# seg7_display_arbiter

==> seg7_display_arbiter/registers.png <==
Other sequential cells in the stronger gray, the rest of the logic in the fainter gray.
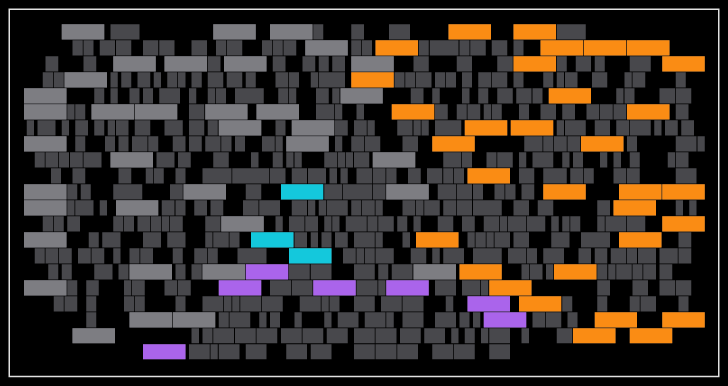

===== src/rtl/seg7_display_arbiter.sv =====
// -----------------------------------------------------------------------------
// seg7_display_arbiter
//
// Shares a single 7-segment display between three requesters. A round-robin
// arbiter hands the display to one requester at a time. The owner keeps it
// until it drops its request, or until it has held it for HOLD_TICKS cycles
// while someone else is waiting. Every change of owner is separated by
// BLANK_TICKS cycles of dark display, so one owner's pattern never flashes
// into the next owner's pattern.
//
// Parameters
//   HOLD_TICKS   minimum grant time in clk_i cycles before forced rotation (>= 2)
//   BLANK_TICKS  all-off cycles between owners (>= 1)
//
// Ports
//   clk_i      sole clock, rising edge
//   rst_ni     synchronous active-low reset
//   req_i      per-requester display request, level-sensitive
//   seg0_i..   segment pattern of requester 0/1/2 (bit0 = segment a)
//   gnt_o      registered one-hot grant, zero when nobody owns the display
//   owner_o    index of the current or most recent owner
//   busy_o     high while granting or blanking
//   seg_o      registered segment drive, lags gnt_o by one cycle
// -----------------------------------------------------------------------------
module seg7_display_arbiter #(
   parameter int unsigned HOLD_TICKS  = 20_000_000,
   parameter int unsigned BLANK_TICKS = 2_500_000
) (
   input  logic       clk_i,
   input  logic       rst_ni,
   input  logic [2:0] req_i,
   input  logic [6:0] seg0_i,
   input  logic [6:0] seg1_i,
   input  logic [6:0] seg2_i,
   output logic [2:0] gnt_o,
   output logic [1:0] owner_o,
   output logic       busy_o,
   output logic [6:0] seg_o
);

   typedef enum logic [1:0] {
      ST_IDLE,
      ST_GRANT,
      ST_BLANK
   } state_e;

   localparam logic [31:0] HOLD_MAX  = 32'(HOLD_TICKS - 1);
   localparam logic [31:0] BLANK_MAX = 32'(BLANK_TICKS - 1);

   state_e      state_q;
   logic [2:0]  gnt_q;
   logic [1:0]  owner_q;
   logic [6:0]  seg_q;
   logic [31:0] hold_cnt_q;
   logic [31:0] hold_cnt_d;
   logic [31:0] blank_cnt_q;
   logic [31:0] blank_cnt_d;

   logic [3:0]  req_pad;
   logic [1:0]  cand1;
   logic [1:0]  cand2;
   logic [1:0]  winner;
   logic [2:0]  winner_gnt;
   logic        any_req;
   logic        own_req;
   logic        other_req;
   logic [6:0]  seg_sel;

   // Next index in the 0 -> 1 -> 2 -> 0 rotation.
   function automatic logic [1:0] rr_next(input logic [1:0] idx);
      return (idx >= 2'd2) ? 2'd0 : idx + 2'd1;
   endfunction

   // Padding to four bits lets a 2-bit index select without a range hazard.
   assign req_pad = {1'b0, req_i};
   assign any_req = |req_i;

   // While granted, gnt_q is the owner's one-hot mask.
   assign own_req   = |(req_i & gnt_q);
   assign other_req = |(req_i & ~gnt_q);

   // NOTE: every signal written in an always_comb gets a default first, so no
   // path leaves it unassigned and no latch is inferred.
   always_comb begin
      cand1  = rr_next(owner_q);
      cand2  = rr_next(cand1);
      winner = owner_q;
      if (req_pad[cand1]) begin
         winner = cand1;
      end else if (req_pad[cand2]) begin
         winner = cand2;
      end
      winner_gnt = 3'b001 << winner;
   end

   always_comb begin
      seg_sel = seg2_i;
      case (owner_q)
         2'd0:    seg_sel = seg0_i;
         2'd1:    seg_sel = seg1_i;
         default: seg_sel = seg2_i;
      endcase
   end

   // Hold counter saturates so a lone owner can keep the display indefinitely.
   assign hold_cnt_d  = (hold_cnt_q == HOLD_MAX) ? hold_cnt_q : hold_cnt_q + 32'd1;
   assign blank_cnt_d = blank_cnt_q + 32'd1;

   // NOTE: state registers use non-blocking assignments so every flop samples
   // the pre-edge values, independent of statement order.
   always_ff @(posedge clk_i) begin
      // NOTE: reset is sampled on the clock edge; it wins over any state.
      if (!rst_ni) begin
         state_q     <= ST_IDLE;
         gnt_q       <= '0;
         owner_q     <= 2'd2;
         seg_q       <= '0;
         hold_cnt_q  <= '0;
         blank_cnt_q <= '0;
      end else begin
         // Drive the owner's live pattern only while granted.
         seg_q <= (state_q == ST_GRANT) ? seg_sel : '0;

         case (state_q)
            ST_IDLE: begin
               if (any_req) begin
                  state_q    <= ST_GRANT;
                  gnt_q      <= winner_gnt;
                  owner_q    <= winner;
                  hold_cnt_q <= '0;
               end
            end

            ST_GRANT: begin
               // Voluntary release and forced rotation share one exit.
               if (!own_req || ((hold_cnt_q == HOLD_MAX) && other_req)) begin
                  state_q     <= ST_BLANK;
                  gnt_q       <= '0;
                  blank_cnt_q <= '0;
               end else begin
                  hold_cnt_q <= hold_cnt_d;
               end
            end

            ST_BLANK: begin
               // Requests arriving here are not remembered.
               if (blank_cnt_q == BLANK_MAX) begin
                  state_q <= ST_IDLE;
               end else begin
                  blank_cnt_q <= blank_cnt_d;
               end
            end

            default: begin
               state_q <= ST_IDLE;
               gnt_q   <= '0;
            end
         endcase
      end
   end

   assign gnt_o   = gnt_q;
   assign owner_o = owner_q;
   assign busy_o  = (state_q != ST_IDLE);
   assign seg_o   = seg_q;

endmodule


===== config.mk =====
export PLATFORM = sky130hd
export DESIGN_NAME = seg7_display_arbiter
export DESIGN_NICKNAME = d
export VERILOG_FILES = /design/src/rtl/seg7_display_arbiter.sv
export SDC_FILE = /design/constraint.sdc
export NUM_CORES = 1
export LEC_CHECK = 0
export CAP_MARGIN = 0
export CORE_ASPECT_RATIO = 0.5
export CORE_MARGIN = 2
export CORE_UTILIZATION = 59
export CTS_BUF_LIST = sky130_fd_sc_hd__clkbuf_8
export DETAILED_ROUTE_END_ITERATION = 10
export HOLD_SLACK_MARGIN = 0.05
export PLACE_DENSITY = 0.81
export SLEW_MARGIN = 20
export SYNTH_ARGS = -nofsm -noshare
export SYNTH_HDL_FRONTEND = slang
export SYNTH_SLANG_ARGS = --single-unit

===== constraint.sdc =====
create_clock -name clk_i -period 3.4 [get_ports clk_i]
set_input_delay 0.51 -clock clk_i [delete_from_list [all_inputs] [get_ports clk_i]]
set_output_delay 0.51 -clock clk_i [all_outputs]
set_load 0.05 [all_outputs]

# aidan_mcnay_div_arbiter

[config.mk]
export PLATFORM = sky130hd
export DESIGN_NAME = aidan_mcnay_div_arbiter
export DESIGN_NICKNAME = d
export VERILOG_FILES = /design/src/rtl/aidan_mcnay_div_arb_defs.sv /design/src/rtl/aidan_mcnay_div_arbiter_rr_arb2.sv /design/src/rtl/aidan_mcnay_div_arbiter.sv
export SDC_FILE = /design/constraint.sdc
export NUM_CORES = 1
export LEC_CHECK = 0
export CAP_MARGIN = 20
export CORE_MARGIN = 4
export CORE_UTILIZATION = 45
export CTS_CLUSTER_DIAMETER = 200
export DETAILED_ROUTE_END_ITERATION = 8
export DONT_BUFFER_PORTS = 1
export GPL_TIMING_DRIVEN = 0
export PLACE_DENSITY = 0.61
export SLEW_MARGIN = 20
export SYNTH_ARGS = -nofsm -noshare
export SYNTH_HDL_FRONTEND = slang
export SYNTH_SLANG_ARGS = --single-unit
[constraint.sdc]
create_clock -name clk -period 4.2 [get_ports clk]
set_clock_uncertainty 0.05 [all_clocks]
set_input_delay 0.84 -clock clk [delete_from_list [all_inputs] [get_ports clk]]
set_output_delay 0.84 -clock clk [all_outputs]
set_load 0.03 [all_outputs]
[src/rtl/aidan_mcnay_div_arb_defs.sv]
`default_nettype none
// ============================================================================
// Module   : aidan_mcnay_div_arb_defs (package)
// Purpose  : Shared FSM encodings and requester count for the divider arbiter.
// Revision : 1.0
// ============================================================================
package aidan_mcnay_div_arb_defs;

  localparam int unsigned NUM_REQ = 2;

  localparam logic [1:0] ST_IDLE  = 2'd0;
  localparam logic [1:0] ST_ISSUE = 2'd1;
  localparam logic [1:0] ST_WAIT  = 2'd2;
  localparam logic [1:0] ST_RESP  = 2'd3;

endpackage

`default_nettype wire

[src/rtl/aidan_mcnay_div_arbiter_rr_arb2.sv]
`default_nettype none
// ============================================================================
// Module   : aidan_mcnay_rr_arb2
// Purpose  : Two-way combinational grant; ptr breaks ties when both request.
// Revision : 1.0
// ============================================================================
module aidan_mcnay_rr_arb2
  import aidan_mcnay_div_arb_defs::*;
(
  input  logic [NUM_REQ-1:0] req,
  input  logic               ptr,
  output logic               grant,
  output logic               grant_val
);

  always_comb begin
    grant_val = |req;
    if (req == 2'b11) grant = ptr;
    else              grant = req[1];
  end

endmodule

`default_nettype wire

[src/rtl/aidan_mcnay_div_arbiter.sv]
`default_nettype none
// ============================================================================
// Module   : aidan_mcnay_div_arbiter
// Purpose  : Shares one iterative divider between two requesters, one
//            transaction in flight at a time.
// Revision : 1.0
// ============================================================================
module aidan_mcnay_div_arbiter
  import aidan_mcnay_div_arb_defs::*;
#(
  parameter int nbits = 32
) (
  input  logic                     clk,
  input  logic                     reset,
  input  logic [NUM_REQ-1:0]       req_val,
  output logic [NUM_REQ-1:0]       req_rdy,
  input  logic [NUM_REQ*nbits-1:0] req_opa,
  input  logic [NUM_REQ*nbits-1:0] req_opb,
  output logic [NUM_REQ-1:0]       resp_val,
  input  logic [NUM_REQ-1:0]       resp_rdy,
  output logic [nbits-1:0]         resp_result,
  output logic [nbits-1:0]         div_opa,
  output logic [nbits-1:0]         div_opb,
  output logic                     div_istream_val,
  input  logic                     div_istream_rdy,
  input  logic                     div_ostream_val,
  output logic                     div_ostream_rdy,
  input  logic [nbits-1:0]         div_result,
  output logic                     owner
);

  logic [1:0]       r_state;
  logic [1:0]       w_state_next;
  logic             r_ptr;
  logic             r_owner;
  logic [nbits-1:0] r_opa;
  logic [nbits-1:0] r_opb;
  logic [nbits-1:0] r_result;

  logic             w_grant;
  logic             w_grant_val;
  logic [nbits-1:0] w_sel_opa;
  logic [nbits-1:0] w_sel_opb;
  logic             w_accept;
  logic             w_done;

  aidan_mcnay_rr_arb2 u_rr_arb2 (
    .req       (req_val),
    .ptr       (r_ptr),
    .grant     (w_grant),
    .grant_val (w_grant_val)
  );

  always_comb begin
    w_sel_opa = w_grant ? req_opa[2*nbits-1:nbits] : req_opa[nbits-1:0];
    w_sel_opb = w_grant ? req_opb[2*nbits-1:nbits] : req_opb[nbits-1:0];
    w_accept  = (r_state == ST_IDLE) && w_grant_val;
    w_done    = (r_state == ST_RESP) && resp_rdy[r_owner];
  end

  // FSM state register
  always_ff @(posedge clk or negedge reset) begin
    if (!reset) r_state <= ST_IDLE;
    else        r_state <= w_state_next;
  end

  // FSM next-state
  always_comb begin
    w_state_next = r_state;
    case (r_state)
      ST_IDLE:  if (w_grant_val)       w_state_next = ST_ISSUE;
      ST_ISSUE: if (div_istream_rdy)   w_state_next = ST_WAIT;
      ST_WAIT:  if (div_ostream_val)   w_state_next = ST_RESP;
      ST_RESP:  if (resp_rdy[r_owner]) w_state_next = ST_IDLE;
      default:                         w_state_next = ST_IDLE;
    endcase
  end

  // FSM outputs; the reset term keeps handshakes quiet while reset is held
  always_comb begin
    req_rdy         = '0;
    resp_val        = '0;
    div_istream_val = 1'b0;
    div_ostream_rdy = 1'b0;
    if (reset) begin
      case (r_state)
        ST_IDLE:  req_rdy[w_grant]   = w_grant_val;
        ST_ISSUE: div_istream_val    = 1'b1;
        ST_WAIT:  div_ostream_rdy    = 1'b1;
        ST_RESP:  resp_val[r_owner]  = 1'b1;
        default:  ;
      endcase
    end
  end

  always_ff @(posedge clk or negedge reset) begin
    if (!reset) begin
      r_ptr    <= 1'b0;
      r_owner  <= 1'b0;
      r_opa    <= '0;
      r_opb    <= '0;
      r_result <= '0;
    end else begin
      if (w_accept) begin
        r_owner <= w_grant;
        r_opa   <= w_sel_opa;
        r_opb   <= w_sel_opb;
      end
      if ((r_state == ST_WAIT) && div_ostream_val) r_result <= div_result;
      // Favour the other requester on the next tie
      if (w_done) r_ptr <= ~r_owner;
    end
  end

  always_comb begin
    div_opa     = r_opa;
    div_opb     = r_opb;
    resp_result = r_result;
    owner       = r_owner;
  end

endmodule

`default_nettype wire

==> aidan_mcnay_div_arbiter/registers.png <==
Other sequential cells in the stronger gray, the rest of the logic in the fainter gray.
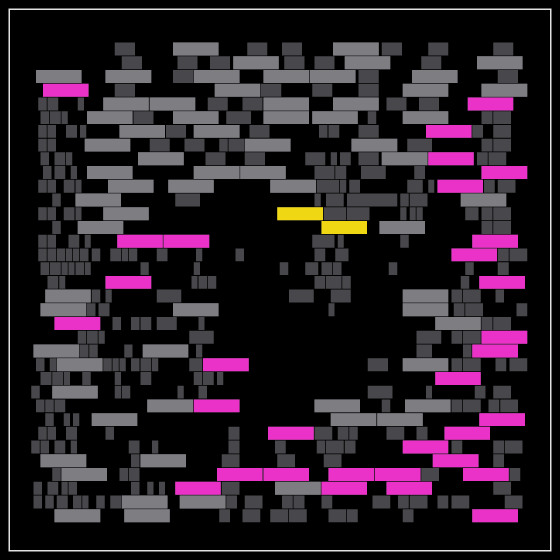
color	signal	placed flops
magenta	div_opb	32
yellow	r_state	2
not colored	66
Seq/total area: 52.5%
storage element area: 2500 um^2
Seq power: 2.76 mW
final design utilization: 50.8%

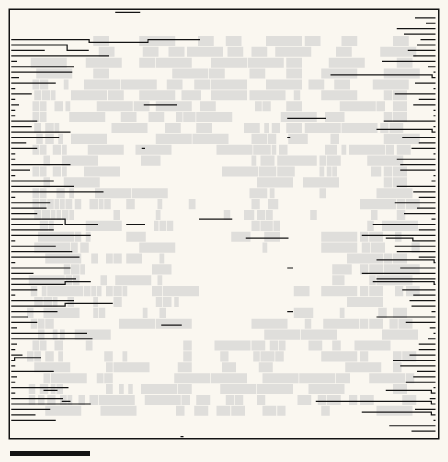
(aidan_mcnay_div_arbiter/met3.png)
Bar = 20 um. Cells faint in the background.
wire length on this layer	1280 um
nets with wire on the layer	153
Routed WL: 11900 um
met3 Use GR: 8.61%
DR vias: 3094

==> out/metrics.cfg, aidan_mcnay_div_arbiter <==
[power]
power.group.top = sequential cells

[clock_network]
numCtsBuffers = 9
cts.clk_slew.worst_paths_ps = 110
cts_sinks = 100

[run_status]
status = complete, no violations

[worst_setup_path]
cp.required_ps = 3310
crit_family = AND-OR/OR-AND gates
crit_chain = inv_1 > ha_1 > o21ai_1 > a21oi_2 > buf_2 > and2_1

[cells_and_area]
layout.nonclk_buf_share_pct = 3.18
syn_to_final_growth_pct = 8.00
nClkBuffers = 9

[logic_synthesis]
synth_top_area_share_pct = 56.7
synth.avg_cell_area_um2 = 11.5
synth_nets = 554
ys_ff = 100
synth-edff-count = 0
adder_share_pct = 1.13

[global_routing]
grt.total_usage_pct = 20.6
antenna_found_initial = 0

[floorplan]
fp.dieH_um = 107

aidan_mcnay_div_arbiter: metal layers:
metal	global-route usage (%)	vias to the layer above	part of all wire (%)
met3	8.61	12	11
met2	36.5	166	51
li1	-	1416	-
met5	0	-	0
met1	22.6	1500	37
met4	5.84	0	1.3
aidan_mcnay_div_arbiter: worst paths after layout:
check	start	cells after the start	slack, ps	endpoint
min reg2reg	r_ptr	2	510	r_ptr
max reg2reg	r_state[0]	7	2320	div_opb[31]
min	reset	0	110	div_opb[6]
min in group clk	r_ptr	2	510	r_ptr
max	r_state[0]	6	1080	req_rdy[0]
max in group asynchronous	reset	0	3870	div_opa[0]
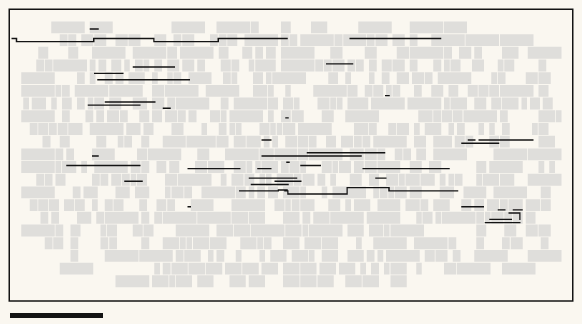
(seg7_display_arbiter/met3.png)
Bar = 20 um. Cells faint in the background.
longest straight run	21.2 um
share of all routed wire	4.1%
wire length on this layer	363 um
nets with wire on the layer	24
main direction	horizontal

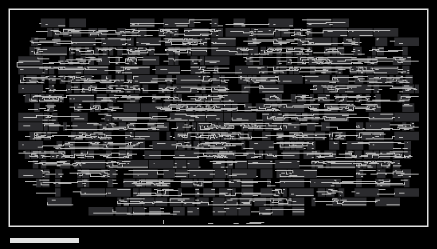
(seg7_display_arbiter/met1.png)
Bar = 20 um. Cells faint in the background.
wire length on this layer	4260 um
nets with wire on the layer	531
main direction	horizontal
share of all routed wire	48%

Notes on seg7_display_arbiter/registers.png above:
color	signal	placed flops
purple	seg_o	7
orange	hold_cnt_q	32
cyan	gnt_o	3
Seq/total area: 34.0%
storage element area: 1560 um^2

==> out/metrics.cfg, seg7_display_arbiter <==
[run_status]
status = complete, no violations

[detailed_routing]
wl_per_cell_um = 14.3
via_per_inst = 6.12
drcViolationCount = 0
via_count = 3800
final_antenna_net_count = 0

[power]
power.density_nw_per_um2 = 434
intPower_mw = 1.38
finalPower_mw = 2.00
vdd_drop_max_uv = 244
pwr-share-clk_pct = 30.3
swShare_pct = 31.1

[global_routing]
grt.total_usage_pct = 25.9
grt_pass1_wl_um = 15900

[clock_network]
cts_root_buffer = clkbuf_8
numCtsBuffers = 9
cts_setup_buffers = 0
cts_buffer_depth = 2
holdBufCountCts = 0
worstSkewPairLatency_ps = 360
cts_resized = 0
cts.clk_slew.worst_paths_ps = 80

[cells_and_area]
lay_top_count = dfxtp_1
syn_to_final_growth_pct = 15.0
fin_area_um2 = 4600
drive_above_1_share_pct = 4.35
instances_no_fill = 621
fin_nets = 553
fill_cells = 574

[worst_setup_path]
r2r_end = blank_cnt_q[31]
cp_slowest_stage_delay_ps = 630
crit_family = simple AND/OR/NAND/NOR gates
crit_top_cell = or4_1
cp_max_fo = 26
cp.required_ps = 3690
slowest_stage = or4_1
cp.arrival_ps = 3490
path_buffers = 0
cp-startpoint = hold_cnt_q[17]
cp.depth = 6
r2r_slack_ps = 200

[logic_synthesis]
flop_cell = dfxtp_1
top_cells_by_area = dfxtp_1, a21oi_1, or3_1
synth_top_area_share_pct = 39.1
synthMuxAreaShare_pct = 2.50
syn-cell-area_um2 = 4000
yosys-top-cells-count = dfxtp_1, a21oi_1, nand2_1
synth.distinct_cells = 50

[final_timing]
rsz0062_at_grt = no
finalWorstSetupSlack_ps = 201
worstMarginPinSlew_ps = 653
hold_viol = 0
drv_slew = 0
holdWs_ps = 472

[floorplan]
core_util_floorplan_pct = 60.4
row_count = 21
die-width_um = 120
core_um2 = 6620

[placed_design]
dpl_cell_area_um2 = 4430
gp_congestion = 0.850

[worst_hold_path]
hold_path_depth = 2

[run]
drv_cap = 0
tool_warnings = 26

-- seg7_display_arbiter: metal layers --
layer,global-route usage [%],wire length (um)
met2,42.0,4140
met4,8.28,131
met3,7.08,362
met5,0,0
met1,33.6,4260
-- seg7_display_arbiter: registers in the layout, summed over array words and instances, names as in the netlist --
name / flops
hold_cnt_q: 32
owner_o: 2
gnt_o: 3
seg_o: 7
blank_cnt_q: 32
state_q: 2
-- seg7_display_arbiter: layout make-up --
cell class	instances	share of cell area, %
multi-input cells	383	50.0
flip-flops and latches	78	34.0
repair buffers	43	9.09
well taps	92	2.50
inverters	10	0.817
clock inverters	4	0.354
clock buffers	11	3.29

==> gallery <==
Signal wires on met2.
Cells faint in the background.
picture 1
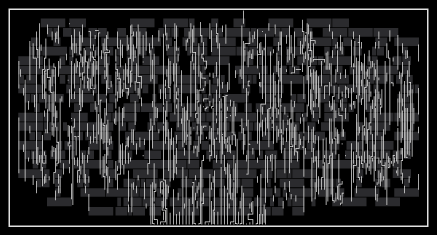
picture 2
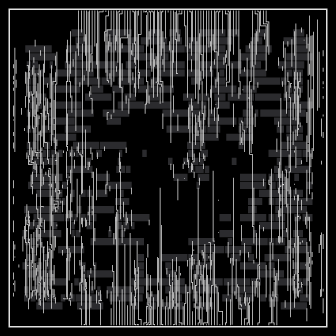
For aidan_mcnay_div_arbiter, see picture 2.
For seg7_display_arbiter, see picture 1.

Key to picture 1:
nets with wire on the layer	446
main direction	vertical
share of all routed wire	47%
longest straight run	30.4 um
wire length on this layer	4140 um


# xosera_bus_initiator

### config.mk
export PLATFORM = sky130hd
export DESIGN_NAME = xosera_bus_initiator
export DESIGN_NICKNAME = d
export VERILOG_FILES = /design/src/rtl/xosera_bus_initiator.sv
export SDC_FILE = /design/constraint.sdc
export NUM_CORES = 1
export LEC_CHECK = 0
export ABC_CLOCK_PERIOD_IN_PS = 4800
export CAP_MARGIN = 25
export CELL_PAD_IN_SITES_DETAIL_PLACEMENT = 1
export CELL_PAD_IN_SITES_GLOBAL_PLACEMENT = 2
export CORE_ASPECT_RATIO = 0.8
export CORE_UTILIZATION = 44
export CTS_BUF_LIST = sky130_fd_sc_hd__clkbuf_2 sky130_fd_sc_hd__clkbuf_4 sky130_fd_sc_hd__clkbuf_8
export CTS_CLUSTER_DIAMETER = 120
export DETAILED_ROUTE_END_ITERATION = 7
export DONT_BUFFER_PORTS = 1
export PLACE_DENSITY = 0.95
export RECOVER_POWER = 50
export SLEW_MARGIN = 20
export SYNTH_ARGS = -nofsm -noshare
export SYNTH_HDL_FRONTEND = slang
export SYNTH_SLANG_ARGS = --single-unit
### constraint.sdc
create_clock -name clk -period 4.8 [get_ports clk]
set_input_delay 0.96 -clock clk [delete_from_list [all_inputs] [get_ports clk]]
set_output_delay 0.96 -clock clk [all_outputs]
set_load 0.02 [all_outputs]
### src/rtl/xosera_bus_initiator.sv
// xosera_bus_initiator
// Turns single request/response transactions into Xosera 8-bit bus cycles.
// A word access becomes two byte cycles: the even byte (bytesel 0) first,
// then the odd byte (bytesel 1). A byte access is one odd-byte cycle.
// Each byte cycle runs SETUP_CYC, then STROBE_CYC, then HOLD_CYC clocks.
// The interrupt line is synchronised and turned into a rising-edge pulse.
//
// Ports
//   clk, reset_n_i      : clock, asynchronous active-low reset
//   req_*               : request handshake and fields (latched on accept)
//   rsp_valid_o/data_o  : one-cycle completion pulse and read result
//   bus_*_o, bus_data_i : registered Xosera bus strobes and data
//   bus_intr_i, intr_o  : asynchronous interrupt in, one-cycle pulse out
module xosera_bus_initiator #(
  parameter int unsigned SETUP_CYC  = 1,
  parameter int unsigned STROBE_CYC = 4,
  parameter int unsigned HOLD_CYC   = 1
) (
  input  logic        clk,
  input  logic        reset_n_i,
  input  logic        req_valid_i,
  output logic        req_ready_o,
  input  logic        req_rd_nwr_i,
  input  logic [3:0]  req_reg_num_i,
  input  logic        req_byte_i,
  input  logic [15:0] req_data_i,
  output logic        rsp_valid_o,
  output logic [15:0] rsp_data_o,
  output logic        bus_cs_n_o,
  output logic        bus_rd_nwr_o,
  output logic        bus_bytesel_o,
  output logic [3:0]  bus_reg_num_o,
  output logic [7:0]  bus_data_o,
  output logic        bus_data_oe_o,
  input  logic [7:0]  bus_data_i,
  input  logic        bus_intr_i,
  output logic        intr_o
);

  typedef enum logic [1:0] {
    ST_IDLE   = 2'd0,
    ST_SETUP  = 2'd1,
    ST_STROBE = 2'd2,
    ST_HOLD   = 2'd3
  } state_e;

  // Counter reload values; each phase lasts (load + 1) cycles.
  localparam logic [3:0] SETUP_LD  = 4'(SETUP_CYC - 1);
  localparam logic [3:0] STROBE_LD = 4'(STROBE_CYC - 1);
  localparam logic [3:0] HOLD_LD   = 4'(HOLD_CYC - 1);

  state_e      state_q;
  logic [3:0]  cnt_q;
  logic        ready_q;
  logic [7:0]  odd_byte_q;
  logic        cs_n_q;
  logic        rd_nwr_q;
  logic        bytesel_q;
  logic [3:0]  reg_num_q;
  logic [7:0]  wdata_q;
  logic        oe_q;
  logic        rsp_valid_q;
  logic [15:0] rsp_data_q;
  logic [1:0]  sync_q;
  logic        intr_prev_q;
  logic        intr_q;
  logic [7:0]  first_byte_d;

  // First byte on the bus: the odd byte for byte accesses, else the even byte.
  always_comb begin
    first_byte_d = 8'h00;
    if (req_byte_i) begin
      first_byte_d = req_data_i[7:0];
    end else begin
      first_byte_d = req_data_i[15:8];
    end
  end

  // Transaction FSM: sequences the byte cycles and drives every bus/response register.
  always_ff @(posedge clk or negedge reset_n_i) begin
    if (!reset_n_i) begin
      state_q     <= ST_IDLE;
      cnt_q       <= 4'd0;
      ready_q     <= 1'b1;
      odd_byte_q  <= 8'h00;
      cs_n_q      <= 1'b1;
      rd_nwr_q    <= 1'b1;
      bytesel_q   <= 1'b0;
      reg_num_q   <= 4'h0;
      wdata_q     <= 8'h00;
      oe_q        <= 1'b0;
      rsp_valid_q <= 1'b0;
      rsp_data_q  <= 16'h0000;
    end else begin
      rsp_valid_q <= 1'b0;
      case (state_q)
        ST_IDLE: begin
          if (req_valid_i) begin
            odd_byte_q <= req_data_i[7:0];
            rd_nwr_q   <= req_rd_nwr_i;
            bytesel_q  <= req_byte_i;
            reg_num_q  <= req_reg_num_i;
            wdata_q    <= first_byte_d;
            oe_q       <= ~req_rd_nwr_i;
            // Clearing here gives 0 for writes and a zero even byte for byte reads.
            rsp_data_q <= 16'h0000;
            cnt_q      <= SETUP_LD;
            ready_q    <= 1'b0;
            state_q    <= ST_SETUP;
          end
        end
        ST_SETUP: begin
          if (cnt_q == 4'd0) begin
            cs_n_q  <= 1'b0;
            cnt_q   <= STROBE_LD;
            state_q <= ST_STROBE;
          end else begin
            cnt_q <= cnt_q - 4'd1;
          end
        end
        ST_STROBE: begin
          if (cnt_q == 4'd0) begin
            // Last strobe cycle: the target's read data is sampled here.
            if (rd_nwr_q) begin
              if (bytesel_q) begin
                rsp_data_q[7:0] <= bus_data_i;
              end else begin
                rsp_data_q[15:8] <= bus_data_i;
              end
            end
            cs_n_q  <= 1'b1;
            cnt_q   <= HOLD_LD;
            state_q <= ST_HOLD;
          end else begin
            cnt_q <= cnt_q - 4'd1;
          end
        end
        ST_HOLD: begin
          if (cnt_q == 4'd0) begin
            if (!bytesel_q) begin
              // Even byte done: run the odd byte cycle of the word.
              bytesel_q <= 1'b1;
              wdata_q   <= odd_byte_q;
              cnt_q     <= SETUP_LD;
              state_q   <= ST_SETUP;
            end else begin
              oe_q        <= 1'b0;
              rsp_valid_q <= 1'b1;
              ready_q     <= 1'b1;
              state_q     <= ST_IDLE;
            end
          end else begin
            cnt_q <= cnt_q - 4'd1;
          end
        end
        default: begin
          cs_n_q  <= 1'b1;
          oe_q    <= 1'b0;
          ready_q <= 1'b1;
          cnt_q   <= 4'd0;
          state_q <= ST_IDLE;
        end
      endcase
    end
  end

  // Interrupt: two-flop synchroniser, then a registered rising-edge detect.
  always_ff @(posedge clk or negedge reset_n_i) begin
    if (!reset_n_i) begin
      sync_q      <= 2'b00;
      intr_prev_q <= 1'b0;
      intr_q      <= 1'b0;
    end else begin
      sync_q      <= {sync_q[0], bus_intr_i};
      intr_prev_q <= sync_q[1];
      intr_q      <= sync_q[1] & ~intr_prev_q;
    end
  end

  assign req_ready_o   = ready_q;
  assign rsp_valid_o   = rsp_valid_q;
  assign rsp_data_o    = rsp_data_q;
  assign bus_cs_n_o    = cs_n_q;
  assign bus_rd_nwr_o  = rd_nwr_q;
  assign bus_bytesel_o = bytesel_q;
  assign bus_reg_num_o = reg_num_q;
  assign bus_data_o    = wdata_q;
  assign bus_data_oe_o = oe_q;
  assign intr_o        = intr_q;

endmodule

# exe_issue_ctrl

`config.mk`:
```
export PLATFORM = sky130hd
export DESIGN_NAME = exe_issue_ctrl
export DESIGN_NICKNAME = d
export VERILOG_FILES = /design/src/rtl/exe_pkg.sv /design/src/rtl/exe_issue_ctrl.sv
export SDC_FILE = /design/constraint.sdc
export NUM_CORES = 1
export LEC_CHECK = 0
export CORE_UTILIZATION = 40
export CTS_CLUSTER_DIAMETER = 60
export CTS_CLUSTER_SIZE = 28
export DETAILED_ROUTE_END_ITERATION = 8
export PLACE_DENSITY = 0.75
export SLEW_MARGIN = 5
export SYNTH_ARGS = -nofsm -noshare
export SYNTH_HDL_FRONTEND = slang
export SYNTH_SLANG_ARGS = --single-unit
```
`constraint.sdc`:
```
create_clock -name i_clk -period 1.9 [get_ports i_clk]
set_input_delay 0.19 -clock i_clk [delete_from_list [all_inputs] [get_ports i_clk]]
set_output_delay 0.19 -clock i_clk [all_outputs]
set_load 0.03 [all_outputs]
```
`src/rtl/exe_pkg.sv`:
```
// Shared types for the execution-unit issue controller.
package exe_pkg;

  // Execution unit opcode encoding
  typedef enum logic [1:0] {
    OP_SUB    = 2'b00,
    OP_CMP    = 2'b01,
    OP_SHIFT  = 2'b10,
    OP_BITCHG = 2'b11
  } op_e;

  localparam int unsigned STATUS_W = 4;

  // Controller FSM states
  typedef enum logic [1:0] {
    IDLE,
    WAIT,
    RESP
  } state_e;

endpackage

```
`src/rtl/exe_issue_ctrl.sv`:
```
// Issue controller: accepts a command, drives the execution unit, waits its fixed
// latency, captures result/status and returns them on a valid/ready response port.
module exe_issue_ctrl
  import exe_pkg::*;
#(
  parameter int unsigned BITS    = 8,
  parameter int unsigned EXE_LAT = 1,
  parameter int unsigned CNT_W   = 8
) (
  input  logic                i_clk,
  input  logic                i_rst,
  input  logic                i_cmd_valid,
  output logic                o_cmd_ready,
  input  logic [BITS-1:0]     i_cmd_a,
  input  logic [BITS-1:0]     i_cmd_b,
  input  logic [1:0]          i_cmd_op,
  output logic [BITS-1:0]     o_exe_a,
  output logic [BITS-1:0]     o_exe_b,
  output logic [1:0]          o_exe_op,
  input  logic [BITS-1:0]     i_exe_out,
  input  logic [STATUS_W-1:0] i_exe_status,
  output logic                o_rsp_valid,
  input  logic                i_rsp_ready,
  output logic [BITS-1:0]     o_rsp_data,
  output logic [STATUS_W-1:0] o_rsp_status,
  output logic [1:0]          o_rsp_op,
  output logic [STATUS_W-1:0] o_sticky_status,
  input  logic                i_sticky_clr,
  output logic [CNT_W-1:0]    o_rsp_cnt,
  output logic                o_busy
);

  // EXE_LAT is at most 7, so three bits hold the wait count
  localparam int unsigned WaitW = 3;

  state_e                state_q, state_d;
  logic [WaitW-1:0]      wait_q, wait_d;
  logic [BITS-1:0]       exe_a_q, exe_a_d;
  logic [BITS-1:0]       exe_b_q, exe_b_d;
  logic [1:0]            exe_op_q, exe_op_d;
  logic [1:0]            rsp_op_q, rsp_op_d;
  logic [BITS-1:0]       rsp_data_q, rsp_data_d;
  logic [STATUS_W-1:0]   rsp_status_q, rsp_status_d;
  logic [STATUS_W-1:0]   sticky_q, sticky_d;
  logic [CNT_W-1:0]      cnt_q, cnt_d;

  logic accept, capture, rsp_hs;

  assign accept  = (state_q == IDLE) && i_cmd_valid;
  assign capture = (state_q == WAIT) && (wait_q == '0);
  assign rsp_hs  = (state_q == RESP) && i_rsp_ready;

  // State and datapath registers
  always_ff @(posedge i_clk or posedge i_rst) begin
    if (i_rst) begin
      state_q      <= IDLE;
      wait_q       <= '0;
      exe_a_q      <= '0;
      exe_b_q      <= '0;
      exe_op_q     <= '0;
      rsp_op_q     <= '0;
      rsp_data_q   <= '0;
      rsp_status_q <= '0;
      sticky_q     <= '0;
      cnt_q        <= '0;
    end else begin
      state_q      <= state_d;
      wait_q       <= wait_d;
      exe_a_q      <= exe_a_d;
      exe_b_q      <= exe_b_d;
      exe_op_q     <= exe_op_d;
      rsp_op_q     <= rsp_op_d;
      rsp_data_q   <= rsp_data_d;
      rsp_status_q <= rsp_status_d;
      sticky_q     <= sticky_d;
      cnt_q        <= cnt_d;
    end
  end

  // Next-state logic
  always_comb begin
    state_d = state_q;
    unique case (state_q)
      IDLE:    if (i_cmd_valid) state_d = WAIT;
      WAIT:    if (wait_q == '0) state_d = RESP;
      RESP:    if (i_rsp_ready) state_d = IDLE;
      default: state_d = IDLE;
    endcase
  end

  // Datapath next values: command latch, wait counter, capture, sticky, response count
  always_comb begin
    wait_d       = wait_q;
    exe_a_d      = exe_a_q;
    exe_b_d      = exe_b_q;
    exe_op_d     = exe_op_q;
    rsp_op_d     = rsp_op_q;
    rsp_data_d   = rsp_data_q;
    rsp_status_d = rsp_status_q;
    sticky_d     = sticky_q;
    cnt_d        = cnt_q;

    if (accept) begin
      exe_a_d  = i_cmd_a;
      exe_b_d  = i_cmd_b;
      exe_op_d = i_cmd_op;
      rsp_op_d = i_cmd_op;
      wait_d   = WaitW'(EXE_LAT);
    end else if (state_q == WAIT && wait_q != '0) begin
      wait_d = wait_q - 1'b1;
    end

    if (capture) begin
      rsp_data_d   = i_exe_out;
      rsp_status_d = i_exe_status;
      // A clear in the capture cycle wipes old history but keeps the new status
      sticky_d     = (i_sticky_clr ? '0 : sticky_q) | i_exe_status;
    end else if (i_sticky_clr) begin
      sticky_d = '0;
    end

    if (rsp_hs) cnt_d = cnt_q + 1'b1;
  end

  // Outputs decoded from state; ready is held low for the whole reset
  always_comb begin
    o_cmd_ready = (state_q == IDLE) && !i_rst;
    o_rsp_valid = (state_q == RESP);
    o_busy      = (state_q != IDLE);
  end

  assign o_exe_a         = exe_a_q;
  assign o_exe_b         = exe_b_q;
  assign o_exe_op        = exe_op_q;
  assign o_rsp_data      = rsp_data_q;
  assign o_rsp_status    = rsp_status_q;
  assign o_rsp_op        = rsp_op_q;
  assign o_sticky_status = sticky_q;
  assign o_rsp_cnt       = cnt_q;

endmodule

```
# mem_port_arbiter

$ cat src/rtl/mem_port_arbiter_pkg.sv
// Shared types and defaults for the CPU memory-port arbiter.
// Widths default to the values used by the Fetch and Memory stages.
package mem_port_arbiter_pkg;

    localparam int unsigned DEF_ADDR_W     = 16;
    localparam int unsigned DEF_DATA_W     = 16;
    localparam int unsigned DEF_STARVE_MAX = 4;

    typedef enum logic {
        ST_IDLE = 1'b0,
        ST_BUSY = 1'b1
    } state_e;

    typedef enum logic [1:0] {
        OWN_NONE = 2'd0,
        OWN_IF   = 2'd1,
        OWN_DM   = 2'd2
    } owner_e;

    // Bits needed to hold a saturating count of 0..max_val
    function automatic int unsigned cnt_width(input int unsigned max_val);
        int unsigned w;
        w = 1;
        while ((64'd1 << w) <= 64'(max_val)) begin
            w = w + 1;
        end
        return w;
    endfunction

endpackage

$ cat src/rtl/arb_starve_pick.sv
// Priority pick between fetch and data requests, with a starvation counter
// that forces a fetch win after STARVE_MAX consecutive data wins.
module arb_starve_pick
    import mem_port_arbiter_pkg::*;
#(
    parameter int unsigned STARVE_MAX = DEF_STARVE_MAX
) (
    input  logic clk,
    input  logic rst,
    input  logic arb_en,
    input  logic if_req,
    input  logic dm_req,
    output logic pick_if_c,
    output logic pick_dm_c
);

    localparam int unsigned      CNT_W   = cnt_width(STARVE_MAX);
    localparam logic [CNT_W-1:0] CNT_MAX = CNT_W'(STARVE_MAX);

    logic [CNT_W-1:0] starve_cnt;
    logic             starve_hit;

    // Data wins unless fetch has been passed over STARVE_MAX times in a row
    always_comb begin
        starve_hit = if_req && (starve_cnt == CNT_MAX);
        pick_dm_c  = arb_en && dm_req && !starve_hit;
        pick_if_c  = arb_en && if_req && !pick_dm_c;
    end

    always_ff @(posedge clk or negedge rst) begin
        if (!rst) begin
            starve_cnt <= '0;
        end else if (!if_req || pick_if_c) begin
            starve_cnt <= '0;
        end else if (pick_dm_c && (starve_cnt != CNT_MAX)) begin
            starve_cnt <= starve_cnt + CNT_W'(1);
        end
    end

endmodule

$ cat src/rtl/mem_port_arbiter.sv
// Shares the single memory port between instruction fetch and the memory stage,
// tracking one outstanding transaction and routing its response to the owner.
module mem_port_arbiter
    import mem_port_arbiter_pkg::*;
#(
    parameter int unsigned ADDR_W     = DEF_ADDR_W,
    parameter int unsigned DATA_W     = DEF_DATA_W,
    parameter int unsigned STARVE_MAX = DEF_STARVE_MAX
) (
    input  logic              clk,
    input  logic              rst,
    input  logic              if_req,
    input  logic [ADDR_W-1:0] if_addr,
    output logic              if_gnt,
    output logic              if_rvalid,
    output logic [DATA_W-1:0] if_rdata,
    input  logic              flush,
    input  logic              dm_req,
    input  logic              dm_we,
    input  logic [ADDR_W-1:0] dm_addr,
    input  logic [DATA_W-1:0] dm_wdata,
    output logic              dm_gnt,
    output logic              dm_rvalid,
    output logic [DATA_W-1:0] dm_rdata,
    output logic              mem_req,
    output logic              mem_we,
    output logic [ADDR_W-1:0] mem_addr,
    output logic [DATA_W-1:0] mem_wdata,
    input  logic              mem_ack,
    input  logic [DATA_W-1:0] mem_rdata
);

    state_e state_q, state_d;
    owner_e owner_q, owner_d;
    logic   drop_if_q, drop_if_d;

    logic              arb_en;
    logic              if_req_eff;
    logic              dm_req_eff;
    logic              pick_if_c;
    logic              pick_dm_c;

    logic              if_gnt_d, dm_gnt_d, if_rvalid_d, dm_rvalid_d;
    logic [DATA_W-1:0] if_rdata_d, dm_rdata_d;
    logic              mem_req_d, mem_we_d;
    logic [ADDR_W-1:0] mem_addr_d;
    logic [DATA_W-1:0] mem_wdata_d;

    // A request is still visible during its own grant cycle; mask it so an
    // immediate ack cannot grant the same request twice.
    always_comb begin
        if_req_eff = if_req && !if_gnt;
        dm_req_eff = dm_req && !dm_gnt;
        arb_en     = (state_q == ST_IDLE) || ((state_q == ST_BUSY) && mem_ack);
    end

    arb_starve_pick #(
        .STARVE_MAX (STARVE_MAX)
    ) u_pick (
        .clk       (clk),
        .rst       (rst),
        .arb_en    (arb_en),
        .if_req    (if_req_eff),
        .dm_req    (dm_req_eff),
        .pick_if_c (pick_if_c),
        .pick_dm_c (pick_dm_c)
    );

    always_ff @(posedge clk or negedge rst) begin
        if (!rst) begin
            state_q   <= ST_IDLE;
            owner_q   <= OWN_NONE;
            drop_if_q <= 1'b0;
        end else begin
            state_q   <= state_d;
            owner_q   <= owner_d;
            drop_if_q <= drop_if_d;
        end
    end

    always_comb begin
        state_d     = state_q;
        owner_d     = owner_q;
        drop_if_d   = drop_if_q;
        if_gnt_d    = 1'b0;
        dm_gnt_d    = 1'b0;
        if_rvalid_d = 1'b0;
        dm_rvalid_d = 1'b0;
        if_rdata_d  = if_rdata;
        dm_rdata_d  = dm_rdata;
        mem_req_d   = mem_req;
        mem_we_d    = mem_we;
        mem_addr_d  = mem_addr;
        mem_wdata_d = mem_wdata;

        case (state_q)
            ST_IDLE: begin
                owner_d   = OWN_NONE;
                drop_if_d = 1'b0;
            end
            ST_BUSY: begin
                if (mem_ack) begin
                    // Retire the current op; a pick below may start the next one
                    drop_if_d   = 1'b0;
                    state_d     = ST_IDLE;
                    owner_d     = OWN_NONE;
                    mem_req_d   = 1'b0;
                    mem_we_d    = 1'b0;
                    mem_addr_d  = '0;
                    mem_wdata_d = '0;
                    if ((owner_q == OWN_IF) && !drop_if_q && !flush) begin
                        if_rvalid_d = 1'b1;
                        if_rdata_d  = mem_rdata;
                    end
                    if (owner_q == OWN_DM) begin
                        dm_rvalid_d = 1'b1;
                        dm_rdata_d  = mem_we ? '0 : mem_rdata;
                    end
                end else if (flush && (owner_q == OWN_IF)) begin
                    drop_if_d = 1'b1;
                end
            end
            default: begin
                state_d = ST_IDLE;
                owner_d = OWN_NONE;
            end
        endcase

        if (pick_dm_c) begin
            dm_gnt_d    = 1'b1;
            state_d     = ST_BUSY;
            owner_d     = OWN_DM;
            mem_req_d   = 1'b1;
            mem_we_d    = dm_we;
            mem_addr_d  = dm_addr;
            mem_wdata_d = dm_wdata;
        end else if (pick_if_c) begin
            if_gnt_d    = 1'b1;
            state_d     = ST_BUSY;
            owner_d     = OWN_IF;
            mem_req_d   = 1'b1;
            mem_we_d    = 1'b0;
            mem_addr_d  = if_addr;
            mem_wdata_d = '0;
        end
    end

    always_ff @(posedge clk or negedge rst) begin
        if (!rst) begin
            if_gnt    <= 1'b0;
            dm_gnt    <= 1'b0;
            if_rvalid <= 1'b0;
            dm_rvalid <= 1'b0;
            if_rdata  <= '0;
            dm_rdata  <= '0;
            mem_req   <= 1'b0;
            mem_we    <= 1'b0;
            mem_addr  <= '0;
            mem_wdata <= '0;
        end else begin
            if_gnt    <= if_gnt_d;
            dm_gnt    <= dm_gnt_d;
            if_rvalid <= if_rvalid_d;
            dm_rvalid <= dm_rvalid_d;
            if_rdata  <= if_rdata_d;
            dm_rdata  <= dm_rdata_d;
            mem_req   <= mem_req_d;
            mem_we    <= mem_we_d;
            mem_addr  <= mem_addr_d;
            mem_wdata <= mem_wdata_d;
        end
    end

endmodule

$ cat config.mk
export PLATFORM = sky130hd
export DESIGN_NAME = mem_port_arbiter
export DESIGN_NICKNAME = d
export VERILOG_FILES = /design/src/rtl/mem_port_arbiter_pkg.sv /design/src/rtl/arb_starve_pick.sv /design/src/rtl/mem_port_arbiter.sv
export SDC_FILE = /design/constraint.sdc
export NUM_CORES = 1
export LEC_CHECK = 0
export CAP_MARGIN = 30
export CORE_MARGIN = 1
export CORE_UTILIZATION = 39
export CTS_BUF_LIST = sky130_fd_sc_hd__clkbuf_4 sky130_fd_sc_hd__clkbuf_8
export CTS_CLUSTER_DIAMETER = 80
export DETAILED_ROUTE_END_ITERATION = 8
export PLACE_DENSITY = 0.78
export RECOVER_POWER = 50
export REMOVE_ABC_BUFFERS = 1
export SYNTH_ARGS = -nofsm -noshare
export SYNTH_HDL_FRONTEND = slang
export SYNTH_SLANG_ARGS = --single-unit
$ cat constraint.sdc
create_clock -name clk -period 1.5 [get_ports clk]
set_input_delay 0.225 -clock clk [delete_from_list [all_inputs] [get_ports clk]]
set_output_delay 0.225 -clock clk [all_outputs]
set_load 0.03 [all_outputs]
# data_ram_arbiter

`src/rtl/data_ram_arbiter.sv`:
```
// Purpose: two-master arbiter for the single-port data RAM (m0 = CPU data port, m1 = loader/DMA).
// Latency: first ack one cycle after req rises; back-to-back accesses at one per cycle while owned.
// Backpressure: a master holds req and request signals until ack; loser waits, owner yields after MAX_HOLD acks.
//
// Ports:
//   clk, rst              rising-edge clock, asynchronous active-high reset
//   mN_req/we/sel/addr/wdata  master N request (N = 0, 1)
//   mN_rdata, mN_ack      master N read data (zero unless acked read) and access-done strobe
//   ram_ce/we/sel/addr/data_o  to data_ram; ram_data_i combinational read data from data_ram
//   owner                 00 IDLE, 01 OWN0, 10 OWN1
// Optional feature: define ARB_ROUND_ROBIN_EN for round-robin tie-break in IDLE
// (default: fixed priority, m0 wins a tie).
module data_ram_arbiter #(
   parameter int unsigned MAX_HOLD = 8
) (
   input  logic        clk,
   input  logic        rst,
   input  logic        m0_req,
   input  logic        m0_we,
   input  logic [3:0]  m0_sel,
   input  logic [31:0] m0_addr,
   input  logic [31:0] m0_wdata,
   output logic [31:0] m0_rdata,
   output logic        m0_ack,
   input  logic        m1_req,
   input  logic        m1_we,
   input  logic [3:0]  m1_sel,
   input  logic [31:0] m1_addr,
   input  logic [31:0] m1_wdata,
   output logic [31:0] m1_rdata,
   output logic        m1_ack,
   output logic        ram_ce,
   output logic        ram_we,
   output logic [3:0]  ram_sel,
   output logic [31:0] ram_addr,
   output logic [31:0] ram_data_o,
   input  logic [31:0] ram_data_i,
   output logic [1:0]  owner
);

   typedef enum logic [1:0] {
      IDLE = 2'b00,
      OWN0 = 2'b01,
      OWN1 = 2'b10
   } state_t;

   // Counter value on the last ack an owner may take while the other master waits.
   localparam logic [7:0] HOLD_LAST = 8'(MAX_HOLD - 1);

   state_t     state, state_nxt;
   logic [7:0] hold_cnt, hold_cnt_nxt;

`ifdef ARB_ROUND_ROBIN_EN
   // 0: m0 was the most recent new owner, 1: m1 was.
   logic       last_owner, last_owner_nxt;
`endif

   always_ff @(posedge clk or posedge rst) begin
      if (rst) begin
         state    <= IDLE;
         hold_cnt <= 8'd0;
`ifdef ARB_ROUND_ROBIN_EN
         last_owner <= 1'b0;
`endif
      end else begin
         state    <= state_nxt;
         hold_cnt <= hold_cnt_nxt;
`ifdef ARB_ROUND_ROBIN_EN
         last_owner <= last_owner_nxt;
`endif
      end
   end

   always_comb begin
      state_nxt    = state;
      hold_cnt_nxt = hold_cnt;
      case (state)
         IDLE: begin
            hold_cnt_nxt = 8'd0;
            if (m0_req && m1_req) begin
`ifdef ARB_ROUND_ROBIN_EN
               state_nxt = last_owner ? OWN0 : OWN1;
`else
               state_nxt = OWN0;
`endif
            end else if (m0_req) begin
               state_nxt = OWN0;
            end else if (m1_req) begin
               state_nxt = OWN1;
            end
         end
         OWN0: begin
            if (m0_req) begin
               if (hold_cnt == HOLD_LAST) begin
                  // Hold budget spent: yield if m1 waits, else saturate and keep going.
                  if (m1_req) begin
                     state_nxt    = OWN1;
                     hold_cnt_nxt = 8'd0;
                  end
               end else begin
                  hold_cnt_nxt = hold_cnt + 8'd1;
               end
            end else begin
               state_nxt    = m1_req ? OWN1 : IDLE;
               hold_cnt_nxt = 8'd0;
            end
         end
         OWN1: begin
            if (m1_req) begin
               if (hold_cnt == HOLD_LAST) begin
                  if (m0_req) begin
                     state_nxt    = OWN0;
                     hold_cnt_nxt = 8'd0;
                  end
               end else begin
                  hold_cnt_nxt = hold_cnt + 8'd1;
               end
            end else begin
               state_nxt    = m0_req ? OWN0 : IDLE;
               hold_cnt_nxt = 8'd0;
            end
         end
         default: begin
            state_nxt    = IDLE;
            hold_cnt_nxt = 8'd0;
         end
      endcase
   end

`ifdef ARB_ROUND_ROBIN_EN
   always_comb begin
      last_owner_nxt = last_owner;
      if (state_nxt == OWN0 && state != OWN0) last_owner_nxt = 1'b0;
      if (state_nxt == OWN1 && state != OWN1) last_owner_nxt = 1'b1;
   end
`endif

   // Acks come straight from the registered owner and the live req, so a
   // handover to a master that is already requesting costs no dead cycle.
   always_comb begin
      m0_ack     = (state == OWN0) && m0_req;
      m1_ack     = (state == OWN1) && m1_req;
      ram_ce     = m0_ack | m1_ack;
      ram_we     = (m0_ack & m0_we) | (m1_ack & m1_we);
      ram_sel    = ({4{m0_ack}} & m0_sel) | ({4{m1_ack}} & m1_sel);
      ram_addr   = ({32{m0_ack}} & m0_addr) | ({32{m1_ack}} & m1_addr);
      ram_data_o = ({32{m0_ack}} & m0_wdata) | ({32{m1_ack}} & m1_wdata);
      m0_rdata   = (m0_ack && !m0_we) ? ram_data_i : 32'd0;
      m1_rdata   = (m1_ack && !m1_we) ? ram_data_i : 32'd0;
      owner      = state;
   end

endmodule

```
`config.mk`:
```
export PLATFORM = sky130hd
export DESIGN_NAME = data_ram_arbiter
export DESIGN_NICKNAME = d
export VERILOG_FILES = /design/src/rtl/data_ram_arbiter.sv
export SDC_FILE = /design/constraint.sdc
export NUM_CORES = 1
export LEC_CHECK = 0
export CORE_AREA = 2 2 120 122
export DETAILED_ROUTE_END_ITERATION = 12
export DIE_AREA = 0 0 122 124
export MAX_ROUTING_LAYER = met4
export PLACE_DENSITY = 0.5
export SYNTH_ARGS = -nofsm -noshare
export SYNTH_HDL_FRONTEND = slang
export SYNTH_SLANG_ARGS = --single-unit
```
`constraint.sdc`:
```
create_clock -name clk -period 2.2 [get_ports clk]
set_input_delay 0.66 -clock clk [delete_from_list [all_inputs] [get_ports clk]]
set_output_delay 0.66 -clock clk [all_outputs]
set_load 0.05 [all_outputs]
```
==> data_ram_arbiter/met3.png <==
Bar = 20 um. Cells faint in the background.
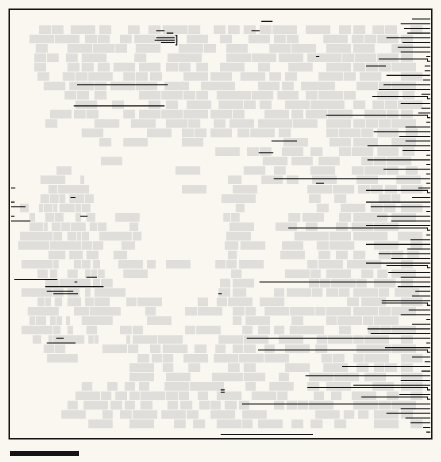
longest straight run	54.2 um
main direction	horizontal

==> out/metrics.cfg, data_ram_arbiter <==
[run_status]
status = complete, but fails checks
failed_checks = negative setup slack

[logic_synthesis]
synth-edff-count = 0
yosys_warnings = 0
ys_ff = 10
synth_nets = 408
ys_top_logic_family = AND-OR/OR-AND gates
adder_share_pct = 3.51
yosys-stat-cells = 229
simple_gate_share_pct = 32.0
xor_area_share_pct = 1.47

[final_timing]
fmax_mhz = 415
hold_viol = 0
finalWorstSetupSlack_ps = -209
setup_viol = 134

[cells_and_area]
fill_cells = 1079
fin_nets = 748
fin_area_um2 = 8080
largest_class = buffers
drive_above_1_share_pct = 60.4

[detailed_routing]
wl_met2_um = 9410
via_count = 3315
drt_iter0_markers = 75
dr.pass1.iters = 4

[floorplan]
io_pins = 312
fp.dieH_um = 124
tap_cells = 180

[power]
intPower_mw = 3.64
swShare_pct = 46.2
p_leak_nw = 3.43
p_switching_mw = 3.13

[clock_network]
cts_setup_buffers = 14
holdBufCountCts = 0
numCtsBuffers = 3
worstSkewPairLatency_ps = 250

[worst_setup_path]
r2r_slack_ps = 560
cp.arrival_ps = 1750
cp.required_ps = 1540
r2r_start = owner[0]

[worst_hold_path]
hold_end = hold_cnt[1]

[data_ram_arbiter: cell usage after synthesis (all sizes together), types with 4 or more instances]
library cell | number | share of area, %
a22o | 69 | 34
nand3 | 4 | 1.7
and2 | 64 | 22
o21ai | 7 | 2.2
or3 | 5 | 2.0
ha | 5 | 3.5
a21oi | 4 | 1.1
inv | 6 | 1.3
clkbuf | 19 | 4.0
nand2 | 6 | 1.3
dfrtp | 10 | 14
[data_ram_arbiter: worst max-delay path: stages (launching register included)]
cell and delay (ps):
dfrtp_2 400, buf_4 150, ha_4 170, nand2_8 100
inv_16 70, buf_12 160, a22o_2 280, buf_12 150
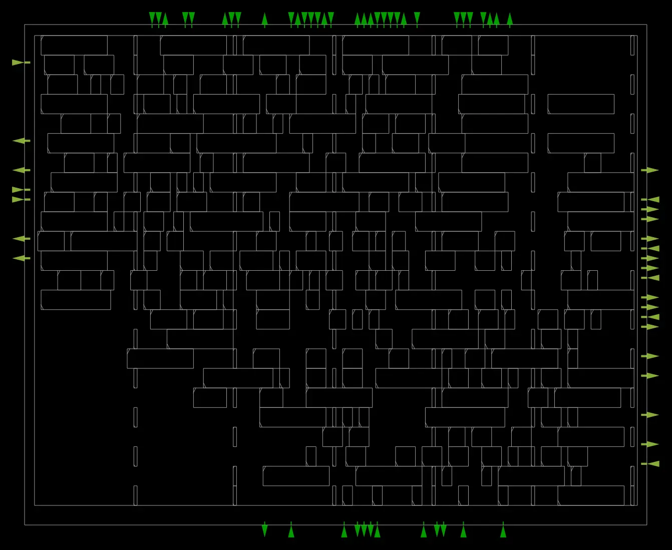
(xosera_bus_initiator/final_placement.png)
core outline area: 5470 um^2
Seq Cell Count: 52
FP Rows: 24
final design utilization: 49.2%
Well-Tap Cells: 78

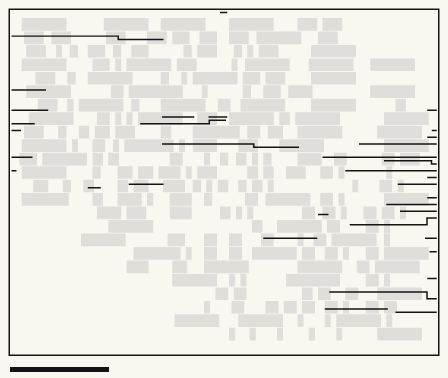
(xosera_bus_initiator/met3.png)
Bar = 20 um. Cells faint in the background.
wire length on this layer	299 um
longest straight run	22.8 um
share of all routed wire	5.0%
DR vias: 1767
Routed WL: 5950 um
met3 Use GR: 5.36%

==> out/metrics.cfg, xosera_bus_initiator <==
[power]
share_comb_of_total_power_pct = 33.5
clock_power_mw = 0.363
comb_cell_power_mw = 0.672
power.density_nw_per_um2 = 746
power.group.top = sequential cells
swShare_pct = 43.7
pwr-share-clk_pct = 18.1

[global_routing]
grt_pass1_vias = 1848
grt_pass1_wl_um = 9890
antenna_found_initial = 0
grt_busiest_layer = met2
use_met2_pct = 35.0
met1_usage_pct = 29.1

[placed_design]
post-dp-hpwl_um = 4100
gp_congestion = 0.811
place_ws_ps = 2170

[cells_and_area]
instances_no_fill = 300
fill_cells = 593
antenna_cells = 0
largest_reg_flops = 16
fin_nets = 260
syn_to_final_growth_pct = 7.13
fin_area_um2 = 2690

[detailed_routing]
top_layer = met4
wl_met2_um = 2990
drt_iter0_markers = 110
met1Wirelength_um = 2610

[floorplan]
die-width_um = 86.4
fp.dieH_um = 69.5

[final_timing]
holdWs_ps = 332
tns_ps = 0
min_period_ps = 2680

[logic_synthesis]
synth_seq_share_pct = 52.0
yosys-stat-cells = 228
yosysTopAreaCell = dfrtp_1
ys_area_um2 = 2510
synth.distinct_cells = 36
synthMuxAreaShare_pct = 13.5
ys_top_logic_family = AND-OR/OR-AND gates
simple_gate_share_pct = 10.5
compound_area_share_pct = 18.0

[run]
drv_cap = 0

[worst_setup_path]
cp.required_ps = 5010
r2r_start = state_q[0]
cp-startpoint = state_q[0]

[clock_network]
cts_setup_buffers = 0
numCtsBuffers = 5
htreeDepth = 2

[run_status]
status = complete, no violations

xosera_bus_initiator: worst reg2reg max path, stage by stage (launching register included):
cell      delay, ps
dfrtp_1         420
inv_1           150
ha_1            840
mux2i_1         180
buf_4           250
or3_1           510
o211ai_1        250
xosera_bus_initiator: area by class of cell:
type | instances | area (um^2) | area share (%)
Clock inverter | 3 | 68.8 | 2.56
Inverter | 6 | 22.5 | 0.838
Tap cell | 78 | 97.6 | 3.63
Multi-Input combinational cell | 154 | 1110 | 41.4
Sequential cell | 52 | 1310 | 48.6
Timing Repair Buffer | 2 | 11.3 | 0.419
Clock buffer | 5 | 68.8 | 2.56
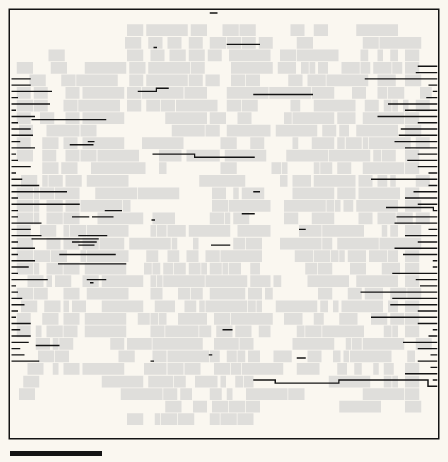
(mem_port_arbiter/met3.png)
Bar = 20 um. Cells faint in the background.
longest straight run	19.3 um
wire length on this layer	665 um
main direction	horizontal
nets with wire on the layer	112

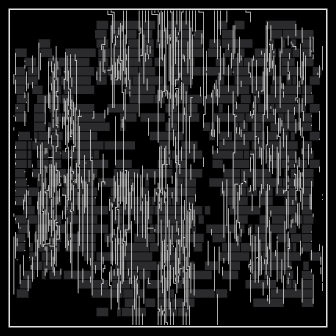
(mem_port_arbiter/met2.png)
Cells faint in the background.
wire length on this layer	4350 um
share of all routed wire	48%

==> out/metrics.cfg, mem_port_arbiter <==
[final_timing]
finClkSkew_ps = 7.53
worstMarginPinSlew_ps = 679
slew-limit-headroom_pct = 54.8
holdWs_ps = 446
tns_ps = -3370
finalWorstSetupSlack_ps = -136
setup_viol = 43

[detailed_routing]
drcViolationCount = 0
final_antenna_net_count = 0
wl_met2_um = 4350
top_layer = met4
drt_wl_total_um = 9120
wl_per_cell_um = 17.0

[logic_synthesis]
synth_top_area_share_pct = 59.9
xor_area_share_pct = 0
simple_gate_share_pct = 9.23
synth_seq_share_pct = 59.9
yosys-top-cells-count = dfrtp_1, inv_1, nand2_1
top_cell = dfrtp_1
yosysTopAreaCell = dfrtp_1
syn-cell-area_um2 = 3210
synth_cells = 267
synth.avg_cell_area_um2 = 12.0
top_cells_by_area = dfrtp_1, mux2_2, a221o_1

[worst_setup_path]
crit_family = AND-OR/OR-AND gates
critPathCaptureType = flop
path_buffers = 2
crit_chain = inv_2 > ha_4 > nand2_4 > o211a_4 > bufbuf_16 > a22o_1
slowest_stage = dfrtp_1
cp_max_fo = 6
start_kind = flop
r2r_start = u_pick.starve_cnt[1]

[global_routing]
overflow = 0
met1_usage_pct = 27.6
use_met2_pct = 34.0
gr-usage-met3_pct = 4.76

[clock_network]
cts_resized = 85
cts_root_buffer = clkbuf_8
cts_buffer_depth = 2
cts_tree = done
worstSkewPairLatency_ps = 350
cts_sinks = 77

[cells_and_area]
fin_nets = 504
drive_above_1_share_pct = 18.3
instances_no_fill = 538

[run_status]
failed_checks = negative setup slack
status = complete, but fails checks

[placed_design]
gp_congestion = 0.739
place_ws_ps = -534

[floorplan]
io_pins = 141
core_util_floorplan_pct = 41.0
core_um2 = 7850

[power]
swShare_pct = 36.9
finalPower_mw = 7.04
power.density_nw_per_um2 = 1350
share_comb_of_total_power_pct = 37.8

mem_port_arbiter: area by class of cell:
cell class / instances / area, um^2
multi-input combinational: 148 / 1180
inverter: 21 / 78.8
sequential: 77 / 1930
fill: 645 / 2610
tap: 102 / 128
clock inverter: 6 / 62.6
timing repair buffer: 174 / 1720
clock buffer: 10 / 138
mem_port_arbiter: flip-flops by register name, summed over array words and instances (netlist names), 2 cells and up:
signal / cells
owner_q: 2
dm_rdata: 16
mem_wdata: 16
if_rdata: 16
mem_addr: 16
u_pick.starve_cnt: 3
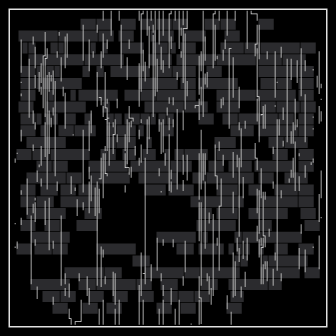
(exe_issue_ctrl/met2.png)
Cells faint in the background.
longest straight run	34.7 um
share of all routed wire	47%

==> out/metrics.cfg, exe_issue_ctrl <==
[run_status]
status = complete, no violations

[worst_setup_path]
r2r_end = o_rsp_data[7]
cp_max_fo = 6
crit_type = reg -> out
r2r_start = wait_q[0]
cp.required_ps = 1710

[power]
comb_cell_power_mw = 2.85
vdd_drop_max_uv = 909
p_switching_mw = 2.09
p_leak_nw = 1.32
clock_power_mw = 0.646
power.density_nw_per_um2 = 1750

[cells_and_area]
nClkBuffers = 7
antenna_cells = 0
seq_area_share_pct = 39.7
largest_class = registers
syn_to_final_growth_pct = 48.3
fill_cells = 411
instances_no_fill = 300

[final_timing]
worstMarginPinSlew_ps = 404
finalClockPeriodUsage_pct = 94.6
tns_ps = 0
hold_viol = 0

[detailed_routing]
drcViolationCount = 0
via_count = 1398

[global_routing]
grt_max_degree = 30
grt_pass1_wl_um = 5890

[run]
tool_warnings = 27

[floorplan]
die-width_um = 72.6

[logic_synthesis]
synth_nets = 187
yosysTopAreaCell = dfrtp_1
simple_gate_share_pct = 9.66
yosys-stat-cells = 149
synth_cells = 149
synth_seq_share_pct = 58.9
synth.distinct_cells = 27
compound_area_share_pct = 3.89
synth.avg_cell_area_um2 = 13.4

[clock_network]
worstSkewPairLatency_ps = 290
cts_buffer_depth = 2
holdBufCountCts = 0

[placed_design]
gp_congestion = 0.829

## exe_issue_ctrl: how the worst max path moves through the flow
stage / start / slack [ps] / end
finish: state_q[1] / 100 / o_rsp_valid
global route: state_q[1] / 20 / o_busy
CTS: state_q[1] / 80 / o_busy
detailed placement: state_q[1] / 260 / o_cmd_ready
global placement: state_q[1] / 280 / o_cmd_ready
floorplan: wait_q[0] / 460 / o_rsp_data[0]
## exe_issue_ctrl: cell families after synthesis
group | after synthesis
flip-flops | 47
buffers and inverters | 16
AND/OR/NAND/NOR | 34
AND-OR/OR-AND | 15
adder cells (fa/ha/maj) | 3
multiplexers | 27
XOR/XNOR | 7

==> layout pictures side by side <==
Met1 routing.
Bar = 20 um. Cells faint in the background.
panel A
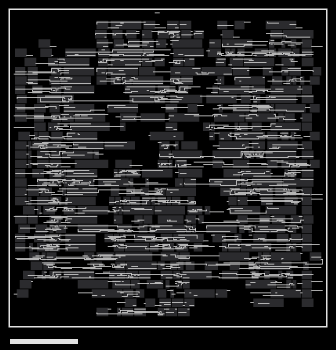
panel B
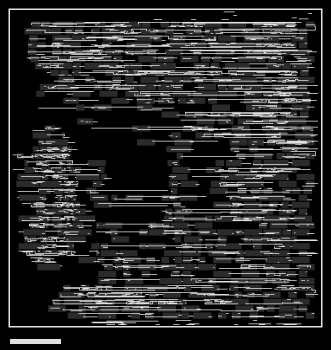
panel C
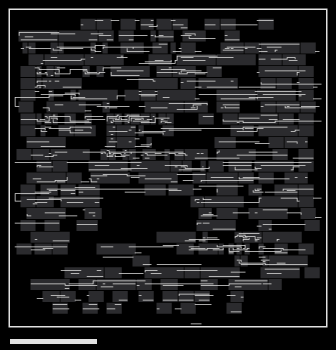
panel D
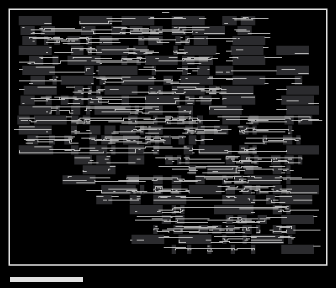
- largest die: panel B
- mem_port_arbiter = panel A
- xosera_bus_initiator = panel D
- data_ram_arbiter = panel B
- exe_issue_ctrl = panel C



==> gallery <==
Placed standard cells.
shot_01.png
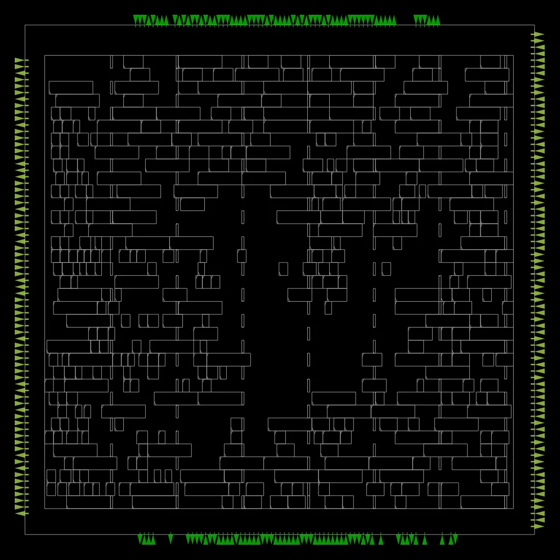
shot_02.png
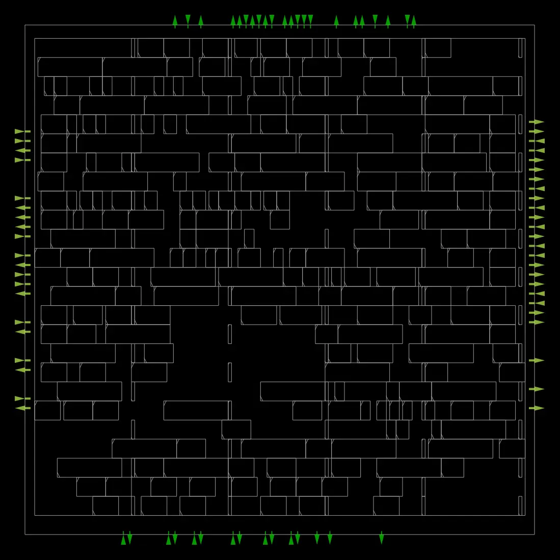
shot_03.png
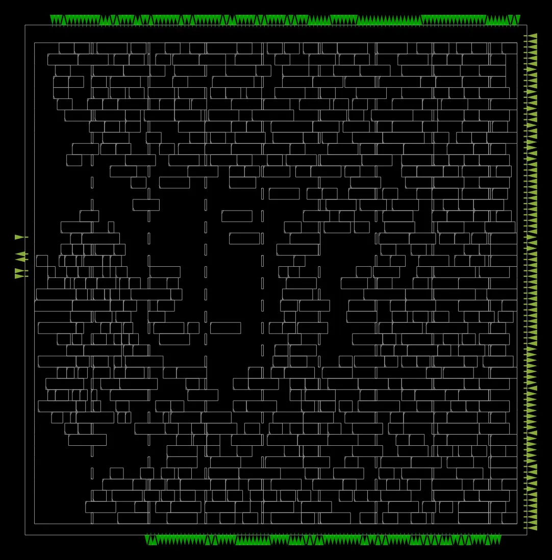
shot_04.png
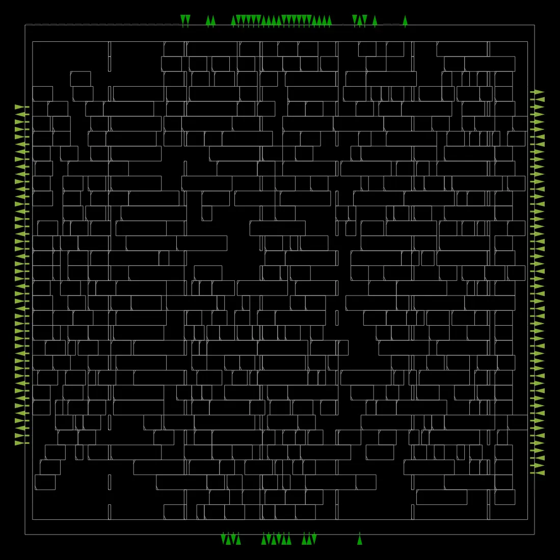
data_ram_arbiter is shot_03.png.
exe_issue_ctrl is shot_02.png.
aidan_mcnay_div_arbiter is shot_01.png.
mem_port_arbiter is shot_04.png.
The one with the most sequential cells is shot_01.png.
The one with the fewest sequential cells is shot_03.png.


==> notes/layouts.md <==
Pictures saved along the way, in no particular order.

Where the registers sit.
image #1
Other sequential cells in the stronger gray, the rest of the logic in the fainter gray.
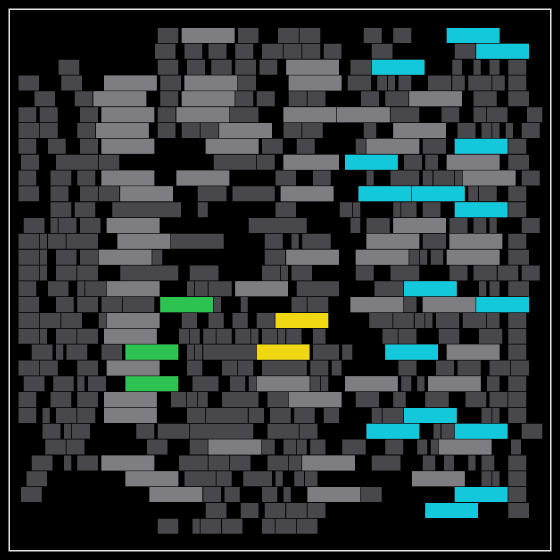
image #2
Other sequential cells in the stronger gray, the rest of the logic in the fainter gray.
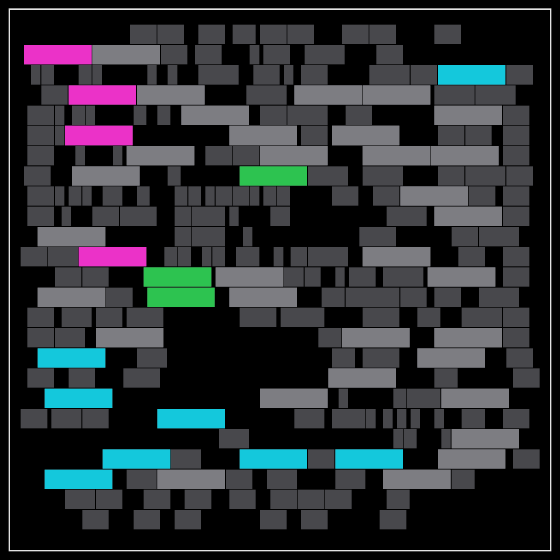
image #3
Other cells in gray.
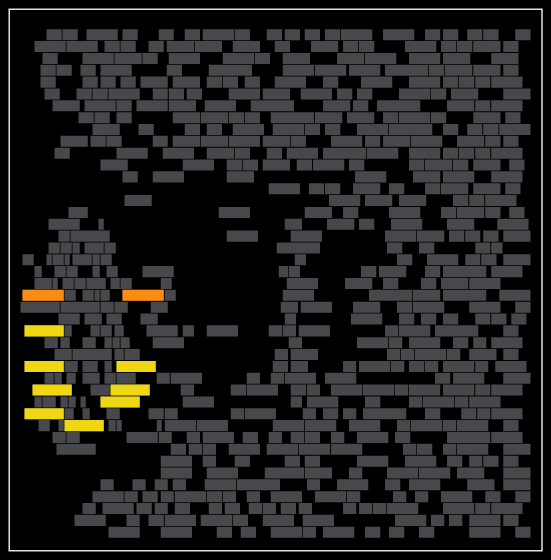
image #4
Other sequential cells in the stronger gray, the rest of the logic in the fainter gray.
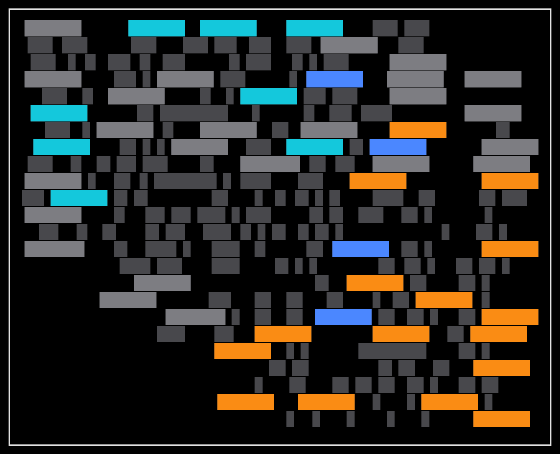
For mem_port_arbiter, see image #1.
For data_ram_arbiter, see image #3.
For xosera_bus_initiator, see image #4.
For exe_issue_ctrl, see image #2.

Key to image #4:
color	signal	placed flops
orange	rsp_data_o	16
cyan	bus_data_o	8
blue	cnt_q	4
not colored	24

No activity file was given, so power comes from the tool's default toggle rates.
